==================== design 1
$ cat config.mk
export PLATFORM = sky130hd
export DESIGN_NAME = fifo_wr_arbiter
export DESIGN_NICKNAME = d
export VERILOG_FILES = /design/src/rtl/fifo_wr_arbiter_pkg.sv /design/src/rtl/fifo_wr_arbiter_rr_arbiter.sv /design/src/rtl/fifo_wr_arbiter.sv
export SDC_FILE = /design/constraint.sdc
export NUM_CORES = 1
export LEC_CHECK = 0
export ABC_AREA = 1
export CORE_ASPECT_RATIO = 1.5
export CORE_MARGIN = 3
export CORE_UTILIZATION = 52
export CTS_BUF_LIST = sky130_fd_sc_hd__clkbuf_16
export CTS_CLUSTER_DIAMETER = 150
export CTS_CLUSTER_SIZE = 8
export DETAILED_ROUTE_END_ITERATION = 10
export PLACE_DENSITY = 0.88
export SYNTH_ARGS = -nofsm -noshare
export SYNTH_HDL_FRONTEND = slang
export SYNTH_SLANG_ARGS = --single-unit
$ cat constraint.sdc
create_clock -name wclk -period 11.9 [get_ports wclk]
set_input_delay 2.38 -clock wclk [delete_from_list [all_inputs] [get_ports wclk]]
set_output_delay 2.38 -clock wclk [all_outputs]
set_load 0.01 [all_outputs]
$ cat src/rtl/fifo_wr_arbiter_pkg.sv
// Shared FIFO write-side definitions: default geometry, FSM encoding and a
// small index-width helper used by the arbiter and the pointer logic.
package fifo_wr_arbiter_pkg;

  localparam int NREQ_DEF       = 4;
  localparam int DATA_WIDTH_DEF = 8;
  localparam int MAX_BURST_DEF  = 4;
  localparam int CNT_W          = 4;

  typedef enum logic [0:0] {
    ST_IDLE  = 1'b0,
    ST_BURST = 1'b1
  } wr_state_e;

  // Width needed to hold a requester index; never less than one bit.
  function automatic int idx_width(input int n);
    return (n > 1) ? $clog2(n) : 1;
  endfunction

endpackage

$ cat src/rtl/fifo_wr_arbiter_rr_arbiter.sv
// Combinational round-robin picker: the first requester strictly after
// last_owner (wrapping) wins; pick is one-hot, valid flags any request.
module rr_arbiter
  import fifo_wr_arbiter_pkg::*;
#(
  parameter int NREQ = NREQ_DEF,
  parameter int IW   = idx_width(NREQ_DEF)
) (
  input  logic [NREQ-1:0] req,
  input  logic [IW-1:0]   last_owner,
  output logic [NREQ-1:0] pick,
  output logic            valid
);

  int rank_s;
  int best_s;

  // Rank each index by its distance after last_owner and keep the closest requester.
  always_comb begin
    pick   = '0;
    valid  = 1'b0;
    rank_s = 0;
    best_s = NREQ;
    for (int i = 0; i < NREQ; i++) begin
      if (i > int'(last_owner)) begin
        rank_s = i - int'(last_owner) - 1;
      end else begin
        rank_s = i + NREQ - int'(last_owner) - 1;
      end
      if (req[i] && (rank_s < best_s)) begin
        best_s  = rank_s;
        pick    = '0;
        pick[i] = 1'b1;
        valid   = 1'b1;
      end else begin
        best_s = best_s;
      end
    end
  end

endmodule

$ cat src/rtl/fifo_wr_arbiter.sv
// Write-port arbiter: grants one requester at a time for a burst of up to
// MAX_BURST beats and steers its data onto the FIFO write port.
module fifo_wr_arbiter
  import fifo_wr_arbiter_pkg::*;
#(
  parameter int NREQ       = NREQ_DEF,
  parameter int DATA_WIDTH = DATA_WIDTH_DEF,
  parameter int MAX_BURST  = MAX_BURST_DEF
) (
  input  logic                       wclk,
  input  logic                       rst_n,
  input  logic [NREQ-1:0]            req,
  input  logic [NREQ*DATA_WIDTH-1:0] req_data,
  input  logic [NREQ-1:0]            req_last,
  input  logic                       full,
  output logic [NREQ-1:0]            gnt,
  output logic [NREQ-1:0]            ack,
  output logic                       winc,
  output logic [DATA_WIDTH-1:0]      wdata,
  output logic                       busy
);

  localparam int IW = idx_width(NREQ);

  wr_state_e        state_q, state_d;
  logic [NREQ-1:0]  gnt_q, gnt_d;
  logic [CNT_W-1:0] cnt_q, cnt_d;
  logic [IW-1:0]    last_owner_q, last_owner_d;
  // Low for the first edge after reset release so no grant lands on it.
  logic             rdy_q;

  logic [NREQ-1:0]       pick_s;
  logic                  pick_vld_s;
  logic [IW-1:0]         owner_s;
  logic                  winc_s;
  logic                  last_beat_s;
  logic [DATA_WIDTH-1:0] wdata_s;

  rr_arbiter #(
    .NREQ (NREQ),
    .IW   (IW)
  ) u_rr_arbiter (
    .req        (req),
    .last_owner (last_owner_q),
    .pick       (pick_s),
    .valid      (pick_vld_s)
  );

  // Owner index and data mux derived from the one-hot grant (zero when idle).
  always_comb begin
    owner_s = '0;
    wdata_s = '0;
    for (int i = 0; i < NREQ; i++) begin
      owner_s = owner_s | (gnt_q[i] ? IW'(i) : IW'(0));
      wdata_s = wdata_s | (req_data[i*DATA_WIDTH +: DATA_WIDTH] & {DATA_WIDTH{gnt_q[i]}});
    end
  end

  assign winc_s      = (state_q == ST_BURST) & req[owner_s] & ~full;
  assign last_beat_s = winc_s & (req_last[owner_s] | (cnt_q == CNT_W'(MAX_BURST - 1)));

  assign gnt   = gnt_q;
  assign busy  = (state_q == ST_BURST);
  assign winc  = winc_s;
  assign ack   = {NREQ{winc_s}} & gnt_q;
  assign wdata = (state_q == ST_BURST) ? wdata_s : {DATA_WIDTH{1'b0}};

  // Next-state logic: grant from IDLE, count accepted beats, close the burst.
  always_comb begin
    state_d      = state_q;
    gnt_d        = gnt_q;
    cnt_d        = cnt_q;
    last_owner_d = last_owner_q;
    case (state_q)
      ST_IDLE: begin
        if (pick_vld_s && rdy_q) begin
          state_d = ST_BURST;
          gnt_d   = pick_s;
          cnt_d   = '0;
        end else begin
          gnt_d   = '0;
        end
      end
      ST_BURST: begin
        if (last_beat_s) begin
          state_d      = ST_IDLE;
          gnt_d        = '0;
          cnt_d        = '0;
          last_owner_d = owner_s;
        end else if (winc_s) begin
          cnt_d = cnt_q + CNT_W'(1);
        end else begin
          cnt_d = cnt_q;
        end
      end
      default: begin
        state_d = ST_IDLE;
        gnt_d   = '0;
        cnt_d   = '0;
      end
    endcase
  end

  // State registers; reset drops any burst in flight and favours requester 0.
  always_ff @(posedge wclk or negedge rst_n) begin
    if (!rst_n) begin
      state_q      <= ST_IDLE;
      gnt_q        <= '0;
      cnt_q        <= '0;
      last_owner_q <= IW'(NREQ - 1);
      rdy_q        <= 1'b0;
    end else begin
      state_q      <= state_d;
      gnt_q        <= gnt_d;
      cnt_q        <= cnt_d;
      last_owner_q <= last_owner_d;
      rdy_q        <= 1'b1;
    end
  end

endmodule

==> results.toml <==
# yosys + openroad results
[logic_synthesis]
ys_ff = 12
ys_sh_adder_pct = 22.7
synth.most_common_cell = "nand2_1"
synth-edff-count = 0
netlist_top_cells_area = "ha_1 23%, nand2_1 17%, dfrtp_1 13%"
ys_seq_share_pct = 15.3
ys_cells = 302
topCombFamilyByArea = "simple AND/OR/NAND/NOR gates"
ys_sh_xor_pct = 2.21
top_area_cell = "ha_1"
synth_area_mm2 = 0.00198
synth_chip_area_mm2 = 0.00198
ff_type = "dfrtp_1"
top_cell_area_share_pct = 22.7
syn_area_per_cell_um2 = 6.56

[global_routing]
antenna_found_initial = 0
grt_overflow = 0
gr-usage-met3_pct = 2.52
grt_pass1_wl_um = 8870

[critical_path]
crit_start = "req[0]"
r2r_start = "last_owner_q[0]$_DFFE_PN1P_"
endpoint = "cnt_q[3]$_DFFE_PN0P_"
criticalPathCategory = "input port to flip-flop"
path_buffers = 2
cp_common_cell = "nand2_1"
cpPeakStageDelay_ns = 0.53

[route]
via_per_inst = 5.36
detail_route.wl_per_cell_um = 12.8
firstDrtPassIters = 4
routed.top_layer = "met4"
wl_um = 5280
wl_met3_um = 185
vias = 2204

[cells_and_area]
clkbuf_count = 3
lay_top_cells = "90 x nand2_1, 60 x clkdlybuf4s50_1, 41 x inv_1"
postLayoutCellArea_mm2 = 0.00272
sh_seq_area_pct = 11.1
finalNonFillerCells = 411
seq_cells = 12
inv_count = 43
comb_area_mm2 = 0.00153

[clock_tree]
htreeDepth = 1
clock_path_buffers = 2
clk_pin_slew_ns = 0.04
hold_buffers = 0
cts_setup_buffers = 0

[sta]
setup_viol = 0
finalClockSkew_ns = 0.00260
setup_ws_ns = 4.29
tns_ns = 0
slew_viol_final = 0

[run_status]
status = "finished clean"

[placed_design]
placed_cell_area_mm2 = 0.00264
place.gp.congestion = 0.892

[die]
die_width_um = 56.4

[power_and_ir_drop]
swShare_pct = 52.7

[run]
drv_cap = 0
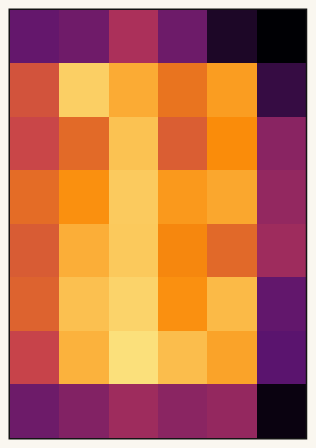
design_1/util_map.png
6 x 8 tiles, from black (low) to pale yellow (high), 0 to 100% covered.
mean over tiles: 58%
emptiest ninth of the die: upper right
densest ninth of the die: center
fullest tile: 93%

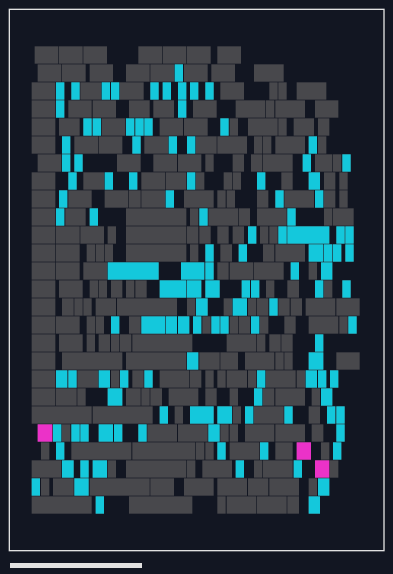
design_1/gates.png
Bar = 20 um.
| family | color | cells |
|---|---|---|
| nand cells | cyan | 120 |
| and/or cells | magenta | 3 |


==================== design 2
design_2/gates.png
Bar = 20 um.
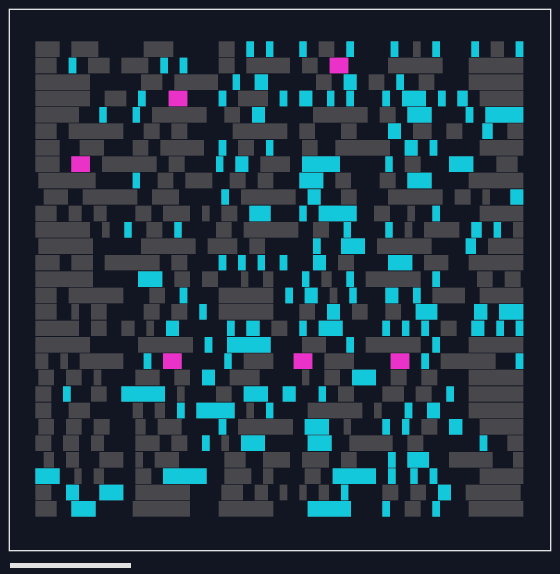
design_2/placed.png
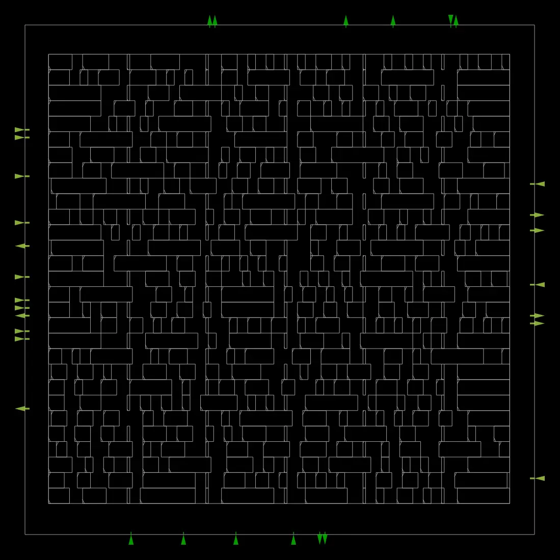
==> config.mk <==
export PLATFORM = sky130hd
export DESIGN_NAME = swap_banco
export DESIGN_NICKNAME = d
export VERILOG_FILES = /design/src/rtl/swap_pkg.sv /design/src/rtl/registrador_n.sv /design/src/rtl/swap_banco.sv
export SDC_FILE = /design/constraint.sdc
export NUM_CORES = 1
export LEC_CHECK = 0
export ABC_AREA = 1
export CELL_PAD_IN_SITES_DETAIL_PLACEMENT = 2
export CELL_PAD_IN_SITES_GLOBAL_PLACEMENT = 2
export CORE_MARGIN = 4
export CORE_UTILIZATION = 35
export DETAILED_ROUTE_END_ITERATION = 6
export PLACE_DENSITY = 0.82
export SETUP_SLACK_MARGIN = 0.02
export SLEW_MARGIN = 15
export SYNTH_ARGS = -nofsm -noshare
export SYNTH_HDL_FRONTEND = slang
export SYNTH_SLANG_ARGS = --single-unit
==> constraint.sdc <==
create_clock -name ck -period 2.3 [get_ports ck]
set_input_delay 0.46 -clock ck [delete_from_list [all_inputs] [get_ports ck]]
set_output_delay 0.46 -clock ck [all_outputs]
set_load 0.1 [all_outputs]
==> src/rtl/swap_pkg.sv <==
// Shared types for the swap_banco register bank: command encodings and
// controller states.
package swap_pkg;

  typedef enum logic [1:0] {
    OP_LOAD = 2'b00,
    OP_MOVE = 2'b01,
    OP_SWAP = 2'b10,
    OP_NOP  = 2'b11
  } op_t;

  typedef enum logic [2:0] {
    ST_IDLE,
    ST_LOAD,
    ST_MOV,
    ST_SW1,
    ST_SW2,
    ST_SW3,
    ST_FIM
  } state_t;

endpackage

==> src/rtl/registrador_n.sv <==
// WIDTH-bit register with write enable and asynchronous active-low clear.
module registrador_n #(
  parameter int WIDTH = 6
) (
  input  logic             ck,
  input  logic             rst,
  input  logic             en,
  input  logic [WIDTH-1:0] d,
  output logic [WIDTH-1:0] q
);

  // NOTE: state is updated with non-blocking assignments so every register
  // sampling the shared bus on the same edge sees the pre-edge value.
  always_ff @(posedge ck or negedge rst) begin
    if (!rst) begin
      q <= '0;
    end else if (en) begin
      q <= d;
    end
  end

endmodule

==> src/rtl/swap_banco.sv <==
// Register bank with hidden temp on a single one-hot muxed bus; a small FSM
// runs LOAD/MOVE/SWAP as sequences of bus transfers behind start/done.
module swap_banco
  import swap_pkg::*;
#(
  parameter  int WIDTH = 6,
  parameter  int NREGS = 4,
  localparam int AW    = $clog2(NREGS)
) (
  input  logic             ck,
  input  logic             rst,
  input  logic             start,
  input  logic [1:0]       op,
  input  logic [AW-1:0]    src,
  input  logic [AW-1:0]    dst,
  input  logic [WIDTH-1:0] data_in,
  input  logic [AW-1:0]    rd_addr,
  output logic [WIDTH-1:0] rd_data,
  output logic [WIDTH-1:0] barramento,
  output logic             busy,
  output logic             done
);

  // Bus select bits: [0] data operand, [NREGS:1] registers, [NREGS+1] temp.
  localparam int NSEL = NREGS + 2;

  state_t               state, state_nx;
  logic [AW-1:0]        src_q, dst_q;
  logic [WIDTH-1:0]     data_q;
  logic [WIDTH-1:0]     regs [NREGS];
  logic [WIDTH-1:0]     temp_q;
  logic [NREGS-1:0]     reg_we;
  logic                 temp_we;
  logic [NSEL-1:0]      bus_sel;

  // One-hot decode of a register index; out-of-range indices decode to zero,
  // which both suppresses the write and leaves the bus undriven (reads 0).
  function automatic logic [NREGS-1:0] decode(input logic [AW-1:0] idx);
    decode = '0;
    for (int i = 0; i < NREGS; i++) begin
      if (idx == AW'(i)) decode[i] = 1'b1;
    end
  endfunction

  // The opcode is consumed by the IDLE transition itself, so only the
  // operands need to be held for the rest of the command.
  always_ff @(posedge ck or negedge rst) begin
    if (!rst) begin
      state  <= ST_IDLE;
      src_q  <= '0;
      dst_q  <= '0;
      data_q <= '0;
    end else begin
      state <= state_nx;
      if (state == ST_IDLE && start) begin
        src_q  <= src;
        dst_q  <= dst;
        data_q <= data_in;
      end
    end
  end

  // NOTE: every output of this block gets a default before the case, so no
  // path leaves a signal unassigned and no latch is inferred.
  always_comb begin
    state_nx = state;
    bus_sel  = '0;
    reg_we   = '0;
    temp_we  = 1'b0;
    unique case (state)
      ST_IDLE: begin
        if (start) begin
          case (op_t'(op))
            OP_LOAD: state_nx = ST_LOAD;
            OP_MOVE: state_nx = ST_MOV;
            OP_SWAP: state_nx = ST_SW1;
            OP_NOP:  state_nx = ST_FIM;
          endcase
        end
      end
      ST_LOAD: begin
        bus_sel[0] = 1'b1;
        reg_we     = decode(dst_q);
        state_nx   = ST_FIM;
      end
      ST_MOV: begin
        bus_sel[NREGS:1] = decode(src_q);
        reg_we           = decode(dst_q);
        state_nx         = ST_FIM;
      end
      ST_SW1: begin
        bus_sel[NREGS:1] = decode(src_q);
        temp_we          = 1'b1;
        state_nx         = ST_SW2;
      end
      ST_SW2: begin
        bus_sel[NREGS:1] = decode(dst_q);
        reg_we           = decode(src_q);
        state_nx         = ST_SW3;
      end
      ST_SW3: begin
        bus_sel[NREGS+1] = 1'b1;
        reg_we           = decode(dst_q);
        state_nx         = ST_FIM;
      end
      ST_FIM: begin
        state_nx = ST_IDLE;
      end
      default: begin
        state_nx = ST_IDLE;
      end
    endcase
  end

  // AND-OR mux: with at most one select bit set this is a plain bus.
  always_comb begin
    barramento = '0;
    if (bus_sel[0]) barramento = barramento | data_q;
    for (int i = 0; i < NREGS; i++) begin
      if (bus_sel[i+1]) barramento = barramento | regs[i];
    end
    if (bus_sel[NREGS+1]) barramento = barramento | temp_q;
  end

  for (genvar g = 0; g < NREGS; g++) begin : g_reg
    registrador_n #(.WIDTH(WIDTH)) u_reg (
      .ck (ck),
      .rst(rst),
      .en (reg_we[g]),
      .d  (barramento),
      .q  (regs[g])
    );
  end

  registrador_n #(.WIDTH(WIDTH)) u_temp (
    .ck (ck),
    .rst(rst),
    .en (temp_we),
    .d  (barramento),
    .q  (temp_q)
  );

  always_comb begin
    rd_data = '0;
    for (int i = 0; i < NREGS; i++) begin
      if (rd_addr == AW'(i)) rd_data = regs[i];
    end
  end

  assign busy = (state != ST_IDLE);
  assign done = (state == ST_FIM);

endmodule

==> results.toml <==
# yosys + openroad results
[logic_synthesis]
syn_nets = 305
synth_chip_area_mm2 = 0.00232
ys_seq_share_pct = 46.3
top_cells_by_count = "118 x nand2_1, 43 x dfrtp_1, 30 x o21bai_1"
ff_type = "dfrtp_1"
ys_sh_mux_pct = 2.91
synthArstFlopShare_pct = 100
synth-edff-count = 0
top_area_cell = "dfrtp_1"
netlist_top_cells_area = "dfrtp_1 46%, nand2_1 19%, o21bai_1 9.7%"
synth.distinct_cells = 22
ys_sh_adder_pct = 0
syn_inst = 288

[sta]
setup_viol = 12
setup_ws_ns = -0.186
slew_viol_final = 0
hold_ws_ns = 0.0978
max_freq_ghz = 0.402
post-route-period-util_pct = 108
finalClockSkew_ns = 0.0193
final-hold-violation-count = 0
min_period_ns = 2.49

[cells_and_area]
sh_seq_area_pct = 29.1
top_register = "g.u_reg.q"
buffer_area_share_pct = 21.6
inv_count = 11
top_regs = "g.u_reg.q x24, data_q x6, u_temp.q x6"
antenna_cells = 0
syn_to_final_growth_pct = 59.6
largest_register_ffs = 24
mostFrequentLayoutCell = "nand2_1"
dominant-cell-class = "multi-input combinational cells"
clk_share_pct = 2.70

[run]
drv_cap = 0
warnings = 30

[route]
detail_route.wl_per_cell_um = 33.0
drt_iter0_markers = 231
via_per_inst = 6.20
wl_met2_um = 7440
wl_um = 14700
ant_nets = 0

[critical_path]
cpPeakStageDelay_ns = 0.50
r2r_start = "state[0]$_DFFE_PN0P_"
endpoint = "barramento[5]"
critPathTopFamily = "simple AND/OR/NAND/NOR gates"
worst_path_max_delay_cell = "dfrtp_2"
path_buffers = 2

[run_status]
status = "finished with violations"
violations = "setup timing"

[clock_tree]
clock_path_buffers = 2
ctsResizeCount = 45
clock_latency_ns = 0.32
cts_tree = "built"
cts_sinks = 43
ctsRootBufferMaster = "clkbuf_8"

[power_and_ir_drop]
total_power_w = 0.00543
internal_power_w = 0.00251
sequentialPower_w = 0.00146
p_per_area_mw_per_mm2 = 1460
ir_drop_v = 0.000915

[global_routing]
grt_util_met1_pct = 38.2

[placed_design]
pre_cts_slack_ns = -0.137
placed_cell_area_mm2 = 0.00306
io_buffer_count = 30

[die]
fp-utilization_pct = 36.4
fp.dieH_um = 89.5
ios = 31
## Picture notes: design_2/gates.png
| family | color | cells |
|---|---|---|
| nand cells | cyan | 139 |
| and/or cells | magenta | 6 |

## Picture notes: design_2/placed.png
Core Region: 0.00639 mm2
num rows: 29
num sequential: 43
# fillers: 653


==================== design 3
design_3/placed.png
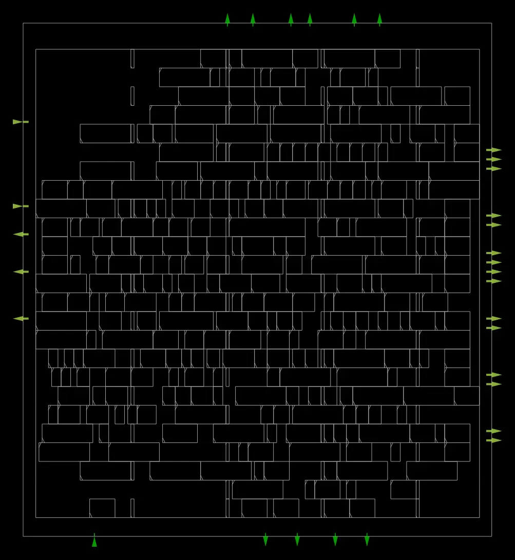
design_3/m3.png
Bar = 20 um.
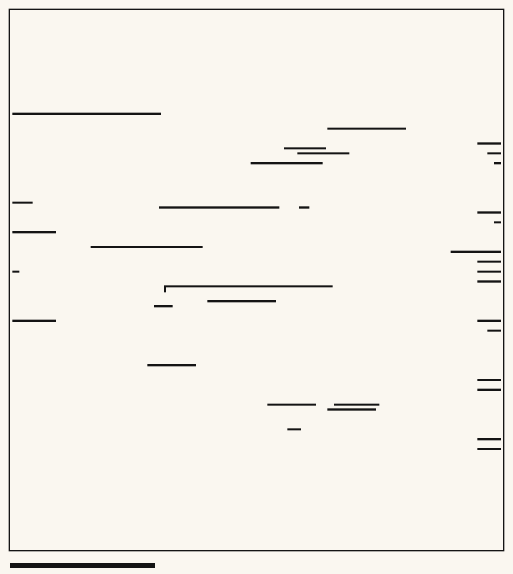
==> src/rtl/joystick_adc_reader.sv <==
// MCP3202 SPI master: converts joystick channel 0 then channel 1, forever, and holds each result.
// Define JOY_ADC_FILTER_EN for a 4-sample moving average per channel. With CLK_DIV < 4 the MISO
// synchronizer has no timing margin, so record that wherever such a value is used.
module joystick_adc_reader #(
  parameter int CLK_DIV    = 25,
  parameter int GAP_CYCLES = 25
) (
  input  logic        clk25,
  input  logic        rst,
  output logic        adc_cs_n,
  output logic        adc_sclk,
  output logic        adc_mosi,
  input  logic        adc_miso,
  output logic [11:0] ch0,
  output logic [11:0] ch1,
  output logic        valid
);
  localparam int          CNT_MAX  = (GAP_CYCLES > CLK_DIV) ? GAP_CYCLES : CLK_DIV;
  localparam int          CNT_W    = $clog2(CNT_MAX);
  localparam logic [11:0] CENTRE   = 12'd2048;
  localparam logic [4:0]  LAST_BIT = 5'd17;

  typedef enum logic [1:0] {S_GAP, S_SETUP, S_SHIFT} state_t;

  state_t           state_q, state_d;
  logic [CNT_W-1:0] cnt_q, cnt_d;
  logic [4:0]       bit_q, bit_d;
  logic             sel_q, sel_d;
  logic             cs_n_q, cs_n_d;
  logic             sclk_q, sclk_d;
  logic             mosi_q, mosi_d;
  logic [11:0]      shreg_q, shreg_d;
  logic             miso_meta_q, miso_sync_q;
  logic             done;
  logic             gap_last, half_last;
  logic [11:0]      ch0_q, ch1_q;
  logic             valid_q;
  logic [11:0]      result0, result1;

  // Command frame: START, SGL, ODD (channel), MSBF, then zeros.
  function automatic logic cmd_bit(input logic [4:0] k, input logic odd);
    case (k)
      5'd1, 5'd2, 5'd4: cmd_bit = 1'b1;
      5'd3:             cmd_bit = odd;
      default:          cmd_bit = 1'b0;
    endcase
  endfunction

  assign gap_last  = (cnt_q == CNT_W'(GAP_CYCLES - 1));
  assign half_last = (cnt_q == CNT_W'(CLK_DIV - 1));

  // NOTE: sequential state uses <= so every flop samples values from before the edge.
  always_ff @(posedge clk25) begin
    if (rst) begin
      state_q     <= S_GAP;
      cnt_q       <= '0;
      bit_q       <= '0;
      sel_q       <= 1'b1;
      cs_n_q      <= 1'b1;
      sclk_q      <= 1'b0;
      mosi_q      <= 1'b0;
      shreg_q     <= '0;
      miso_meta_q <= 1'b0;
      miso_sync_q <= 1'b0;
    end else begin
      state_q     <= state_d;
      cnt_q       <= cnt_d;
      bit_q       <= bit_d;
      sel_q       <= sel_d;
      cs_n_q      <= cs_n_d;
      sclk_q      <= sclk_d;
      mosi_q      <= mosi_d;
      shreg_q     <= shreg_d;
      miso_meta_q <= adc_miso;
      miso_sync_q <= miso_meta_q;
    end
  end

  always_comb begin
    // NOTE: every _d gets a default first, so no branch can leave a latch behind.
    state_d = state_q;
    cnt_d   = cnt_q + CNT_W'(1);
    bit_d   = bit_q;
    sel_d   = sel_q;
    cs_n_d  = cs_n_q;
    sclk_d  = sclk_q;
    mosi_d  = mosi_q;
    shreg_d = shreg_q;
    done    = 1'b0;
    case (state_q)
      S_GAP: begin
        cs_n_d = 1'b1;
        sclk_d = 1'b0;
        mosi_d = 1'b0;
        if (gap_last) begin
          state_d = S_SETUP;
          cnt_d   = '0;
          sel_d   = ~sel_q;
          cs_n_d  = 1'b0;
          mosi_d  = cmd_bit(5'd1, ~sel_q);
        end
      end
      S_SETUP: begin
        if (half_last) begin
          state_d = S_SHIFT;
          cnt_d   = '0;
          bit_d   = 5'd1;
          sclk_d  = 1'b1;
        end
      end
      S_SHIFT: begin
        if (half_last) begin
          cnt_d = '0;
          if (sclk_q) begin
            // Falling edge: present the bit for the next period.
            sclk_d = 1'b0;
            mosi_d = cmd_bit(bit_q + 5'd1, sel_q);
          end else if (bit_q == LAST_BIT) begin
            state_d = S_GAP;
            bit_d   = '0;
            cs_n_d  = 1'b1;
            done    = 1'b1;
          end else begin
            // Rising edge of period bit_q+1; periods 6..17 carry B11..B0.
            bit_d  = bit_q + 5'd1;
            sclk_d = 1'b1;
            if (bit_q >= 5'd5) shreg_d = {shreg_q[10:0], miso_sync_q};
          end
        end
      end
      default: begin
        state_d = S_GAP;
        cnt_d   = '0;
        bit_d   = '0;
        cs_n_d  = 1'b1;
        sclk_d  = 1'b0;
        mosi_d  = 1'b0;
      end
    endcase
  end

`ifdef JOY_ADC_FILTER_EN
  logic [11:0] hist0_q [3];
  logic [11:0] hist1_q [3];
  logic [13:0] sum0, sum1;

  always_comb begin
    sum0    = 14'(shreg_q) + 14'(hist0_q[0]) + 14'(hist0_q[1]) + 14'(hist0_q[2]);
    sum1    = 14'(shreg_q) + 14'(hist1_q[0]) + 14'(hist1_q[1]) + 14'(hist1_q[2]);
    result0 = 12'(sum0 >> 2);
    result1 = 12'(sum1 >> 2);
  end

  // NOTE: the history is only three registers per channel, so it is reset to centre like any flop.
  always_ff @(posedge clk25) begin
    if (rst) begin
      for (int i = 0; i < 3; i++) begin
        hist0_q[i] <= CENTRE;
        hist1_q[i] <= CENTRE;
      end
    end else if (done) begin
      if (!sel_q) begin
        hist0_q[0] <= shreg_q;
        hist0_q[1] <= hist0_q[0];
        hist0_q[2] <= hist0_q[1];
      end else begin
        hist1_q[0] <= shreg_q;
        hist1_q[1] <= hist1_q[0];
        hist1_q[2] <= hist1_q[1];
      end
    end
  end
`else
  assign result0 = shreg_q;
  assign result1 = shreg_q;
`endif

  always_ff @(posedge clk25) begin
    if (rst) begin
      ch0_q   <= CENTRE;
      ch1_q   <= CENTRE;
      valid_q <= 1'b0;
    end else begin
      valid_q <= done && sel_q;
      if (done && !sel_q) ch0_q <= result0;
      if (done && sel_q)  ch1_q <= result1;
    end
  end

  assign adc_cs_n = cs_n_q;
  assign adc_sclk = sclk_q;
  assign adc_mosi = mosi_q;
  assign ch0      = ch0_q;
  assign ch1      = ch1_q;
  assign valid    = valid_q;

endmodule

==> config.mk <==
export PLATFORM = sky130hd
export DESIGN_NAME = joystick_adc_reader
export DESIGN_NICKNAME = d
export VERILOG_FILES = /design/src/rtl/joystick_adc_reader.sv
export SDC_FILE = /design/constraint.sdc
export NUM_CORES = 1
export LEC_CHECK = 0
export CAP_MARGIN = 20
export CORE_ASPECT_RATIO = 1.1
export CORE_MARGIN = 1.5
export CORE_UTILIZATION = 55
export DETAILED_ROUTE_END_ITERATION = 10
export PLACE_DENSITY = 0.87
export REMOVE_ABC_BUFFERS = 1
export SLEW_MARGIN = 20
export SYNTH_ARGS = -nofsm -noshare
export SYNTH_HDL_FRONTEND = slang
export SYNTH_SLANG_ARGS = --single-unit
==> constraint.sdc <==
create_clock -name clk25 -period 2 [get_ports clk25]
set_input_delay 0.4 -clock clk25 [delete_from_list [all_inputs] [get_ports clk25]]
set_output_delay 0.4 -clock clk25 [all_outputs]
set_load 0.02 [all_outputs]
==> results.toml <==
# yosys + openroad results
[logic_synthesis]
ff_type = "dfxtp_1"
ys_cells = 278
ys_seq_share_pct = 43.1
ys_ff = 55
ys_sh_mux_pct = 9.83
synthAoiAreaFrac_pct = 13.0
synthArstFlopShare_pct = 0
ys_sh_simple_pct = 20.3
synth.distinct_cells = 54

[global_routing]
gr-usage-met3_pct = 5.14
grtUsageTotal_pct = 22.5
grt_max_degree = 34

[cells_and_area]
syn_to_final_growth_pct = 19.0
clk_share_pct = 3.86
nMultiInputCombCells = 191
seq_cells = 55

[critical_path]
endpoint = "result0[5]$_SDFFE_PP0P_"
r2r_cells = 7
criticalPathCategory = "flip-flop to flip-flop"
r2r_slack_ns = 0.12
worst_path_max_delay_cell = "ha_1"

[placed_design]
io_buffer_count = 30
pre_cts_slack_ns = 0.113

[sta]
finalClockSkew_ns = 0.00743
slew_viol_final = 0
max_freq_ghz = 0.532

[clock_tree]
hold_buffers = 0
cts_tree = "built"
clk_pin_slew_ns = 0.09

[route]
wl_met1_um = 2270
wl_um = 5130
wl_met3_um = 203

[power_and_ir_drop]
power_frac_clock_pct = 39.4
p_leak_nw = 1.12
combPwrFrac_pct = 2.7
p_per_area_mw_per_mm2 = 627

[run]
warnings = 33

[hold_path]
whs_path_depth = 2

[run_status]
status = "finished clean"
About design_3/placed.png:
utilization after layout: 69.5%
sequential share of cell area: 36.3%
Tap Count: 54

About design_3/m3.png:
wire length on this layer: 204 um
main direction: horizontal


==================== design 4
design_4/gates.png
Bar = 20 um.
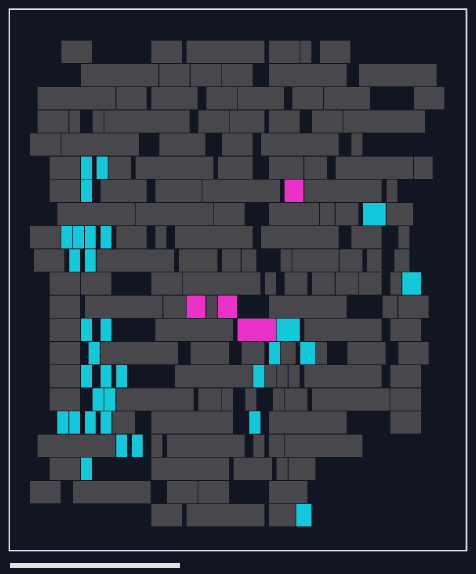
design_4/m3.png
Bar = 20 um.
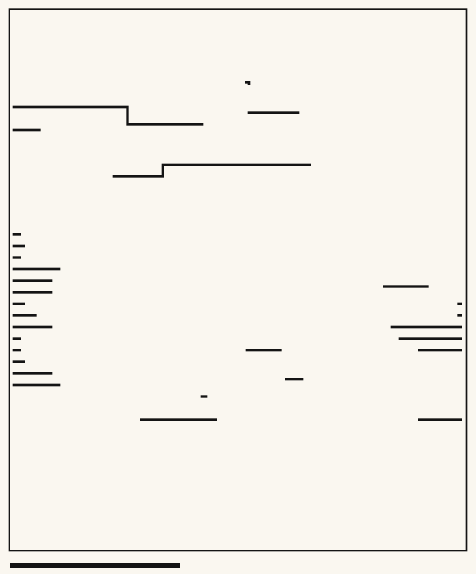
design_4/port_trees.png
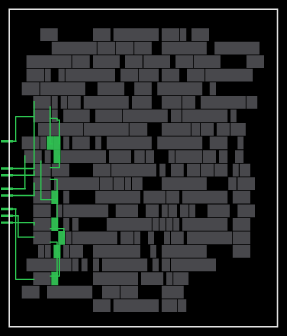
==> config.mk <==
export PLATFORM = sky130hd
export DESIGN_NAME = bb_turnaround_ctrl
export DESIGN_NICKNAME = d
export VERILOG_FILES = /design/src/rtl/bb_ctrl_defs.sv /design/src/rtl/bb_rr_arb2.sv /design/src/rtl/bb_turnaround_ctrl.sv
export SDC_FILE = /design/constraint.sdc
export NUM_CORES = 1
export LEC_CHECK = 0
export CAP_MARGIN = 20
export CORE_ASPECT_RATIO = 1.2
export CORE_MARGIN = 2
export CORE_UTILIZATION = 50
export DETAILED_ROUTE_END_ITERATION = 8
export GPL_TIMING_DRIVEN = 0
export PLACE_DENSITY = 0.87
export SYNTH_ARGS = -nofsm -noshare
export SYNTH_HDL_FRONTEND = slang
export SYNTH_SLANG_ARGS = --single-unit
==> constraint.sdc <==
create_clock -name CLK -period 3.5 [get_ports CLK]
set_input_delay 1.05 -clock CLK [delete_from_list [all_inputs] [get_ports CLK]]
set_output_delay 1.05 -clock CLK [all_outputs]
set_load 0.02 [all_outputs]
==> src/rtl/bb_ctrl_defs.sv <==
// Shared state encodings, direction codes and counter width for the pad-group
// turnaround controller.
package bb_ctrl_defs;

  localparam int GAP_W = 4;

  typedef enum logic [2:0] {
    ST_IDLE   = 3'd0,
    ST_GAP    = 3'd1,
    ST_DRIVE  = 3'd2,
    ST_SAMPLE = 3'd3,
    ST_RDONE  = 3'd4
  } bb_state_e;

  typedef enum logic [1:0] {
    DIR_NONE = 2'd0,
    DIR_WR   = 2'd1,
    DIR_RD   = 2'd2
  } bb_dir_e;

endpackage

==> src/rtl/bb_rr_arb2.sv <==
// Two-requester round-robin arbiter; req[0] is write, req[1] is read.
// The grant is combinational; the fairness pointer moves only on adv.
module bb_rr_arb2 (
  input  logic       clk,
  input  logic       rst,
  input  logic [1:0] req,
  input  logic       adv,
  output logic [1:0] gnt
);

  logic favour_rd;

  always_comb begin
    gnt = 2'b00;
    case (req)
      2'b01:   gnt = 2'b01;
      2'b10:   gnt = 2'b10;
      2'b11:   gnt = favour_rd ? 2'b10 : 2'b01;
      default: gnt = 2'b00;
    endcase
  end

  // After any grant, favour whichever requester did not win.
  always_ff @(posedge clk or posedge rst) begin
    if (rst) begin
      favour_rd <= 1'b0;
    end else if (adv && (gnt != 2'b00)) begin
      favour_rd <= gnt[0];
    end
  end

endmodule

==> src/rtl/bb_turnaround_ctrl.sv <==
// Sequences one bidirectional pad group between a write and a read requester,
// inserting a bus-release gap whenever the drive direction changes.
//
// Handshake: WR_REQ/RD_REQ are levels sampled only in IDLE (no ready signal);
// WR_ACK and RD_VALID are single-cycle completion pulses with no back-pressure.
module bb_turnaround_ctrl
  import bb_ctrl_defs::*;
#(
  parameter int WIDTH   = 8,
  parameter int TURN    = 2,
  parameter int RD_WAIT = 1
) (
  input  logic             CLK,
  input  logic             RST,
  input  logic             WR_REQ,
  input  logic [WIDTH-1:0] WR_DATA,
  output logic             WR_ACK,
  input  logic             RD_REQ,
  output logic [WIDTH-1:0] RD_DATA,
  output logic             RD_VALID,
  output logic [WIDTH-1:0] PAD_I,
  output logic             PAD_T,
  input  logic [WIDTH-1:0] PAD_O,
  output logic             BUSY,
  output bb_state_e        state_dbg
);

  localparam logic [GAP_W-1:0] TURN_C    = GAP_W'(TURN);
  localparam logic [GAP_W-1:0] RD_WAIT_C = GAP_W'(RD_WAIT);

  bb_state_e        state;
  bb_state_e        state_next;
  bb_dir_e          last_dir;
  logic [GAP_W-1:0] gap;
  logic [GAP_W-1:0] wait_cnt;
  logic             lock_wr;
  logic [1:0]       gnt;
  logic             arb_adv;

  assign state_dbg = state;
  assign arb_adv   = (state == ST_IDLE) && (WR_REQ || RD_REQ);

  bb_rr_arb2 u_arb (
    .clk (CLK),
    .rst (RST),
    .req ({RD_REQ, WR_REQ}),
    .adv (arb_adv),
    .gnt (gnt)
  );

  always_ff @(posedge CLK or posedge RST) begin
    if (RST) begin
      state <= ST_IDLE;
    end else begin
      state <= state_next;
    end
  end

  always_comb begin
    state_next = state;
    case (state)
      ST_IDLE: begin
        if (gnt[0]) begin
          state_next = (last_dir == DIR_RD && gap < TURN_C) ? ST_GAP : ST_DRIVE;
        end else if (gnt[1]) begin
          state_next = (last_dir == DIR_WR && gap < TURN_C) ? ST_GAP : ST_SAMPLE;
        end
      end
      ST_GAP: begin
        if (gap == TURN_C) begin
          state_next = lock_wr ? ST_DRIVE : ST_SAMPLE;
        end
      end
      ST_DRIVE:  state_next = ST_IDLE;
      ST_SAMPLE: begin
        if (wait_cnt == RD_WAIT_C) begin
          state_next = ST_RDONE;
        end
      end
      ST_RDONE:  state_next = ST_IDLE;
      default:   state_next = ST_IDLE;
    endcase
  end

  // Outputs are registered from the next state so each one is a flop that the
  // asynchronous reset can force to its released value immediately.
  always_ff @(posedge CLK or posedge RST) begin
    if (RST) begin
      last_dir <= DIR_NONE;
      gap      <= TURN_C;
      wait_cnt <= '0;
      lock_wr  <= 1'b0;
      PAD_I    <= '0;
      PAD_T    <= 1'b1;
      WR_ACK   <= 1'b0;
      RD_VALID <= 1'b0;
      RD_DATA  <= '0;
      BUSY     <= 1'b0;
    end else begin
      if (arb_adv) begin
        lock_wr <= gnt[0];
      end

      // Counts released cycles since the last transfer, saturating at TURN.
      if (state == ST_IDLE || state == ST_GAP) begin
        gap <= (gap >= TURN_C) ? TURN_C : gap + 1'b1;
      end else begin
        gap <= '0;
      end

      wait_cnt <= (state == ST_SAMPLE) ? wait_cnt + 1'b1 : GAP_W'(1);

      if (state_next == ST_DRIVE) begin
        last_dir <= DIR_WR;
        PAD_I    <= WR_DATA;
      end else if (state_next == ST_SAMPLE) begin
        last_dir <= DIR_RD;
      end

      if (state == ST_SAMPLE && state_next == ST_RDONE) begin
        RD_DATA <= PAD_O;
      end

      PAD_T    <= (state_next != ST_DRIVE);
      WR_ACK   <= (state_next == ST_DRIVE);
      RD_VALID <= (state_next == ST_RDONE);
      BUSY     <= (state_next != ST_IDLE);
    end
  end

endmodule

==> results.toml <==
# yosys + openroad results
[run]
warnings = 28

[route]
wl_um = 2920
detail_route.wl_per_cell_um = 13.9

[critical_path]
r2r_cells = 8
r2r_start = "gap[1]$_DFF_PP1_"
crit_start = "WR_REQ"
cp_data_required_time_ns = 3.72
path_depth = 8
timing.rr.end = "PAD_I[7]$_DFFE_PP0N_"

[cells_and_area]
comb_area_um2 = 543
clk_share_pct = 2.49
finalNonFillerCells = 211
inv_count = 9
clkbuf_count = 7
top_regs = "PAD_I x8, RD_DATA x8"
drive_gt1_share_pct = 12.4
final_core_util_pct = 72.2

[logic_synthesis]
top_area_cell = "dfrtp_1"
synth-edff-count = 0
ys_sh_simple_pct = 16.2
synth_chip_area_mm2 = 0.00147

[sta]
rsz0062_at_grt = "no"
hold_ws_ns = 0.490
setup_ws_ns = 0.804
slew_headroom_pct = 65.0
max_freq_ghz = 0.371
setup_viol = 0

[clock_tree]
clk_pin_slew_ns = 0.10
cts_sinks = 35
ctsResizeCount = 0
ctsRootBufferMaster = "clkbuf_4"
cts_tree = "built"

[global_routing]
grt_pass1_vias = 1137
met2_usage_pct = 33.6

[power_and_ir_drop]
p_clk_w = 0.000204
internal_power_w = 0.00116
p_seq_share_pct = 37.5
p_per_area_mw_per_mm2 = 943
comb-power_w = 0.000981

[run_status]
status = "finished clean"

[placed_design]
dp_hpwl_um = 2270

[die]
fp-utilization_pct = 52.8
About design_4/gates.png:
| family | color | cells |
|---|---|---|
| nand cells | cyan | 32 |
| and/or cells | magenta | 4 |

About design_4/m3.png:
share of all routed wire: 4.8%
nets with wire on the layer: 26
main direction: horizontal
longest straight run: 17.2 um
wire length on this layer: 140 um

About design_4/port_trees.png:
| port | color | bits | direction | end cells | buffers | wire |
|---|---|---|---|---|---|---|
| PAD_O | green | 8 | input | 8 | 8 | 141 um |


==================== design 5
design_5/util_map.png
39 x 39 tiles, from black (low) to pale yellow (high), 0 to 100% covered.
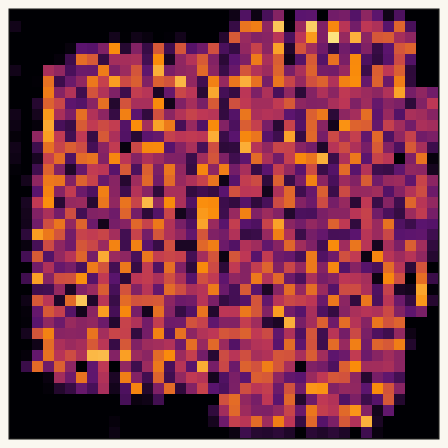
design_5/gates.png
Bar = 100 um.
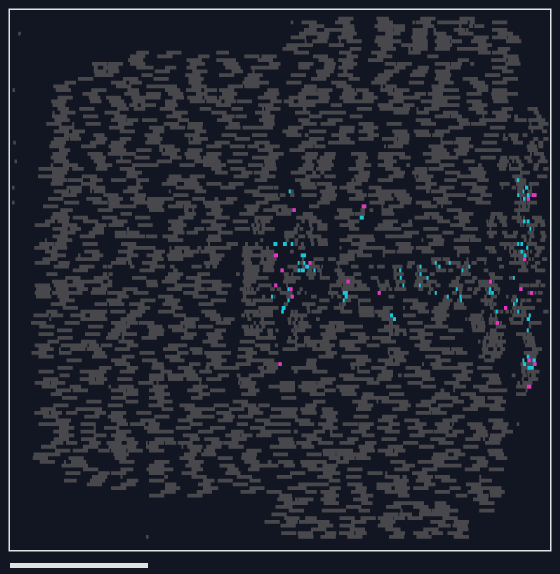
design_5/placed.png
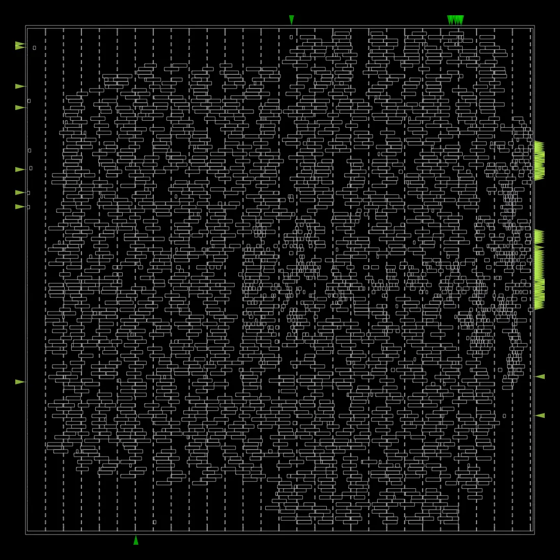
### src/rtl/port_wr_frontend.sv
// Per-port ingress front end: decodes the packet header, requests an SRAM match,
// buffers payload while matching runs, then streams it to the granted SRAM or drops it.
module port_wr_frontend #(
   parameter int FIFO_DEPTH    = 64,
   parameter int MATCH_TIMEOUT = 255
) (
   input  logic        clk,
   input  logic        rst_n,
   input  logic        wr_sop,
   input  logic        wr_eop,
   input  logic        wr_vld,
   input  logic [15:0] wr_data,
   output logic        wr_ready,
   output logic [5:0]  new_length,
   output logic [3:0]  dest_port,
   output logic        match_enable,
   input  logic        match_suc,
   input  logic [5:0]  match_best_sram,
   output logic        sram_wr_en,
   output logic [4:0]  sram_wr_sel,
   output logic        sram_wr_sop,
   output logic        sram_wr_eop,
   output logic [15:0] sram_wr_data,
   output logic [15:0] drop_cnt
);

   // state  | meaning
   // IDLE   | waiting for a header word (wr_sop)
   // MATCH  | match_enable high, payload buffered, waiting for grant or timeout
   // XFER   | streaming buffered payload to the granted SRAM
   // DROP   | discarding the rest of the packet, FIFO flushed

   localparam int             AW       = $clog2(FIFO_DEPTH);
   localparam logic [AW:0]    FULL_CNT = (AW+1)'(FIFO_DEPTH);
   localparam logic [7:0]     TMO_LAST = 8'(MATCH_TIMEOUT - 1);

   typedef enum logic [1:0] {S_IDLE, S_MATCH, S_XFER, S_DROP} state_t;

   state_t         state_q;
   logic [16:0]    mem_q [FIFO_DEPTH];
   logic [AW-1:0]  wptr_q, rptr_q;
   logic [AW:0]    cnt_q;
   logic           eop_seen_q, first_q;
   logic [7:0]     tmo_q;
   logic [5:0]     new_length_q;
   logic [3:0]     dest_port_q;
   logic           match_enable_q;
   logic           sram_wr_en_q, sram_wr_sop_q, sram_wr_eop_q;
   logic [4:0]     sram_wr_sel_q;
   logic [15:0]    sram_wr_data_q;
   logic [15:0]    drop_cnt_q;

   logic fifo_full, fifo_empty, accept, push, pop;
   logic grant_ok, grant_none, timeout, to_drop;
   logic [16:0] pop_word;

   assign fifo_full  = (cnt_q == FULL_CNT);
   assign fifo_empty = (cnt_q == '0);

   always_comb begin
      wr_ready = 1'b1;
      if (state_q == S_MATCH || state_q == S_XFER)
         wr_ready = ~fifo_full & ~eop_seen_q;
   end

   assign accept     = wr_vld & wr_ready;
   assign push       = accept & ((state_q == S_MATCH) | (state_q == S_XFER));
   assign pop        = (state_q == S_XFER) & ~fifo_empty;
   assign pop_word   = mem_q[rptr_q];
   // index 32 (bit 5 set) means the matcher found no SRAM
   assign grant_ok   = match_suc & ~match_best_sram[5];
   assign grant_none = match_suc &  match_best_sram[5];
   assign timeout    = (tmo_q == TMO_LAST);
   assign to_drop    = (state_q == S_MATCH) & ~grant_ok & (grant_none | timeout);

   always_ff @(posedge clk) begin
      if (push) mem_q[wptr_q] <= {wr_eop, wr_data};
   end

   always_ff @(posedge clk) begin
      if (!rst_n) begin
         state_q        <= S_IDLE;
         wptr_q         <= '0;
         rptr_q         <= '0;
         cnt_q          <= '0;
         eop_seen_q     <= 1'b0;
         first_q        <= 1'b0;
         tmo_q          <= '0;
         new_length_q   <= '0;
         dest_port_q    <= '0;
         match_enable_q <= 1'b0;
         sram_wr_en_q   <= 1'b0;
         sram_wr_sop_q  <= 1'b0;
         sram_wr_eop_q  <= 1'b0;
         sram_wr_sel_q  <= '0;
         sram_wr_data_q <= '0;
         drop_cnt_q     <= '0;
      end else begin
         if (to_drop) begin
            wptr_q <= '0;
            rptr_q <= '0;
            cnt_q  <= '0;
         end else begin
            if (push) wptr_q <= wptr_q + 1'b1;
            if (pop)  rptr_q <= rptr_q + 1'b1;
            if (push & ~pop)      cnt_q <= cnt_q + 1'b1;
            else if (pop & ~push) cnt_q <= cnt_q - 1'b1;
         end

         sram_wr_en_q  <= 1'b0;
         sram_wr_sop_q <= 1'b0;
         sram_wr_eop_q <= 1'b0;

         case (state_q)
            S_IDLE: begin
               // header-only packets never reach the matcher
               if (accept & wr_sop & ~wr_eop) begin
                  new_length_q   <= wr_data[15:10];
                  dest_port_q    <= wr_data[3:0];
                  match_enable_q <= 1'b1;
                  tmo_q          <= '0;
                  eop_seen_q     <= 1'b0;
                  state_q        <= S_MATCH;
               end
            end
            S_MATCH: begin
               tmo_q <= tmo_q + 8'd1;
               if (accept & wr_eop) eop_seen_q <= 1'b1;
               if (grant_ok) begin
                  sram_wr_sel_q  <= match_best_sram[4:0];
                  match_enable_q <= 1'b0;
                  first_q        <= 1'b1;
                  state_q        <= S_XFER;
               end else if (to_drop) begin
                  match_enable_q <= 1'b0;
                  if (drop_cnt_q != 16'hFFFF) drop_cnt_q <= drop_cnt_q + 16'd1;
                  state_q        <= S_DROP;
               end
            end
            S_XFER: begin
               if (accept & wr_eop) eop_seen_q <= 1'b1;
               if (pop) begin
                  sram_wr_en_q   <= 1'b1;
                  sram_wr_data_q <= pop_word[15:0];
                  sram_wr_sop_q  <= first_q;
                  sram_wr_eop_q  <= pop_word[16];
                  first_q        <= 1'b0;
                  if (pop_word[16]) begin
                     eop_seen_q <= 1'b0;
                     state_q    <= S_IDLE;
                  end
               end
            end
            S_DROP: begin
               if (eop_seen_q | (accept & wr_eop)) begin
                  eop_seen_q <= 1'b0;
                  state_q    <= S_IDLE;
               end
            end
            default: state_q <= S_IDLE;
         endcase
      end
   end

   assign new_length   = new_length_q;
   assign dest_port    = dest_port_q;
   assign match_enable = match_enable_q;
   assign sram_wr_en   = sram_wr_en_q;
   assign sram_wr_sel  = sram_wr_sel_q;
   assign sram_wr_sop  = sram_wr_sop_q;
   assign sram_wr_eop  = sram_wr_eop_q;
   assign sram_wr_data = sram_wr_data_q;
   assign drop_cnt     = drop_cnt_q;

endmodule
### config.mk
export PLATFORM = sky130hd
export DESIGN_NAME = port_wr_frontend
export DESIGN_NICKNAME = d
export VERILOG_FILES = /design/src/rtl/port_wr_frontend.sv
export SDC_FILE = /design/constraint.sdc
export NUM_CORES = 1
export LEC_CHECK = 0
export CAP_MARGIN = 5
export CORE_UTILIZATION = 30
export DETAILED_ROUTE_END_ITERATION = 7
export PLACE_DENSITY_LB_ADDON = 0.08
export SLEW_MARGIN = 20
export SYNTH_ARGS = -nofsm -noshare
export SYNTH_HDL_FRONTEND = slang
export SYNTH_SLANG_ARGS = --single-unit
### constraint.sdc
create_clock -name clk -period 3.5 [get_ports clk]
set_input_delay 0.525 -clock clk [delete_from_list [all_inputs] [get_ports clk]]
set_output_delay 0.525 -clock clk [all_outputs]
set_load 0.01 [all_outputs]
==> results.toml <==
# yosys + openroad results
[critical_path]
crit_chain = "buf_4 -> mux4_2 -> and2_0 -> a2111oi_1 -> buf_4 -> nor4_1 -> a211oi_2 -> o21ai_1 -> a21oi_1"
criticalPathCategory = "flip-flop to flip-flop"
cp_max_fo = 14
critPathTopFamily = "AND-OR/OR-AND gates"

[run_status]
status = "finished clean"

[cells_and_area]
clkbuf_count = 172
lay_top_cells = "1088 x edfxtp_1, 334 x mux4_2, 144 x clkbuf_16"
drive_gt1_share_pct = 31.2
n_all_buffers = 218
comb_area_mm2 = 0.0105
clk_share_pct = 7.78
postLayoutCellArea_mm2 = 0.0543
seq_area_mm2 = 0.0344
antenna_cells = 3
comb_area_share_pct = 19.4

[sta]
slew_headroom_pct = 33.0
finalClockSkew_ns = 0.0309
rsz0062_at_grt = "no"
slew_viol_final = 0
tns_ns = 0
worst_pin_slew_ns = 1.01

[power_and_ir_drop]
p_sw_w = 0.00729
ir_drop_v = 0.000486
comb-power_w = 0.00280
sequentialPower_w = 0.0156
total_power_w = 0.0319

[route]
routed.top_layer = "met5"
firstDrtPassIters = 5
wl_met3_um = 6080
vias = 21639
wl_um = 124000

[global_routing]
grt_pass1_wl_um = 175000
globalRoute.busiestLayer = "met2"
met2_usage_pct = 27.2
grt_overflow = 0
grt_util_met1_pct = 21.8

[placed_design]
dp.cells = 4216
place.gp.congestion = 0.793

[logic_synthesis]
ys_sh_mux_pct = 17.2
synth_chip_area_mm2 = 0.0454
ys_ff = 1176
top_cells_by_count = "1088 x edfxtp_1, 334 x mux4_2, 141 x nor2_1"
top_area_cell = "edfxtp_1"
synthArstFlopShare_pct = 0
syn_inst = 2089

[hold_path]
whs_path_depth = 2
hold_start = "wr_data[0]"

[clock_tree]
cts_buffers = 138

[die]
nWellTaps = 2016
Notes on design_5/util_map.png above:
tiles over 75% full: 3.2%
densest ninth of the die: center
nearly empty tiles: 16%
mean over tiles: 34%
fullest tile: 94%

Notes on design_5/gates.png above:
| family | color | cells |
|---|---|---|
| and/or cells | magenta | 22 |
| nand cells | cyan | 74 |

Notes on design_5/placed.png above:
num sequential: 1176
sequential share of cell area: 63.4%
num rows: 142
Core Region: 0.150 mm2
utilization after layout: 36.2%


==================== design 6
`src/rtl/bitscan_encoder_pkg.sv`:
```
// Shared types and parameter checks for the bit-scan encoder.
// Imported by the top module.
package bitscan_encoder_pkg;

  typedef enum logic {
    IDLE = 1'b0,
    SCAN = 1'b1
  } state_e;

  // Checks the parameters without clog2: SIZE must be 1..8 and WIDTH must be 1<<SIZE.
  function automatic bit width_ok(input int size, input int width);
    return (size >= 1) && (size <= 8) && (width == (1 << size));
  endfunction

endpackage

```
`src/rtl/lsb_priority_encoder.sv`:
```
// Combinational lowest-set-bit encoder.
// Produces the binary index, a one-hot mask of that bit, and an any-bit-set flag.
module lsb_priority_encoder #(
  parameter int SIZE  = 3,
  parameter int WIDTH = 1 << SIZE
) (
  input  logic [WIDTH-1:0] i_vec,
  output logic [SIZE-1:0]  o_idx,
  output logic             o_any,
  output logic [WIDTH-1:0] o_onehot_lsb
);

  logic [WIDTH-1:0] w_onehot;

  // Two's-complement trick isolates the lowest set bit.
  assign w_onehot     = i_vec & (~i_vec + WIDTH'(1));
  assign o_onehot_lsb = w_onehot;
  assign o_any        = |i_vec;

  // OR-tree: each index bit is the OR of the one-hot lines whose position has that bit set.
  always_comb begin
    o_idx = '0;
    for (int i = 0; i < WIDTH; i++) begin
      if (w_onehot[i]) o_idx = o_idx | SIZE'(i);
    end
  end

endmodule

```
`src/rtl/bitscan_encoder.sv`:
```
// Serialises a WIDTH-bit vector into the SIZE-bit indices of its set bits,
// lowest first, one index per out_valid/out_ready handshake.
//
// state | meaning
// IDLE  | no vector held; in_ready high
// SCAN  | pending holds unsent bits; out_valid high
module bitscan_encoder
  import bitscan_encoder_pkg::*;
#(
  parameter int SIZE  = 3,
  parameter int WIDTH = 1 << SIZE
) (
  input  logic             clk,
  input  logic             rst,
  input  logic             in_valid,
  output logic             in_ready,
  input  logic [WIDTH-1:0] in_vec,
  output logic             out_valid,
  input  logic             out_ready,
  output logic [SIZE-1:0]  out_idx,
  output logic             out_last,
  output logic             in_zero
);

  if (!width_ok(SIZE, WIDTH)) begin : g_width_check
    $error("bitscan_encoder: WIDTH must equal 1<<SIZE with SIZE in 1..8");
  end

  state_e           r_state;
  logic [WIDTH-1:0] r_pending;
  logic             r_in_zero;

  logic [SIZE-1:0]  w_idx;
  logic             w_any;
  logic [WIDTH-1:0] w_onehot;
  logic [WIDTH-1:0] w_cleared;
  logic             w_accept;
  logic             w_handshake;

  lsb_priority_encoder #(
    .SIZE  (SIZE),
    .WIDTH (WIDTH)
  ) u_enc (
    .i_vec        (r_pending),
    .o_idx        (w_idx),
    .o_any        (w_any),
    .o_onehot_lsb (w_onehot)
  );

  assign w_cleared   = r_pending & ~w_onehot;
  assign out_valid   = (r_state == SCAN);
  assign out_idx     = w_idx;
  assign out_last    = w_any && (w_cleared == '0);
  assign in_zero     = r_in_zero;
  assign w_handshake = out_valid && out_ready;
  assign in_ready    = !rst && ((r_state == IDLE) || (w_handshake && out_last));
  assign w_accept    = in_valid && in_ready;

  always_ff @(posedge clk) begin
    if (rst) begin
      r_state   <= IDLE;
      r_pending <= '0;
      r_in_zero <= 1'b0;
    end else begin
      r_in_zero <= w_accept && (in_vec == '0);
      // A new vector may overwrite pending in the same cycle its predecessor's last bit leaves.
      if (w_accept && (in_vec != '0)) begin
        r_pending <= in_vec;
        r_state   <= SCAN;
      end else if (w_handshake) begin
        r_pending <= w_cleared;
        if (out_last) r_state <= IDLE;
      end
    end
  end

endmodule

```
`config.mk`:
```
export PLATFORM = sky130hd
export DESIGN_NAME = bitscan_encoder
export DESIGN_NICKNAME = d
export VERILOG_FILES = /design/src/rtl/bitscan_encoder_pkg.sv /design/src/rtl/lsb_priority_encoder.sv /design/src/rtl/bitscan_encoder.sv
export SDC_FILE = /design/constraint.sdc
export NUM_CORES = 1
export LEC_CHECK = 0
export CORE_UTILIZATION = 39
export DETAILED_ROUTE_END_ITERATION = 7
export HOLD_SLACK_MARGIN = 0.03
export PLACE_DENSITY = 0.68
export SLEW_MARGIN = 15
export SYNTH_ARGS = -nofsm -noshare
export SYNTH_HDL_FRONTEND = slang
export SYNTH_SLANG_ARGS = --single-unit
```
`constraint.sdc`:
```
create_clock -name clk -period 3.06 [get_ports clk]
set_input_delay 0.765 -clock clk [delete_from_list [all_inputs] [get_ports clk]]
set_output_delay 0.765 -clock clk [all_outputs]
set_load 0.01 [all_outputs]
```
==> results.toml <==
# yosys + openroad results
[route]
wl_met3_um = 74
vias = 724
firstDrtPassIters = 4

[logic_synthesis]
ys_cells = 80
ys_sh_mux_pct = 4.67
synth-edff-count = 0
synth_area_um2 = 643
top_cell_area_share_pct = 31.1
netlist_top_cells_area = "dfxtp_1 31%, a21oi_1 7.0%, nor2_1 5.3%"
synthArstFlopShare_pct = 0
syn_area_per_cell_um2 = 8.04
top_area_cell = "dfxtp_1"
synthAoiAreaFrac_pct = 32.5
syn_inst = 80
ys_sh_xor_pct = 1.36
top_cells_by_count = "10 x dfxtp_1, 9 x a21oi_1, 9 x nor2_1"

[clock_tree]
cts_sinks = 10
ctsRootBufferMaster = "clkbuf_4"

[global_routing]
gr-usage-met3_pct = 2.59
grt_pass1_vias = 694
globalRoute.busiestLayer = "met2"
grt_max_degree = 12

[critical_path]
r2r_slack_ns = 0.48
path_depth = 5
critPathTopFamily = "simple AND/OR/NAND/NOR gates"
cp_max_fo = 7
r2r_cells = 6
crit_arrival_ns = 2.21
criticalPathCategory = "flip-flop to primary output"
worst_path_max_delay_cell = "or4_4"
cp-end-kind = "primary output"
cpPeakStageDelay_ns = 0.52

[sta]
setup_ws_ns = 0.0833
post-route-period-util_pct = 97.3
min_period_ns = 2.98

[cells_and_area]
sh_seq_area_pct = 22.2
top_register = "r_pending"
inv_count = 4
n_all_buffers = 25
buffer_area_share_pct = 25.5
final_core_util_pct = 59.3
lay_top_cells = "16 x clkdlybuf4s50_1, 10 x dfxtp_1, 9 x nor2_1, 9 x a21oi_1, 7 x buf_4"
syn_to_final_growth_pct = 40.5
seq_area_um2 = 200

[power_and_ir_drop]
top_power_group = "combinational logic"
p_seq_share_pct = 34.6
combPwrFrac_pct = 39.0
internal_power_w = 0.000310
power_frac_clock_pct = 26.5

[run]
drv_cap = 0

[placed_design]
dp.cells = 115
pre_cts_slack_ns = 0.0280
io_buffer_count = 18
placed_cell_area_um2 = 855

[run_status]
status = "finished clean"

[die]
core_area_mm2 = 0.00152
ios = 19

[hold_path]
min_to = "r_pending[2]$_SDFFE_PP0P_"
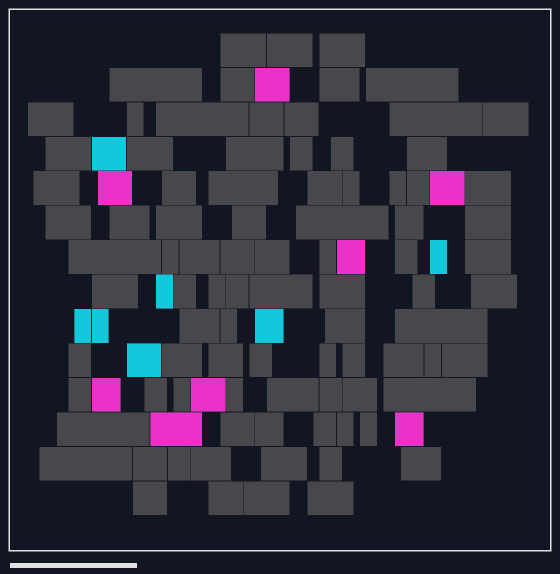
design_6/gates.png
Bar = 10 um.
| family | color | cells |
|---|---|---|
| and/or cells | magenta | 8 |
| nand cells | cyan | 7 |

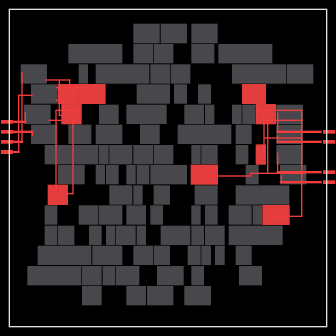
design_6/port_trees.png
| port | color | bits | direction | end cells | buffers | wire |
|---|---|---|---|---|---|---|
| in_vec | red | 8 | input | 10 | 8 | 166 um |


==================== design 7
design_7/placed.png
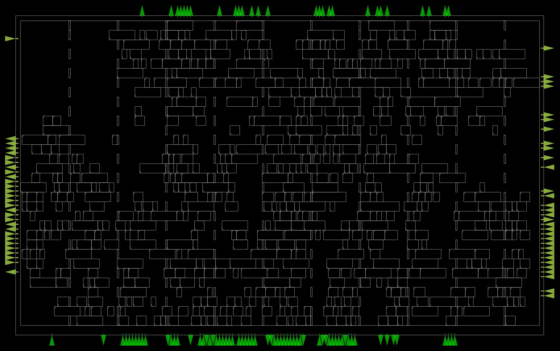
design_7/gates.png
Bar = 50 um.
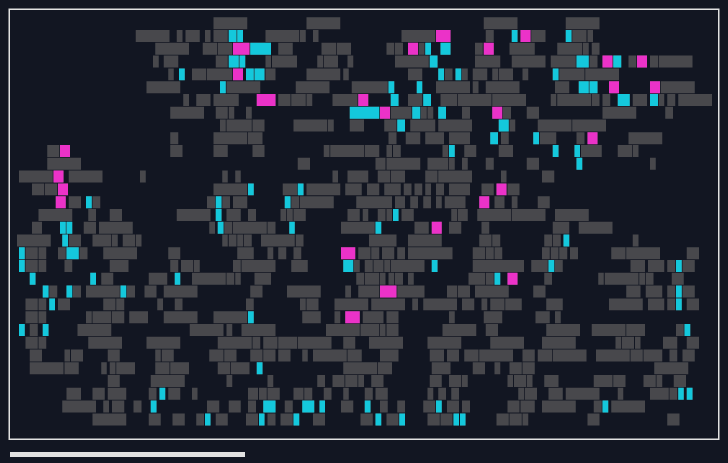
==> config.mk <==
export PLATFORM = sky130hd
export DESIGN_NAME = pc_redirect_arbiter_flat
export DESIGN_NICKNAME = d
export VERILOG_FILES = /design/src/rtl/cpu_pkg.sv /design/src/rtl/pc_redirect_arbiter_if.sv /design/src/rtl/redir_prio_sel.sv /design/src/rtl/pc_redirect_arbiter.sv /design/src/flat_wrapper.sv
export SDC_FILE = /design/constraint.sdc
export NUM_CORES = 1
export LEC_CHECK = 0
export CAP_MARGIN = 15
export CORE_ASPECT_RATIO = 0.6
export CORE_UTILIZATION = 40
export CTS_BUF_LIST = sky130_fd_sc_hd__clkbuf_4
export DETAILED_ROUTE_END_ITERATION = 10
export DONT_BUFFER_PORTS = 1
export PLACE_DENSITY = 0.56
export REMOVE_ABC_BUFFERS = 1
export SLEW_MARGIN = 20
export SYNTH_ARGS = -nofsm -noshare
export SYNTH_HDL_FRONTEND = slang
export SYNTH_SLANG_ARGS = --single-unit
==> constraint.sdc <==
create_clock -name clk -period 4.4 [get_ports clk]
set_clock_uncertainty 0.05 [all_clocks]
set_input_delay 0.88 -clock clk [delete_from_list [all_inputs] [get_ports clk]]
set_output_delay 0.88 -clock clk [all_outputs]
set_load 0.03 [all_outputs]
==> src/rtl/cpu_pkg.sv <==
// Shared types and constants for the PC redirect path: source ranks,
// the redirect record and the sequencer states.
package cpu_pkg;

    localparam int ADDR_W = 27;
    localparam logic [ADDR_W-1:0] RESET_PC = 27'd16268;

    // Encoded value doubles as the priority rank used by the selector.
    typedef enum logic [1:0] {
        NONE = 2'd0,
        ID   = 2'd1,
        EX   = 2'd2,
        TRAP = 2'd3
    } redir_src_e;

    typedef struct packed {
        redir_src_e        src;
        logic [ADDR_W-1:0] target;
    } redir_t;

    typedef enum logic [1:0] {
        BOOT = 2'd0,
        RUN  = 2'd1,
        HOLD = 2'd2
    } state_e;

    function automatic logic [ADDR_W-1:0] align_pc(input logic [ADDR_W-1:0] t);
        return {t[ADDR_W-1:2], 2'b00};
    endfunction

endpackage

==> src/rtl/pc_redirect_arbiter_if.sv <==
// Redirect request / PC-register control bundle between the pipeline and
// the redirect arbiter.
interface pc_redirect_arbiter_if #(
    parameter int CNT_W = 32
);
    logic                        stall_i;
    logic                        trap_valid;
    logic [cpu_pkg::ADDR_W-1:0]  trap_target;
    logic                        ex_valid;
    logic [cpu_pkg::ADDR_W-1:0]  ex_target;
    logic                        id_valid;
    logic [cpu_pkg::ADDR_W-1:0]  id_target;
    logic [cpu_pkg::ADDR_W-1:0]  npc;
    logic                        npc_enn;
    logic                        n_stall;
    logic                        flush_if;
    logic                        flush_id;
    logic                        misalign;
    logic [CNT_W-1:0]            redirect_count;

    modport master (
        output stall_i, trap_valid, trap_target, ex_valid, ex_target,
               id_valid, id_target,
        input  npc, npc_enn, n_stall, flush_if, flush_id, misalign,
               redirect_count
    );

    modport slave (
        input  stall_i, trap_valid, trap_target, ex_valid, ex_target,
               id_valid, id_target,
        output npc, npc_enn, n_stall, flush_if, flush_id, misalign,
               redirect_count
    );
endinterface

==> src/rtl/redir_prio_sel.sv <==
// Fixed-rank redirect selector: picks the highest live request, then lets it
// replace the pending one when its rank is equal or higher.
module redir_prio_sel
    import cpu_pkg::*;
(
    input  logic              i_trap_valid,
    input  logic [ADDR_W-1:0] i_trap_target,
    input  logic              i_ex_valid,
    input  logic [ADDR_W-1:0] i_ex_target,
    input  logic              i_id_valid,
    input  logic [ADDR_W-1:0] i_id_target,
    input  redir_t            i_pend,
    output redir_t            o_sel
);
    redir_t w_live;

    always_comb begin
        w_live = '{src: NONE, target: '0};
        if (i_trap_valid) begin
            w_live = '{src: TRAP, target: i_trap_target};
        end else if (i_ex_valid) begin
            w_live = '{src: EX, target: i_ex_target};
        end else if (i_id_valid) begin
            w_live = '{src: ID, target: i_id_target};
        end

        // Ties go to the live request: it is the newer one.
        o_sel = i_pend;
        if (w_live.src != NONE && w_live.src >= i_pend.src) begin
            o_sel = w_live;
        end
    end
endmodule

==> src/rtl/pc_redirect_arbiter.sv <==
// PC redirect sequencer: boot hold, zero-latency redirect, stall buffering
// with rank-based merge, flush strobes and applied-redirect counter.
//
//   state | meaning
//   BOOT  | PC frozen at RESET_PC for BOOT_CYCLES, requests ignored
//   RUN   | redirects applied immediately when not stalled
//   HOLD  | one redirect buffered across a stall, merged on release
module pc_redirect_arbiter
    import cpu_pkg::*;
#(
    parameter int BOOT_CYCLES = 4,
    parameter int CNT_W       = 32
) (
    input  logic                  clk,
    input  logic                  rst,
    pc_redirect_arbiter_if.slave  bus
);
    localparam int BW = (BOOT_CYCLES > 1) ? $clog2(BOOT_CYCLES) : 1;
    localparam logic [BW-1:0] BOOT_LAST = (BOOT_CYCLES > 0) ? BW'(BOOT_CYCLES - 1) : '0;
    localparam state_e RESET_STATE = (BOOT_CYCLES == 0) ? RUN : BOOT;
    localparam redir_t PEND_NONE = '{src: NONE, target: '0};

    state_e            r_state;
    logic [BW-1:0]     r_boot_cnt;
    redir_t            r_pend;
    logic [ADDR_W-1:0] r_npc_last;
    logic [CNT_W-1:0]  r_cnt;

    state_e            w_state_nxt;
    logic [BW-1:0]     w_boot_cnt_nxt;
    redir_t            w_pend_nxt;
    redir_t            w_sel;
    logic [ADDR_W-1:0] w_npc;
    logic              w_npc_enn;
    logic              w_n_stall;
    logic              w_flush_if;
    logic              w_flush_id;
    logic              w_misalign;
    logic              w_apply;

    // Pending is always NONE outside HOLD, so one selector serves both the
    // live path and the release merge.
    redir_prio_sel u_sel (
        .i_trap_valid  (bus.trap_valid),
        .i_trap_target (bus.trap_target),
        .i_ex_valid    (bus.ex_valid),
        .i_ex_target   (bus.ex_target),
        .i_id_valid    (bus.id_valid),
        .i_id_target   (bus.id_target),
        .i_pend        (r_pend),
        .o_sel         (w_sel)
    );

    always_ff @(posedge clk) begin
        if (rst) begin
            r_state    <= RESET_STATE;
            r_boot_cnt <= '0;
            r_pend     <= PEND_NONE;
            r_npc_last <= RESET_PC;
            r_cnt      <= '0;
        end else begin
            r_state    <= w_state_nxt;
            r_boot_cnt <= w_boot_cnt_nxt;
            r_pend     <= w_pend_nxt;
            if (w_apply) begin
                r_npc_last <= w_npc;
                r_cnt      <= r_cnt + CNT_W'(1);
            end
        end
    end

    always_comb begin
        w_state_nxt    = r_state;
        w_boot_cnt_nxt = r_boot_cnt;
        w_pend_nxt     = r_pend;
        w_npc          = r_npc_last;
        w_npc_enn      = 1'b0;
        w_n_stall      = 1'b0;
        w_flush_if     = 1'b0;
        w_flush_id     = 1'b0;
        w_misalign     = 1'b0;

        case (r_state)
            BOOT: begin
                w_npc          = RESET_PC;
                w_boot_cnt_nxt = r_boot_cnt + BW'(1);
                if (r_boot_cnt == BOOT_LAST) begin
                    w_state_nxt = RUN;
                end
            end
            RUN: begin
                if (!bus.stall_i) begin
                    w_n_stall = 1'b1;
                    if (w_sel.src != NONE) begin
                        w_npc_enn = 1'b1;
                        w_npc     = align_pc(w_sel.target);
                    end
                end else if (w_sel.src != NONE) begin
                    w_pend_nxt  = w_sel;
                    w_state_nxt = HOLD;
                end
            end
            HOLD: begin
                if (bus.stall_i) begin
                    w_pend_nxt = w_sel;
                end else begin
                    w_n_stall   = 1'b1;
                    w_npc_enn   = 1'b1;
                    w_npc       = align_pc(w_sel.target);
                    w_pend_nxt  = PEND_NONE;
                    w_state_nxt = RUN;
                end
            end
            default: begin
                w_state_nxt = BOOT;
            end
        endcase

        if (w_npc_enn && w_n_stall) begin
            w_flush_if = 1'b1;
            w_flush_id = (w_sel.src == TRAP) || (w_sel.src == EX);
            w_misalign = |w_sel.target[1:0];
        end

        // Hold the PC-register controls quiet while reset is applied.
        if (rst) begin
            w_npc      = RESET_PC;
            w_npc_enn  = 1'b0;
            w_n_stall  = 1'b0;
            w_flush_if = 1'b0;
            w_flush_id = 1'b0;
            w_misalign = 1'b0;
        end
    end

    assign w_apply = w_npc_enn && w_n_stall;

    assign bus.npc            = w_npc;
    assign bus.npc_enn        = w_npc_enn;
    assign bus.n_stall        = w_n_stall;
    assign bus.flush_if       = w_flush_if;
    assign bus.flush_id       = w_flush_id;
    assign bus.misalign       = w_misalign;
    assign bus.redirect_count = r_cnt;
endmodule
==> src/flat_wrapper.sv <==
// flat-port wrapper written by rule: the top's interface ports become plain ports
module pc_redirect_arbiter_flat import cpu_pkg::*;
#(
    parameter int BOOT_CYCLES = 4,
    parameter int CNT_W       = 32
)
  (clk, rst, bus_stall_i, bus_trap_valid, bus_trap_target, bus_ex_valid, bus_ex_target, bus_id_valid, bus_id_target, bus_npc, bus_npc_enn, bus_n_stall, bus_flush_if, bus_flush_id, bus_misalign, bus_redirect_count);
  pc_redirect_arbiter_if #(.CNT_W(CNT_W)) bus_i ();
  input  logic clk;
  input  logic rst;
  input wire logic [$bits(bus_i.stall_i)-1:0] bus_stall_i;
  input wire logic [$bits(bus_i.trap_valid)-1:0] bus_trap_valid;
  input wire logic [$bits(bus_i.trap_target)-1:0] bus_trap_target;
  input wire logic [$bits(bus_i.ex_valid)-1:0] bus_ex_valid;
  input wire logic [$bits(bus_i.ex_target)-1:0] bus_ex_target;
  input wire logic [$bits(bus_i.id_valid)-1:0] bus_id_valid;
  input wire logic [$bits(bus_i.id_target)-1:0] bus_id_target;
  output wire logic [$bits(bus_i.npc)-1:0] bus_npc;
  output wire logic [$bits(bus_i.npc_enn)-1:0] bus_npc_enn;
  output wire logic [$bits(bus_i.n_stall)-1:0] bus_n_stall;
  output wire logic [$bits(bus_i.flush_if)-1:0] bus_flush_if;
  output wire logic [$bits(bus_i.flush_id)-1:0] bus_flush_id;
  output wire logic [$bits(bus_i.misalign)-1:0] bus_misalign;
  output wire logic [$bits(bus_i.redirect_count)-1:0] bus_redirect_count;
  assign bus_i.stall_i = bus_stall_i;
  assign bus_i.trap_valid = bus_trap_valid;
  assign bus_i.trap_target = bus_trap_target;
  assign bus_i.ex_valid = bus_ex_valid;
  assign bus_i.ex_target = bus_ex_target;
  assign bus_i.id_valid = bus_id_valid;
  assign bus_i.id_target = bus_id_target;
  assign bus_npc = bus_i.npc;
  assign bus_npc_enn = bus_i.npc_enn;
  assign bus_n_stall = bus_i.n_stall;
  assign bus_flush_if = bus_i.flush_if;
  assign bus_flush_id = bus_i.flush_id;
  assign bus_misalign = bus_i.misalign;
  assign bus_redirect_count = bus_i.redirect_count;
  pc_redirect_arbiter #(.BOOT_CYCLES(BOOT_CYCLES), .CNT_W(CNT_W)) u_core (.clk(clk), .rst(rst), .bus(bus_i));
endmodule
==> results.toml <==
# yosys + openroad results
[route]
vias = 4867
drc = 0
wl_met3_um = 854
via_per_inst = 5.95
drt_iter0_markers = 334
wl_met1_um = 7730

[cells_and_area]
comb_area_mm2 = 0.00324
syn_to_final_growth_pct = 8.49
sh_seq_area_pct = 32.0
inv_count = 17
clkbuf_count = 11
mostFrequentLayoutCell = "dfxtp_1"
final_core_util_pct = 44.7
nets = 739
dominant-cell-class = "multi-input combinational cells"

[sta]
worst_pin_slew_ns = 0.910
setup_viol = 0
setup_ws_ns = 0.185
hold_ws_ns = 0.432

[power_and_ir_drop]
p_seq_share_pct = 45.1
internal_power_w = 0.00128
swShare_pct = 35.9
p_sw_w = 0.000715
ir_drop_v = 0.000158
sequentialPower_w = 0.000899
total_power_w = 0.00199

[logic_synthesis]
syn_inst = 651
syn_area_per_cell_um2 = 8.15
synth_chip_area_mm2 = 0.00531
synth-edff-count = 0
topCombFamilyByArea = "AND-OR/OR-AND gates"
ys_ff = 92
yosysWarnings = 0
synth.distinct_cells = 59
top_cell_area_share_pct = 34.7
synth_area_mm2 = 0.00531
ys_sh_adder_pct = 1.65
ys_sh_xor_pct = 3.80
ys_seq_share_pct = 34.7

[clock_tree]
htreeDepth = 3
cts_buffers = 9
cts_tree = "built"
cts_setup_buffers = 0
ctsRootBufferMaster = "clkbuf_4"

[run]
drv_cap = 0
warnings = 28

[placed_design]
place.gp.congestion = 0.856

[global_routing]
grt_overflow = 0
grt_pass1_wl_um = 23500
antenna_found_initial = 0
grt_max_degree = 90

[critical_path]
critPathTopFamily = "AND-OR/OR-AND gates"
criticalPathCategory = "input port to primary output"
crit_start = "bus_ex_valid"
timing.rr.end = "u_core.r_npc_last[20]$_SDFFE_PP0P_"

[run_status]
status = "finished clean"

[die]
die_width_um = 151

[hold_path]
min_to = "u_core.r_npc_last[5]$_SDFFE_PP0P_"
## Picture notes: design_7/placed.png
# fillers: 1302
num sequential: 92
num rows: 32

## Picture notes: design_7/gates.png
| family | color | cells |
|---|---|---|
| nand cells | cyan | 91 |
| and/or cells | magenta | 26 |


==================== design 8
design_8/m3.png
Bar = 50 um.
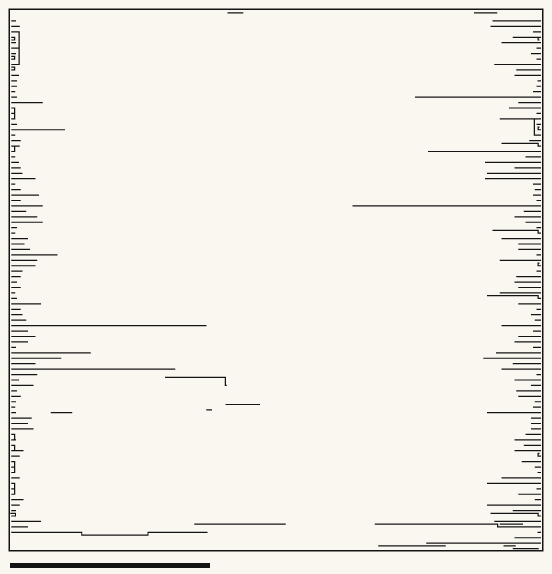
design_8/gates.png
Bar = 50 um.
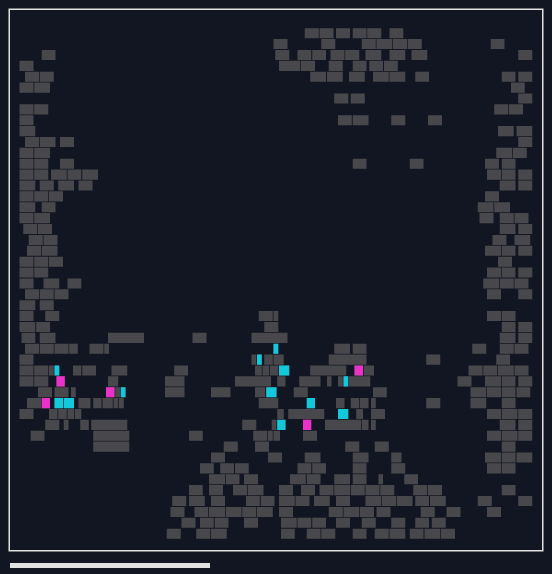
===== config.mk =====
export PLATFORM = sky130hd
export DESIGN_NAME = axil_arbiter_2to1
export DESIGN_NICKNAME = d
export VERILOG_FILES = /design/src/rtl/axil_arb_pkg.sv /design/src/rtl/rr_pick2.sv /design/src/rtl/axil_arbiter_2to1.sv
export SDC_FILE = /design/constraint.sdc
export NUM_CORES = 1
export LEC_CHECK = 0
export CORE_AREA = 2 2 131 133
export CTS_BUF_LIST = sky130_fd_sc_hd__clkbuf_4 sky130_fd_sc_hd__clkbuf_8
export DETAILED_ROUTE_END_ITERATION = 8
export DIE_AREA = 0 0 133 135
export HOLD_SLACK_MARGIN = 0.12
export PLACE_DENSITY = 0.57
export SYNTH_ARGS = -nofsm -noshare
export SYNTH_HDL_FRONTEND = slang
export SYNTH_HIERARCHICAL = 1
export SYNTH_SLANG_ARGS = --single-unit

===== constraint.sdc =====
create_clock -name clk -period 4 [get_ports clk]
set_input_delay 0.6 -clock clk [delete_from_list [all_inputs] [get_ports clk]]
set_output_delay 0.6 -clock clk [all_outputs]
set_load 0.02 [all_outputs]

===== src/rtl/axil_arb_pkg.sv =====
// axil_arb_pkg: state encodings and port constants shared by the 2:1 AXI-Lite arbiter
package axil_arb_pkg;
  typedef enum logic [1:0] {W_IDLE, W_FWD, W_RESP} wr_state_t;
  typedef enum logic [1:0] {R_IDLE, R_FWD, R_DATA} rd_state_t;
  localparam logic PORT0 = 1'b0;
endpackage


===== src/rtl/rr_pick2.sv =====
// rr_pick2: two-requester round-robin pick; ptr names the port favoured on a tie
module rr_pick2 (
  input  logic [1:0] i_req,
  input  logic       i_ptr,
  output logic       o_grant,
  output logic       o_any
);
  assign o_any   = |i_req;
  assign o_grant = &i_req ? i_ptr : i_req[1];
endmodule


===== src/rtl/axil_arbiter_2to1.sv =====
// axil_arbiter_2to1: shares one AXI-Lite slave between two masters, independent round-robin write and read channels
module axil_arbiter_2to1
  import axil_arb_pkg::*;
#(
  parameter int ADDR_W = 12
) (
  input  logic              clk,
  input  logic              rst,
  input  logic [ADDR_W-1:0] i_s0_awaddr,
  input  logic [2:0]        i_s0_awprot,
  input  logic              i_s0_awvalid,
  output logic              o_s0_awready,
  input  logic [31:0]       i_s0_wdata,
  input  logic [3:0]        i_s0_wstrb,
  input  logic              i_s0_wvalid,
  output logic              o_s0_wready,
  output logic [1:0]        o_s0_bresp,
  output logic              o_s0_bvalid,
  input  logic              i_s0_bready,
  input  logic [ADDR_W-1:0] i_s0_araddr,
  input  logic [2:0]        i_s0_arprot,
  input  logic              i_s0_arvalid,
  output logic              o_s0_arready,
  output logic [31:0]       o_s0_rdata,
  output logic [1:0]        o_s0_rresp,
  output logic              o_s0_rvalid,
  input  logic              i_s0_rready,
  input  logic [ADDR_W-1:0] i_s1_awaddr,
  input  logic [2:0]        i_s1_awprot,
  input  logic              i_s1_awvalid,
  output logic              o_s1_awready,
  input  logic [31:0]       i_s1_wdata,
  input  logic [3:0]        i_s1_wstrb,
  input  logic              i_s1_wvalid,
  output logic              o_s1_wready,
  output logic [1:0]        o_s1_bresp,
  output logic              o_s1_bvalid,
  input  logic              i_s1_bready,
  input  logic [ADDR_W-1:0] i_s1_araddr,
  input  logic [2:0]        i_s1_arprot,
  input  logic              i_s1_arvalid,
  output logic              o_s1_arready,
  output logic [31:0]       o_s1_rdata,
  output logic [1:0]        o_s1_rresp,
  output logic              o_s1_rvalid,
  input  logic              i_s1_rready,
  output logic [ADDR_W-1:0] o_m_awaddr,
  output logic [2:0]        o_m_awprot,
  output logic              o_m_awvalid,
  input  logic              i_m_awready,
  output logic [31:0]       o_m_wdata,
  output logic [3:0]        o_m_wstrb,
  output logic              o_m_wvalid,
  input  logic              i_m_wready,
  input  logic [1:0]        i_m_bresp,
  input  logic              i_m_bvalid,
  output logic              o_m_bready,
  output logic [ADDR_W-1:0] o_m_araddr,
  output logic [2:0]        o_m_arprot,
  output logic              o_m_arvalid,
  input  logic              i_m_arready,
  input  logic [31:0]       i_m_rdata,
  input  logic [1:0]        i_m_rresp,
  input  logic              i_m_rvalid,
  output logic              o_m_rready
);
  wr_state_t r_wst;
  rd_state_t r_rdst;
  logic r_wgnt, r_wptr, r_aw_done, r_w_done, r_rgnt, r_rptr;
  logic w_wpick, w_wany, w_rpick, w_rany;
  logic w_wfwd, w_wresp, w_rfwd, w_rdat;
  logic w_aw_hs, w_w_hs, w_b_hs, w_ar_hs, w_r_hs;
  logic w_awrdy, w_wrdy, w_bv, w_arrdy, w_rv;
  rr_pick2 u_wpick (.i_req({i_s1_awvalid, i_s0_awvalid}), .i_ptr(r_wptr), .o_grant(w_wpick), .o_any(w_wany));
  rr_pick2 u_rpick (.i_req({i_s1_arvalid, i_s0_arvalid}), .i_ptr(r_rptr), .o_grant(w_rpick), .o_any(w_rany));
  assign w_wfwd  = r_wst == W_FWD;
  assign w_wresp = r_wst == W_RESP;
  assign w_rfwd  = r_rdst == R_FWD;
  assign w_rdat  = r_rdst == R_DATA;
  assign o_m_awaddr  = r_wgnt ? i_s1_awaddr : i_s0_awaddr;
  assign o_m_awprot  = r_wgnt ? i_s1_awprot : i_s0_awprot;
  assign o_m_wdata   = r_wgnt ? i_s1_wdata : i_s0_wdata;
  assign o_m_wstrb   = r_wgnt ? i_s1_wstrb : i_s0_wstrb;
  // sticky done flags stop AW or W from being reissued while the other half is still pending
  assign o_m_awvalid = w_wfwd & ~r_aw_done & (r_wgnt ? i_s1_awvalid : i_s0_awvalid);
  assign o_m_wvalid  = w_wfwd & ~r_w_done & (r_wgnt ? i_s1_wvalid : i_s0_wvalid);
  assign o_m_bready  = w_wresp & (r_wgnt ? i_s1_bready : i_s0_bready);
  assign o_m_araddr  = r_rgnt ? i_s1_araddr : i_s0_araddr;
  assign o_m_arprot  = r_rgnt ? i_s1_arprot : i_s0_arprot;
  assign o_m_arvalid = w_rfwd & (r_rgnt ? i_s1_arvalid : i_s0_arvalid);
  assign o_m_rready  = w_rdat & (r_rgnt ? i_s1_rready : i_s0_rready);
  assign w_aw_hs = o_m_awvalid & i_m_awready;
  assign w_w_hs  = o_m_wvalid & i_m_wready;
  assign w_b_hs  = o_m_bready & i_m_bvalid;
  assign w_ar_hs = o_m_arvalid & i_m_arready;
  assign w_r_hs  = o_m_rready & i_m_rvalid;
  assign w_awrdy = w_wfwd & ~r_aw_done & i_m_awready;
  assign w_wrdy  = w_wfwd & ~r_w_done & i_m_wready;
  assign w_bv    = w_wresp & i_m_bvalid;
  assign w_arrdy = w_rfwd & i_m_arready;
  assign w_rv    = w_rdat & i_m_rvalid;
  assign o_s0_awready = w_awrdy & (r_wgnt == PORT0);
  assign o_s1_awready = w_awrdy & (r_wgnt != PORT0);
  assign o_s0_wready  = w_wrdy & (r_wgnt == PORT0);
  assign o_s1_wready  = w_wrdy & (r_wgnt != PORT0);
  assign o_s0_bvalid  = w_bv & (r_wgnt == PORT0);
  assign o_s1_bvalid  = w_bv & (r_wgnt != PORT0);
  assign o_s0_bresp   = i_m_bresp;
  assign o_s1_bresp   = i_m_bresp;
  assign o_s0_arready = w_arrdy & (r_rgnt == PORT0);
  assign o_s1_arready = w_arrdy & (r_rgnt != PORT0);
  assign o_s0_rvalid  = w_rv & (r_rgnt == PORT0);
  assign o_s1_rvalid  = w_rv & (r_rgnt != PORT0);
  assign o_s0_rdata   = i_m_rdata;
  assign o_s1_rdata   = i_m_rdata;
  assign o_s0_rresp   = i_m_rresp;
  assign o_s1_rresp   = i_m_rresp;
  always_ff @(posedge clk or posedge rst) begin
    if (rst) begin
      r_wst     <= W_IDLE;
      r_wgnt    <= PORT0;
      r_wptr    <= PORT0;
      r_aw_done <= 1'b0;
      r_w_done  <= 1'b0;
    end else begin
      case (r_wst)
        W_IDLE: if (w_wany) begin
          r_wgnt <= w_wpick;
          r_wst  <= W_FWD;
        end
        W_FWD: if ((r_aw_done | w_aw_hs) & (r_w_done | w_w_hs)) begin
          r_wst     <= W_RESP;
          r_aw_done <= 1'b0;
          r_w_done  <= 1'b0;
        end else begin
          r_aw_done <= r_aw_done | w_aw_hs;
          r_w_done  <= r_w_done | w_w_hs;
        end
        W_RESP: if (w_b_hs) begin
          r_wst  <= W_IDLE;
          r_wptr <= ~r_wgnt;
        end
        default: r_wst <= W_IDLE;
      endcase
    end
  end
  always_ff @(posedge clk or posedge rst) begin
    if (rst) begin
      r_rdst <= R_IDLE;
      r_rgnt <= PORT0;
      r_rptr <= PORT0;
    end else begin
      case (r_rdst)
        R_IDLE: if (w_rany) begin
          r_rgnt <= w_rpick;
          r_rdst <= R_FWD;
        end
        R_FWD: if (w_ar_hs) r_rdst <= R_DATA;
        R_DATA: if (w_r_hs) begin
          r_rdst <= R_IDLE;
          r_rptr <= ~r_rgnt;
        end
        default: r_rdst <= R_IDLE;
      endcase
    end
  end
endmodule


==> results.toml <==
# yosys + openroad results
[run_status]
status = "finished clean"

[die]
die_width_um = 133
chip_area_mm2 = 0.0180
fp.dieH_um = 135

[power_and_ir_drop]
p_sw_w = 0.000823
p_per_area_mw_per_mm2 = 473
ir_drop_v = 0.000186
top_power_group = "combinational logic"
combPwrFrac_pct = 78.1
p_leak_nw = 1.51
power_frac_clock_pct = 6.6
p_clk_w = 0.000127
p_seq_share_pct = 15.3
comb-power_w = 0.00150

[route]
firstDrtPassIters = 4
wl_met2_um = 4650
via_per_inst = 3.60
routed.top_layer = "met4"

[clock_tree]
ctsRootBufferMaster = "clkbuf_8"
hold_buffers = 0
cts_tree = "built"
cts_buffers = 3
clock_latency_ns = 0.23
htreeDepth = 1

[logic_synthesis]
synth_area_mm2 = 0.00202
syn_inst = 227
ys_ff = 10
top_cells_by_count = "72 x buf_4, 54 x mux2_2, 14 x mux2_1"
syn_area_per_cell_um2 = 8.90
synth.most_common_cell = "buf_4"
ys_seq_share_pct = 12.4
ys_sh_simple_pct = 9.91
ys_cells = 227
synth_chip_area_mm2 = 0.00202

[cells_and_area]
clk_share_pct = 1.36
lay_top_cells = "229 x clkdlybuf4s50_1, 54 x mux2_2, 14 x mux2_1"
comb_area_share_pct = 28.4
comb_area_mm2 = 0.00115
nMultiInputCombCells = 129
final_core_util_pct = 24.7
finalNonFillerCells = 599

[critical_path]
critPathLaunchType = "flip-flop"
path_depth = 3
path_buffers = 2
crit_start = "r_wgnt$_DFFE_PP0P_"
crit_chain = "buf_4 -> mux2_2 -> clkdlybuf4s50_1"

[sta]
setup_ws_ns = 0.884
rsz0062_at_grt = "no"
slew_headroom_pct = 43.1
slew_viol_final = 0
max_freq_ghz = 0.321
final-hold-violation-count = 0

[hold_path]
hp-class = "flip-flop to flip-flop"
hold_start = "r_rdst[1]$_DFFE_PP0P_"
min_to = "r_rdst[0]$_DFFE_PP0P_"

[placed_design]
dp.cells = 594
place.gp.congestion = 0.739
dp_hpwl_um = 7860

[global_routing]
grt_pass1_vias = 2385
grt_overflow = 0
gr-usage-met3_pct = 4.54
globalRoute.busiestLayer = "met2"
Notes on design_8/m3.png above:
longest straight run: 48.5 um
nets with wire on the layer: 166

Notes on design_8/gates.png above:
| family | color | cells |
|---|---|---|
| nand cells | cyan | 12 |
| and/or cells | magenta | 5 |


==================== design 9
==> src/rtl/addsub_pipe.sv <==
// Pipelined ripple add/subtract: one WIDTH/STAGES-bit slice per stage, global stall on output backpressure.
// Define ADDSUB_SATURATE_EN to clamp Sum on signed overflow; default build wraps modulo 2^WIDTH.
module addsub_pipe #(
  parameter int unsigned WIDTH  = 16,
  parameter int unsigned STAGES = 4
) (
  input  logic             clk,
  input  logic             rst_n,
  input  logic             in_valid,
  output logic             in_ready,
  input  logic [WIDTH-1:0] A,
  input  logic [WIDTH-1:0] B,
  input  logic             Cin,
  input  logic             op,
  output logic             out_valid,
  input  logic             out_ready,
  output logic [WIDTH-1:0] Sum,
  output logic             Co,
  output logic             V,
  output logic             Z
);

  localparam int unsigned SW  = WIDTH / STAGES;
  localparam int unsigned LST = STAGES - 1;
  localparam int unsigned MSB = WIDTH - 1;

  logic adv;

  // What enters each stage, and what that stage produces.
  logic [WIDTH-1:0] a_in  [STAGES];
  logic [WIDTH-1:0] b_in  [STAGES];
  logic [WIDTH-1:0] s_in  [STAGES];
  logic             c_in  [STAGES];
  logic             v_in  [STAGES];
  logic [WIDTH-1:0] s_out [STAGES];
  logic             c_out [STAGES];

  assign adv      = out_ready || !out_valid;
  assign in_ready = adv;

  for (genvar k = 0; k < STAGES; k++) begin : g_stage
    logic [SW:0] slice_sum;

    if (k == 0) begin : g_in
      // Subtract folds into an add of ~B with inverted borrow as carry-in.
      assign a_in[k] = A;
      assign b_in[k] = op ? ~B : B;
      assign s_in[k] = '0;
      assign c_in[k] = Cin ^ op;
      assign v_in[k] = in_valid;
    end else begin : g_reg
      logic [WIDTH-1:0] a_q;
      logic [WIDTH-1:0] b_q;
      logic [WIDTH-1:0] s_q;
      logic             c_q;
      logic             v_q;

      always_ff @(posedge clk or negedge rst_n) begin
        if (!rst_n) begin
          a_q <= '0;
          b_q <= '0;
          s_q <= '0;
          c_q <= 1'b0;
          v_q <= 1'b0;
        end else if (adv) begin
          a_q <= a_in[k-1];
          b_q <= b_in[k-1];
          s_q <= s_out[k-1];
          c_q <= c_out[k-1];
          v_q <= v_in[k-1];
        end
      end

      assign a_in[k] = a_q;
      assign b_in[k] = b_q;
      assign s_in[k] = s_q;
      assign c_in[k] = c_q;
      assign v_in[k] = v_q;
    end

    assign slice_sum = {1'b0, a_in[k][k*SW +: SW]} + {1'b0, b_in[k][k*SW +: SW]}
                     + (SW+1)'(c_in[k]);
    assign c_out[k]  = slice_sum[SW];
    // Slice k of s_in is still zero, so OR-ing the new slice in is an insert.
    assign s_out[k]  = s_in[k] | (WIDTH'(slice_sum[SW-1:0]) << (k*SW));
  end

  logic             msb_carry;
  logic             ovf;
  logic [WIDTH-1:0] sum_fin;

  // Carry into the MSB recovered from the MSB sum bit and its operands.
  assign msb_carry = s_out[LST][MSB] ^ a_in[LST][MSB] ^ b_in[LST][MSB];
  assign ovf       = msb_carry ^ c_out[LST];

`ifdef ADDSUB_SATURATE_EN
  localparam logic [WIDTH-1:0] SAT_POS = {1'b0, {(WIDTH-1){1'b1}}};
  localparam logic [WIDTH-1:0] SAT_NEG = {1'b1, {(WIDTH-1){1'b0}}};

  assign sum_fin = ovf ? (a_in[LST][MSB] ? SAT_NEG : SAT_POS) : s_out[LST];
`else
  assign sum_fin = s_out[LST];
`endif

  // Output register; result fields only move when a valid beat lands.
  always_ff @(posedge clk or negedge rst_n) begin
    if (!rst_n) begin
      out_valid <= 1'b0;
      Sum       <= '0;
      Co        <= 1'b0;
      V         <= 1'b0;
      Z         <= 1'b0;
    end else if (adv) begin
      out_valid <= v_in[LST];
      if (v_in[LST]) begin
        Sum <= sum_fin;
        Co  <= c_out[LST];
        V   <= ovf;
        Z   <= (sum_fin == '0);
      end
    end
  end

endmodule

==> config.mk <==
export PLATFORM = sky130hd
export DESIGN_NAME = addsub_pipe
export DESIGN_NICKNAME = d
export VERILOG_FILES = /design/src/rtl/addsub_pipe.sv
export SDC_FILE = /design/constraint.sdc
export NUM_CORES = 1
export LEC_CHECK = 0
export CAP_MARGIN = 20
export CORE_AREA = 2 2 122 124
export DETAILED_ROUTE_END_ITERATION = 10
export DIE_AREA = 0 0 124 126
export SKIP_CTS_REPAIR_TIMING = 1
export SLEW_MARGIN = 5
export SYNTH_ARGS = -nofsm -noshare
export SYNTH_HDL_FRONTEND = slang
export SYNTH_SLANG_ARGS = --single-unit
==> constraint.sdc <==
create_clock -name clk -period 1.75 [get_ports clk]
set_input_delay 0.175 -clock clk [delete_from_list [all_inputs] [get_ports clk]]
set_output_delay 0.175 -clock clk [all_outputs]
set_load 0.1 [all_outputs]
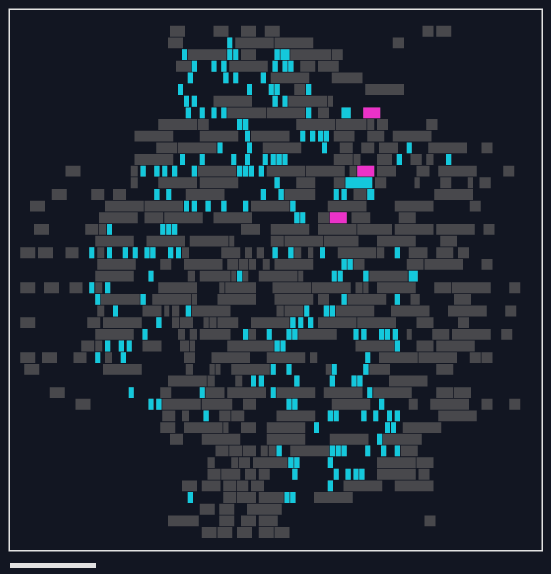
design_9/gates.png
Bar = 20 um.
| family | color | cells |
|---|---|---|
| nand cells | cyan | 185 |
| and/or cells | magenta | 3 |

==> results.toml <==
# yosys + openroad results
[global_routing]
grt_util_met1_pct = 15.5
grt_overflow = 0
gr-usage-met3_pct = 2.81
grtUsageTotal_pct = 12.1

[cells_and_area]
final_core_util_pct = 39.0
n_all_buffers = 74
mostFrequentLayoutCell = "nand2_1"
seq_cells = 98
n_fill_cell = 1425
clk_share_pct = 5.83
buffer_area_share_pct = 12.7
clkbuf_count = 13
drive_gt1_share_pct = 16.7
sh_seq_area_pct = 44.0

[critical_path]
cp_data_required_time_ns = 2.00
worst_path_max_delay_cell = "fa_2"
r2r_cells = 6
criticalPathCategory = "flip-flop to flip-flop"
critPathLaunchType = "flip-flop"
crit_chain = "fa_2 -> fa_2 -> nand3_4 -> a21oi_2 -> o211a_1 -> o31ai_2"

[die]
chip_area_mm2 = 0.0156
fp.dieH_um = 126

[logic_synthesis]
top_cells_by_count = "180 x nand2_1, 98 x dfrtp_1, 27 x o21ai_0"
ys_seq_share_pct = 56.0
synthAoiAreaFrac_pct = 6.66
synth-edff-count = 0
netlist_top_cells_area = "dfrtp_1 56%, nand2_1 15%, fa_1 3.7%"
yosysWarnings = 0
synth.distinct_cells = 31
ys_sh_mux_pct = 3.60
top_cell_area_share_pct = 56.0
ys_sh_simple_pct = 18.4
synthArstFlopShare_pct = 100
top_area_cell = "dfrtp_1"

[run_status]
status = "finished with violations"
violations = "setup timing"

[sta]
setup_viol = 2
post-route-period-util_pct = 106
rsz0062_at_grt = "yes"
min_period_ns = 1.86
hold_ws_ns = 0.361
setup_ws_ns = -0.112
final-hold-violation-count = 0
tns_ns = -0.213
worst_pin_slew_ns = 0.530

[route]
drc = 0
wl_met1_um = 4130
firstDrtPassIters = 4
via_per_inst = 4.39
detail_route.wl_per_cell_um = 12.4
wl_um = 8570

[power_and_ir_drop]
top_power_group = "combinational logic"
sequentialPower_w = 0.00389
p_seq_share_pct = 34.6
internal_power_w = 0.00637
comb-power_w = 0.00526
total_power_w = 0.0112
p_per_area_mw_per_mm2 = 2010

[placed_design]
placed_cell_area_mm2 = 0.00520
dp.cells = 674

[clock_tree]
clock_latency_ns = 0.34
clock_path_buffers = 2
cts_buffers = 9

[hold_path]
hp-class = "input port to asynchronous set/reset pin"

[run]
warnings = 28
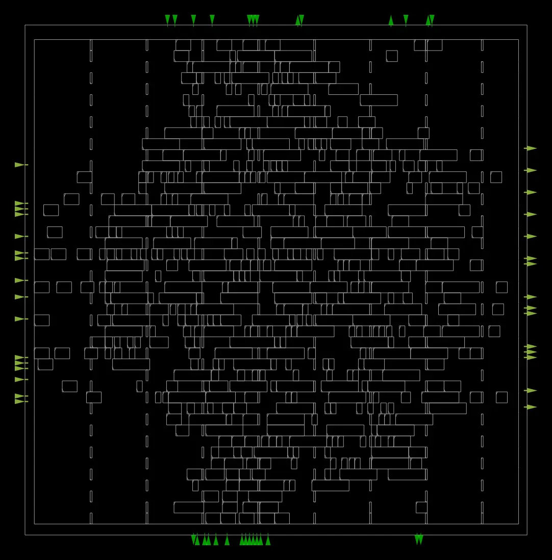
design_9/placed.png
Tap Count: 184
num rows: 44


==================== design 10
$ cat config.mk
export PLATFORM = sky130hd
export DESIGN_NAME = muldiv_ctrl
export DESIGN_NICKNAME = d
export VERILOG_FILES = /design/src/rtl/muldiv_pkg.sv /design/src/rtl/muldiv_step.sv /design/src/rtl/muldiv_ctrl.sv
export SDC_FILE = /design/constraint.sdc
export NUM_CORES = 1
export LEC_CHECK = 0
export ABC_AREA = 1
export CAP_MARGIN = 40
export CORE_UTILIZATION = 40
export DETAILED_ROUTE_END_ITERATION = 16
export GPL_TIMING_DRIVEN = 1
export REMOVE_ABC_BUFFERS = 1
export SLEW_MARGIN = 0
export SYNTH_ARGS = -nofsm -noshare
export SYNTH_HDL_FRONTEND = slang
export SYNTH_SLANG_ARGS = --single-unit
export TNS_END_PERCENT = 30
$ cat constraint.sdc
create_clock -name clk -period 5.4 [get_ports clk]
set_input_delay 0.81 -clock clk [delete_from_list [all_inputs] [get_ports clk]]
set_output_delay 0.81 -clock clk [all_outputs]
set_load 0.01 [all_outputs]
$ cat src/rtl/muldiv_pkg.sv
// muldiv_pkg: shared definitions for the HI/LO multiply/divide sequencer.
//   - funct encodings of the HI/LO-class instructions handled in EX
//   - sequencer state enum
package muldiv_pkg;

  localparam logic [5:0] FN_MULTU = 6'b011001;
  localparam logic [5:0] FN_DIVU  = 6'b011011;
  localparam logic [5:0] FN_MTHI  = 6'b010001;
  localparam logic [5:0] FN_MTLO  = 6'b010011;

  typedef enum logic [1:0] {
    S_IDLE = 2'd0,
    S_MUL  = 2'd1,
    S_DIV  = 2'd2
  } state_e;

endpackage

$ cat src/rtl/muldiv_step.sv
// muldiv_step: one combinational iteration of the shift-add multiply or restoring divide.
// Ports:
//   mode   - S_MUL selects multiply step, S_DIV selects divide step
//   w      - current 64-bit working register ({acc} or {rem, quo})
//   opnd   - multiplicand (MUL) or divisor (DIV)
//   w_next - working register after this iteration
module muldiv_step
  import muldiv_pkg::*;
(
  input  state_e      mode,
  input  logic [63:0] w,
  input  logic [31:0] opnd,
  output logic [63:0] w_next
);

  logic [32:0] mul_sum;
  logic [63:0] div_sh;
  logic [32:0] div_diff;
  logic        div_ge;

  always_comb begin
    // Multiply: conditionally add into the upper half, then shift {carry, acc} right.
    mul_sum = {1'b0, w[63:32]} + (w[0] ? {1'b0, opnd} : 33'd0);

    // Divide: w[63] is the remainder bit shifted out; it takes part in the trial so a
    // remainder at or above 2^31 is not lost. If it is set the trial always succeeds.
    div_sh   = {w[62:0], 1'b0};
    div_diff = {w[63], div_sh[63:32]} - {1'b0, opnd};
    div_ge   = w[63] | ~div_diff[32];

    if (mode == S_DIV) begin
      w_next = div_ge ? {div_diff[31:0], div_sh[31:1], 1'b1} : div_sh;
    end else begin
      w_next = {mul_sum, w[31:1]};
    end
  end

endmodule

$ cat src/rtl/muldiv_ctrl.sv
// muldiv_ctrl: iterative unsigned MULTU/DIVU sequencer owning architectural HI/LO.
// Ports:
//   clk, rst_n        - clock (rising edge), asynchronous active-low reset
//   e_start, e_funct  - muldiv-class instruction in EX and its funct
//   e_aluA, e_aluB    - rs / rt operand values
//   e_mfreq           - MFHI/MFLO in EX this cycle
//   e_flush           - pipeline flush, aborts in-flight work
//   e_busy, e_stall   - operation in progress / stall of a dependent MFHI/MFLO
//   e_hi, e_lo        - architectural HI/LO
//   e_dbz             - one-cycle pulse when a DIVU by zero completes
module muldiv_ctrl
  import muldiv_pkg::*;
#(
  parameter int unsigned ITER = 32
) (
  input  logic        clk,
  input  logic        rst_n,
  input  logic        e_start,
  input  logic [5:0]  e_funct,
  input  logic [31:0] e_aluA,
  input  logic [31:0] e_aluB,
  input  logic        e_mfreq,
  input  logic        e_flush,
  output logic        e_busy,
  output logic        e_stall,
  output logic [31:0] e_hi,
  output logic [31:0] e_lo,
  output logic        e_dbz
);

  localparam int unsigned CntW = (ITER > 1) ? $clog2(ITER) : 1;

  state_e            state_q, state_d;
  logic [CntW-1:0]   cnt_q, cnt_d;
  logic [63:0]       acc_q, acc_d;
  logic [31:0]       opnd_q, opnd_d;
  logic [31:0]       hi_q, hi_d;
  logic [31:0]       lo_q, lo_d;
  logic              dbz_q, dbz_d;
  logic [63:0]       step_w;

  muldiv_step u_step (
    .mode   (state_q),
    .w      (acc_q),
    .opnd   (opnd_q),
    .w_next (step_w)
  );

  always_comb begin
    state_d = state_q;
    cnt_d   = cnt_q;
    acc_d   = acc_q;
    opnd_d  = opnd_q;
    hi_d    = hi_q;
    lo_d    = lo_q;
    dbz_d   = 1'b0;

    case (state_q)
      S_IDLE: begin
        if (e_start && !e_flush) begin
          case (e_funct)
            FN_MULTU: begin
              acc_d   = {32'd0, e_aluB};
              opnd_d  = e_aluA;
              cnt_d   = CntW'(ITER - 1);
              state_d = S_MUL;
            end
            FN_DIVU: begin
              acc_d   = {32'd0, e_aluA};
              opnd_d  = e_aluB;
              cnt_d   = CntW'(ITER - 1);
              state_d = S_DIV;
            end
            FN_MTHI: hi_d = e_aluA;
            FN_MTLO: lo_d = e_aluA;
            default: ;
          endcase
        end
      end
      S_MUL, S_DIV: begin
        if (e_flush) begin
          state_d = S_IDLE;
        end else begin
          acc_d = step_w;
          cnt_d = cnt_q - 1'b1;
          if (cnt_q == '0) begin
            // Last iteration: commit results straight from the step output.
            state_d = S_IDLE;
            cnt_d   = '0;
            hi_d    = step_w[63:32];
            lo_d    = step_w[31:0];
            dbz_d   = (state_q == S_DIV) && (opnd_q == 32'd0);
          end
        end
      end
      default: state_d = S_IDLE;
    endcase
  end

  always_ff @(posedge clk or negedge rst_n) begin
    if (!rst_n) begin
      state_q <= S_IDLE;
      cnt_q   <= '0;
      acc_q   <= '0;
      opnd_q  <= '0;
      hi_q    <= '0;
      lo_q    <= '0;
      dbz_q   <= 1'b0;
    end else begin
      state_q <= state_d;
      cnt_q   <= cnt_d;
      acc_q   <= acc_d;
      opnd_q  <= opnd_d;
      hi_q    <= hi_d;
      lo_q    <= lo_d;
      dbz_q   <= dbz_d;
    end
  end

  assign e_busy  = (state_q != S_IDLE);
  assign e_stall = e_busy & e_mfreq;
  assign e_hi    = hi_q;
  assign e_lo    = lo_q;
  assign e_dbz   = dbz_q;

endmodule
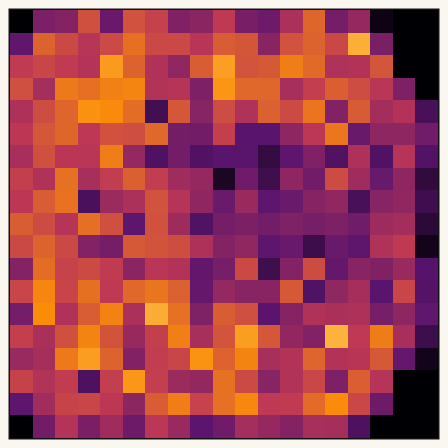
design_10/util_map.png
19 x 19 tiles, from black (low) to pale yellow (high), 0 to 100% covered.
mean over tiles: 44%
nearly empty tiles: 4.4%
fullest tile: 83%

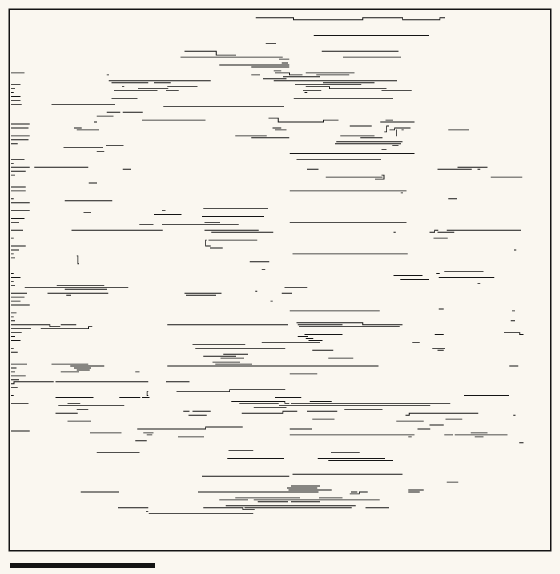
design_10/m3.png
Bar = 50 um.
wire length on this layer: 3400 um
nets with wire on the layer: 221
longest straight run: 72.7 um
share of all routed wire: 6.6%

==> results.toml <==
# yosys + openroad results
[placed_design]
dp_hpwl_um = 40000
pre_cts_slack_ns = 2.13

[logic_synthesis]
syn_inst = 2118
ys_sh_adder_pct = 6.44
ys_cells = 2118
ys_ff = 168
ff_type = "dfrtp_1"
synth.distinct_cells = 52
synthArstFlopShare_pct = 100
ys_sh_mux_pct = 0.587
synth-edff-count = 0

[clock_tree]
cts_setup_buffers = 0
ctsRootBufferMaster = "clkbuf_16"
hold_buffers = 0

[global_routing]
gr-usage-met3_pct = 3.50
grt_max_degree = 142
grt_pass1_vias = 13867

[sta]
setup_viol = 0
post-route-period-util_pct = 59.2
final-hold-violation-count = 0
max_freq_ghz = 0.313

[power_and_ir_drop]
power_frac_clock_pct = 16.7
combPwrFrac_pct = 55.1
p_per_area_mw_per_mm2 = 470

[cells_and_area]
seq_cells = 168
syn_to_final_growth_pct = 17.5
mostFrequentLayoutCell = "nand2_1"

[route]
via_per_inst = 5.41
drt_iter0_markers = 1200
detail_route.wl_per_cell_um = 19.4
firstDrtPassIters = 5

[run_status]
status = "finished clean"

[die]
die_width_um = 187
fp.dieH_um = 187

[critical_path]
cp_max_fo = 25
worst_path_max_delay_cell = "inv_1"

==================== design 11
design_11/port_trees.png
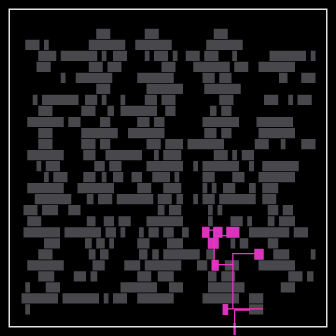
design_11/util_map.png
8 x 8 tiles, from black (low) to pale yellow (high), 0 to 100% covered.
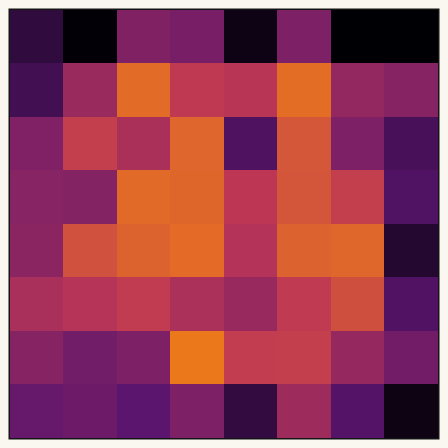
## src/rtl/bpsk_pkg.sv

```systemverilog
`default_nettype none
// ============================================================================
// Module   : bpsk_pkg
// Purpose  : Shared encodings and state type for the BPSK demodulation sequencer.
// Revision : 1.0
// ============================================================================
package bpsk_pkg;

  localparam logic       MODE_HAMMING = 1'b0;
  localparam logic       MODE_BCH     = 1'b1;
  localparam logic [3:0] LEN_HAMMING  = 4'd8;
  localparam logic [3:0] LEN_BCH      = 4'd15;
  localparam logic [1:0] SYM_ZERO     = 2'b01;

  typedef enum logic [1:0] {
    IDLE    = 2'd0,
    COLLECT = 2'd1,
    PRESENT = 2'd2
  } state_t;

  // Both rails equal means the channel could not decide the symbol.
  function automatic logic is_erasure(input logic [1:0] s);
    return (s == 2'b00) || (s == 2'b11);
  endfunction

endpackage
`default_nettype wire

```

## src/rtl/bpsk_slicer.sv

```systemverilog
`default_nettype none
// ============================================================================
// Module   : bpsk_slicer
// Purpose  : Combinational hard decision of a 2-bit channel symbol plus erasure flag.
// Revision : 1.0
// ============================================================================
module bpsk_slicer
  import bpsk_pkg::*;
(
  input  logic [1:0] sym,
  output logic       data_bit,
  output logic       erasure
);

  assign data_bit = (sym == SYM_ZERO) ? 1'b0 : 1'b1;
  assign erasure  = is_erasure(sym);

endmodule
`default_nettype wire

```

## src/rtl/bpsk_demod_ctrl.sv

```systemverilog
`default_nettype none
// ============================================================================
// Module   : bpsk_demod_ctrl
// Purpose  : Assembles sliced BPSK symbols into 8/15-bit codewords for the
//            downstream decoders. Define BPSK_ERASURE_EN to count erasures.
// Revision : 1.0
// ============================================================================
module bpsk_demod_ctrl
  import bpsk_pkg::*;
#(
  parameter int NMAX = 15
) (
  input  logic            clk,
  input  logic            rst_n,
  input  logic            mode,
  input  logic            flush,
  input  logic            sym_valid,
  input  logic [1:0]      sym,
  output logic            sym_ready,
  output logic            out_valid,
  input  logic            out_ready,
  output logic [NMAX-1:0] data_out,
  output logic [3:0]      data_len,
  output logic [3:0]      erasure_cnt
);

  state_t          r_state;
  state_t          w_state_next;
  logic [3:0]      r_cnt;
  logic [3:0]      r_len;
  logic [NMAX-1:0] r_shift;
  logic [NMAX-1:0] w_shift_upd;
  logic [3:0]      w_pos;
  logic            w_bit;
  logic            w_erasure;
  logic            w_accept;
  logic            w_first;
  logic            w_last;

  bpsk_slicer u_slicer (
    .sym      (sym),
    .data_bit (w_bit),
    .erasure  (w_erasure)
  );

  // Ready is decoded from the registered state so out_ready never reaches it.
  assign w_accept = sym_valid && (r_state != PRESENT) && !flush;
  assign w_first  = (r_state == IDLE);
  assign w_pos    = w_first ? 4'd0 : r_cnt;
  assign w_last   = (r_state == COLLECT) && (r_cnt == r_len - 4'd1);

  always_comb begin
    w_shift_upd        = w_first ? '0 : r_shift;
    w_shift_upd[w_pos] = w_bit;
  end

  always_ff @(posedge clk or negedge rst_n) begin
    if (!rst_n) begin
      r_state <= IDLE;
    end else begin
      r_state <= w_state_next;
    end
  end

  always_comb begin
    w_state_next = r_state;
    sym_ready    = 1'b0;
    out_valid    = 1'b0;
    case (r_state)
      IDLE: begin
        sym_ready = 1'b1;
        if (w_accept) w_state_next = COLLECT;
      end
      COLLECT: begin
        sym_ready = 1'b1;
        if (w_accept && w_last) w_state_next = PRESENT;
      end
      PRESENT: begin
        out_valid = !flush;
        if (out_ready) w_state_next = IDLE;
      end
      default: w_state_next = IDLE;
    endcase
    if (flush) w_state_next = IDLE;
  end

  always_ff @(posedge clk or negedge rst_n) begin
    if (!rst_n) begin
      r_cnt    <= 4'd0;
      r_len    <= LEN_HAMMING;
      r_shift  <= '0;
      data_out <= '0;
      data_len <= 4'd0;
    end else if (flush) begin
      r_cnt   <= 4'd0;
      r_shift <= '0;
    end else if (w_accept) begin
      r_shift <= w_shift_upd;
      r_cnt   <= w_pos + 4'd1;
      if (w_first) r_len <= (mode == MODE_BCH) ? LEN_BCH : LEN_HAMMING;
      if (w_last) begin
        data_out <= w_shift_upd;
        data_len <= r_len;
        r_cnt    <= 4'd0;
      end
    end
  end

`ifdef BPSK_ERASURE_EN
  logic [3:0] r_erase_acc;
  logic [3:0] w_erase_upd;

  assign w_erase_upd = (w_first ? 4'd0 : r_erase_acc) + {3'd0, w_erasure};

  always_ff @(posedge clk or negedge rst_n) begin
    if (!rst_n) begin
      r_erase_acc <= 4'd0;
      erasure_cnt <= 4'd0;
    end else if (flush) begin
      r_erase_acc <= 4'd0;
      erasure_cnt <= 4'd0;
    end else if (w_accept) begin
      r_erase_acc <= w_erase_upd;
      if (w_last) erasure_cnt <= w_erase_upd;
    end
  end
`else
  logic unused_erasure;
  assign unused_erasure = w_erasure;
  assign erasure_cnt    = 4'd0;
`endif

endmodule
`default_nettype wire

```

## config.mk

```make
export PLATFORM = sky130hd
export DESIGN_NAME = bpsk_demod_ctrl
export DESIGN_NICKNAME = d
export VERILOG_FILES = /design/src/rtl/bpsk_pkg.sv /design/src/rtl/bpsk_slicer.sv /design/src/rtl/bpsk_demod_ctrl.sv
export SDC_FILE = /design/constraint.sdc
export NUM_CORES = 1
export LEC_CHECK = 0
export CAP_MARGIN = 15
export CELL_PAD_IN_SITES_DETAIL_PLACEMENT = 1
export CELL_PAD_IN_SITES_GLOBAL_PLACEMENT = 2
export CORE_MARGIN = 2
export CORE_UTILIZATION = 37
export CTS_BUF_LIST = sky130_fd_sc_hd__clkbuf_16
export CTS_CLUSTER_SIZE = 24
export DETAILED_ROUTE_END_ITERATION = 10
export HOLD_SLACK_MARGIN = 0.05
export PLACE_DENSITY_LB_ADDON = 0.12
export REMOVE_ABC_BUFFERS = 1
export SYNTH_ARGS = -nofsm -noshare
export SYNTH_HDL_FRONTEND = slang
export SYNTH_HIERARCHICAL = 1
export SYNTH_SLANG_ARGS = --single-unit
```

## constraint.sdc

```tcl
create_clock -name clk -period 3.25 [get_ports clk]
set_input_delay 0.4875 -clock clk [delete_from_list [all_inputs] [get_ports clk]]
set_output_delay 0.4875 -clock clk [all_outputs]
set_load 0.03 [all_outputs]
```

==> results.toml <==
# yosys + openroad results
[placed_design]
io_buffer_count = 28
placed_cell_area_mm2 = 0.00233

[sta]
setup_viol = 0
setup_ws_ns = 0.853
tns_ns = 0
rsz0062_at_grt = "no"
slew_viol_final = 0
hold_ws_ns = 0.319

[logic_synthesis]
synth.distinct_cells = 34
ff_type = "dfrtp_1"
netlist_top_cells_area = "dfrtp_1 48%, mux2i_1 9.9%, mux2_2 4.5%"
synth-edff-count = 0
ys_sh_mux_pct = 14.3
syn_inst = 183
synthAoiAreaFrac_pct = 14.1
ys_sh_xor_pct = 0.866
top_cell_area_share_pct = 48.2
synth_chip_area_mm2 = 0.00202
ys_cells = 183
top_cells_by_count = "39 x dfrtp_1, 20 x mux2i_1, 19 x inv_1"

[die]
fp-utilization_pct = 38.9
nWellTaps = 70
chip_area_mm2 = 0.00608
die_width_um = 77.9

[cells_and_area]
clkbuf_count = 5
postLayoutCellArea_mm2 = 0.00247
mostFrequentLayoutCell = "dfrtp_1"
finalNonFillerCells = 279
drive_gt1_share_pct = 11.0
final_core_util_pct = 47.5
sh_seq_area_pct = 39.5
buffer_area_share_pct = 12.1
antenna_cells = 0
nets = 221
syn_to_final_growth_pct = 22.1

[route]
via_per_inst = 5.24
ant_nets = 0
drt_iter0_markers = 105
wl_met2_um = 2210

[power_and_ir_drop]
sequentialPower_w = 0.000510
p_leak_nw = 1.12
top_power_group = "registers"
internal_power_w = 0.000816
p_sw_w = 0.000258

[critical_path]
r2r_slack_ns = 1.12
r2r_start = "r_cnt[3]$_DFFE_PN0P_"
crit_arrival_ns = 1.91
worst_path_max_delay_cell = "clkdlybuf4s50_1"
endpoint = "out_valid"
crit_start = "r_state[0]$_DFFE_PN0P_"
criticalPathCategory = "flip-flop to primary output"
cp_data_required_time_ns = 2.76
r2r_cells = 4

[clock_tree]
clock_latency_ns = 0.28
clk_pin_slew_ns = 0.06
htreeDepth = 2
clock_path_buffers = 2
ctsRootBufferMaster = "clkbuf_16"
cts_sinks = 39

[global_routing]
grt_pass1_wl_um = 7770
antenna_found_initial = 0
met2_usage_pct = 27.7
grt_overflow = 0
grt_max_degree = 40
grt_util_met1_pct = 21.1
grtUsageTotal_pct = 16.4

[run]
warnings = 29

[run_status]
status = "finished clean"

[hold_path]
hp-class = "input port to asynchronous set/reset pin"
## Picture notes: design_11/port_trees.png
| port | color | bits | direction | end cells | buffers | wire |
|---|---|---|---|---|---|---|
| flush | magenta | 1 | input | 7 | 1 | 57.4 um |

## Picture notes: design_11/util_map.png
fullest tile: 69%
nearly empty tiles: 4.7%
densest ninth of the die: center
mean over tiles: 39%



==> screenshots <==
Cell density map.
image #1
12 x 13 tiles, from black (low) to pale yellow (high), 0 to 100% covered.
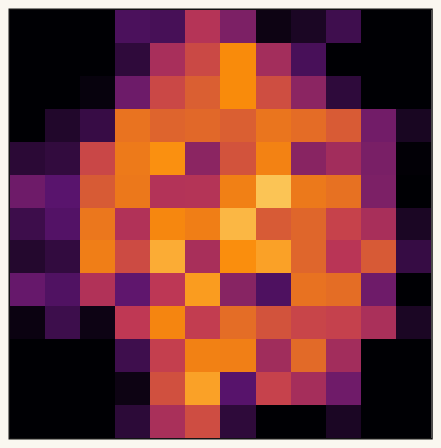
image #2
5 x 6 tiles, from black (low) to pale yellow (high), 0 to 100% covered.
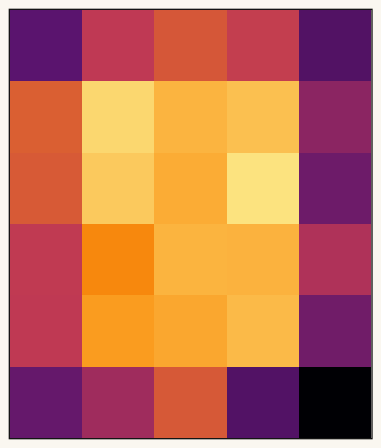
image #3
13 x 14 tiles, from black (low) to pale yellow (high), 0 to 100% covered.
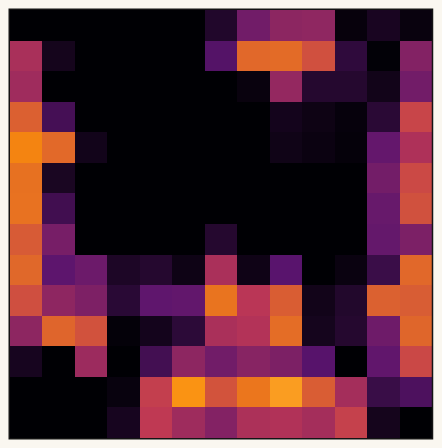
image #4
15 x 9 tiles, from black (low) to pale yellow (high), 0 to 100% covered.
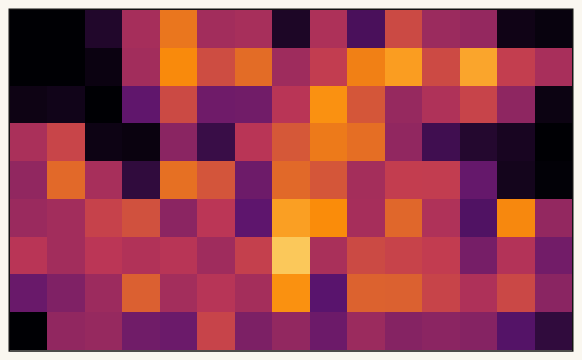
image #5
9 x 9 tiles, from black (low) to pale yellow (high), 0 to 100% covered.
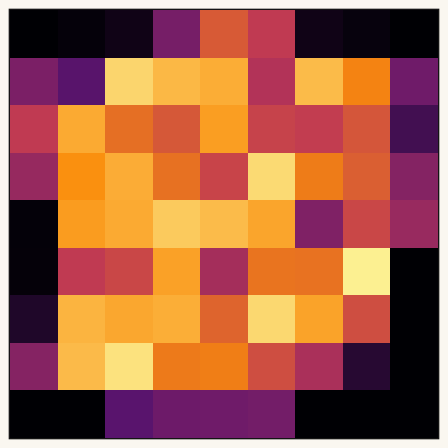
image #6
7 x 7 tiles, from black (low) to pale yellow (high), 0 to 100% covered.
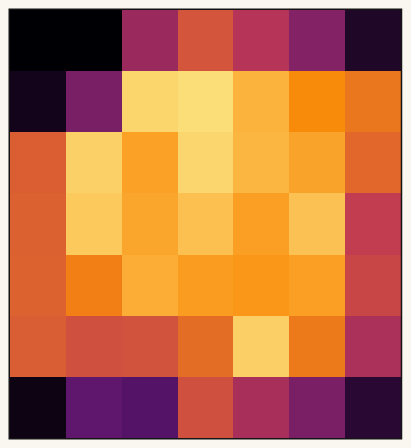
For design 4, see image #2.
For design 6, see image #5.
For design 8, see image #3.
For design 3, see image #6.
For design 7, see image #4.
For design 9, see image #1.
- lowest utilization: image #3

Key to image #2:
mean over tiles: 58%
nearly empty tiles: 3.3%
tiles over 75% full: 37%
fullest tile: 94%
emptiest ninth of the die: lower right
densest ninth of the die: center


==> screenshots <==
I/O nets highlighted.
Plate I
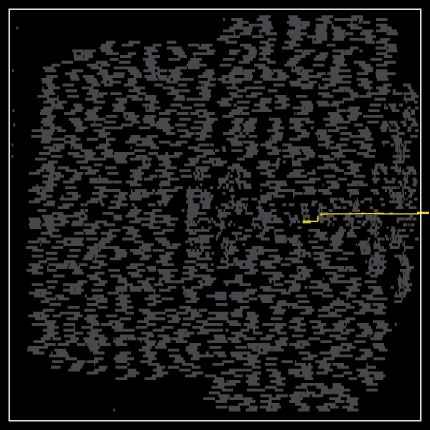
Plate II
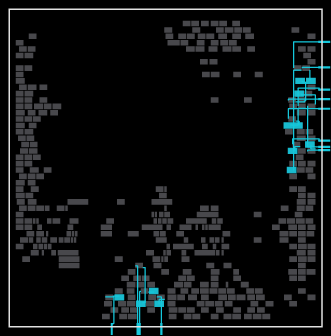
Plate III
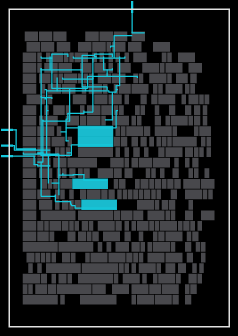
Plate IV
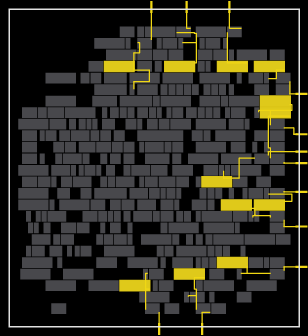
Plate V
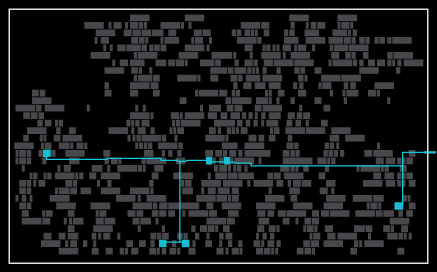
Plate VI
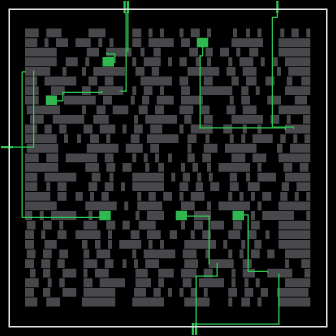
| picture | from |
|---|---|
| Plate II | design 8 |
| Plate V | design 7 |
| Plate III | design 1 |
| Plate IV | design 3 |
| Plate I | design 5 |
| Plate VI | design 2 |
The one with the most cells is Plate I.

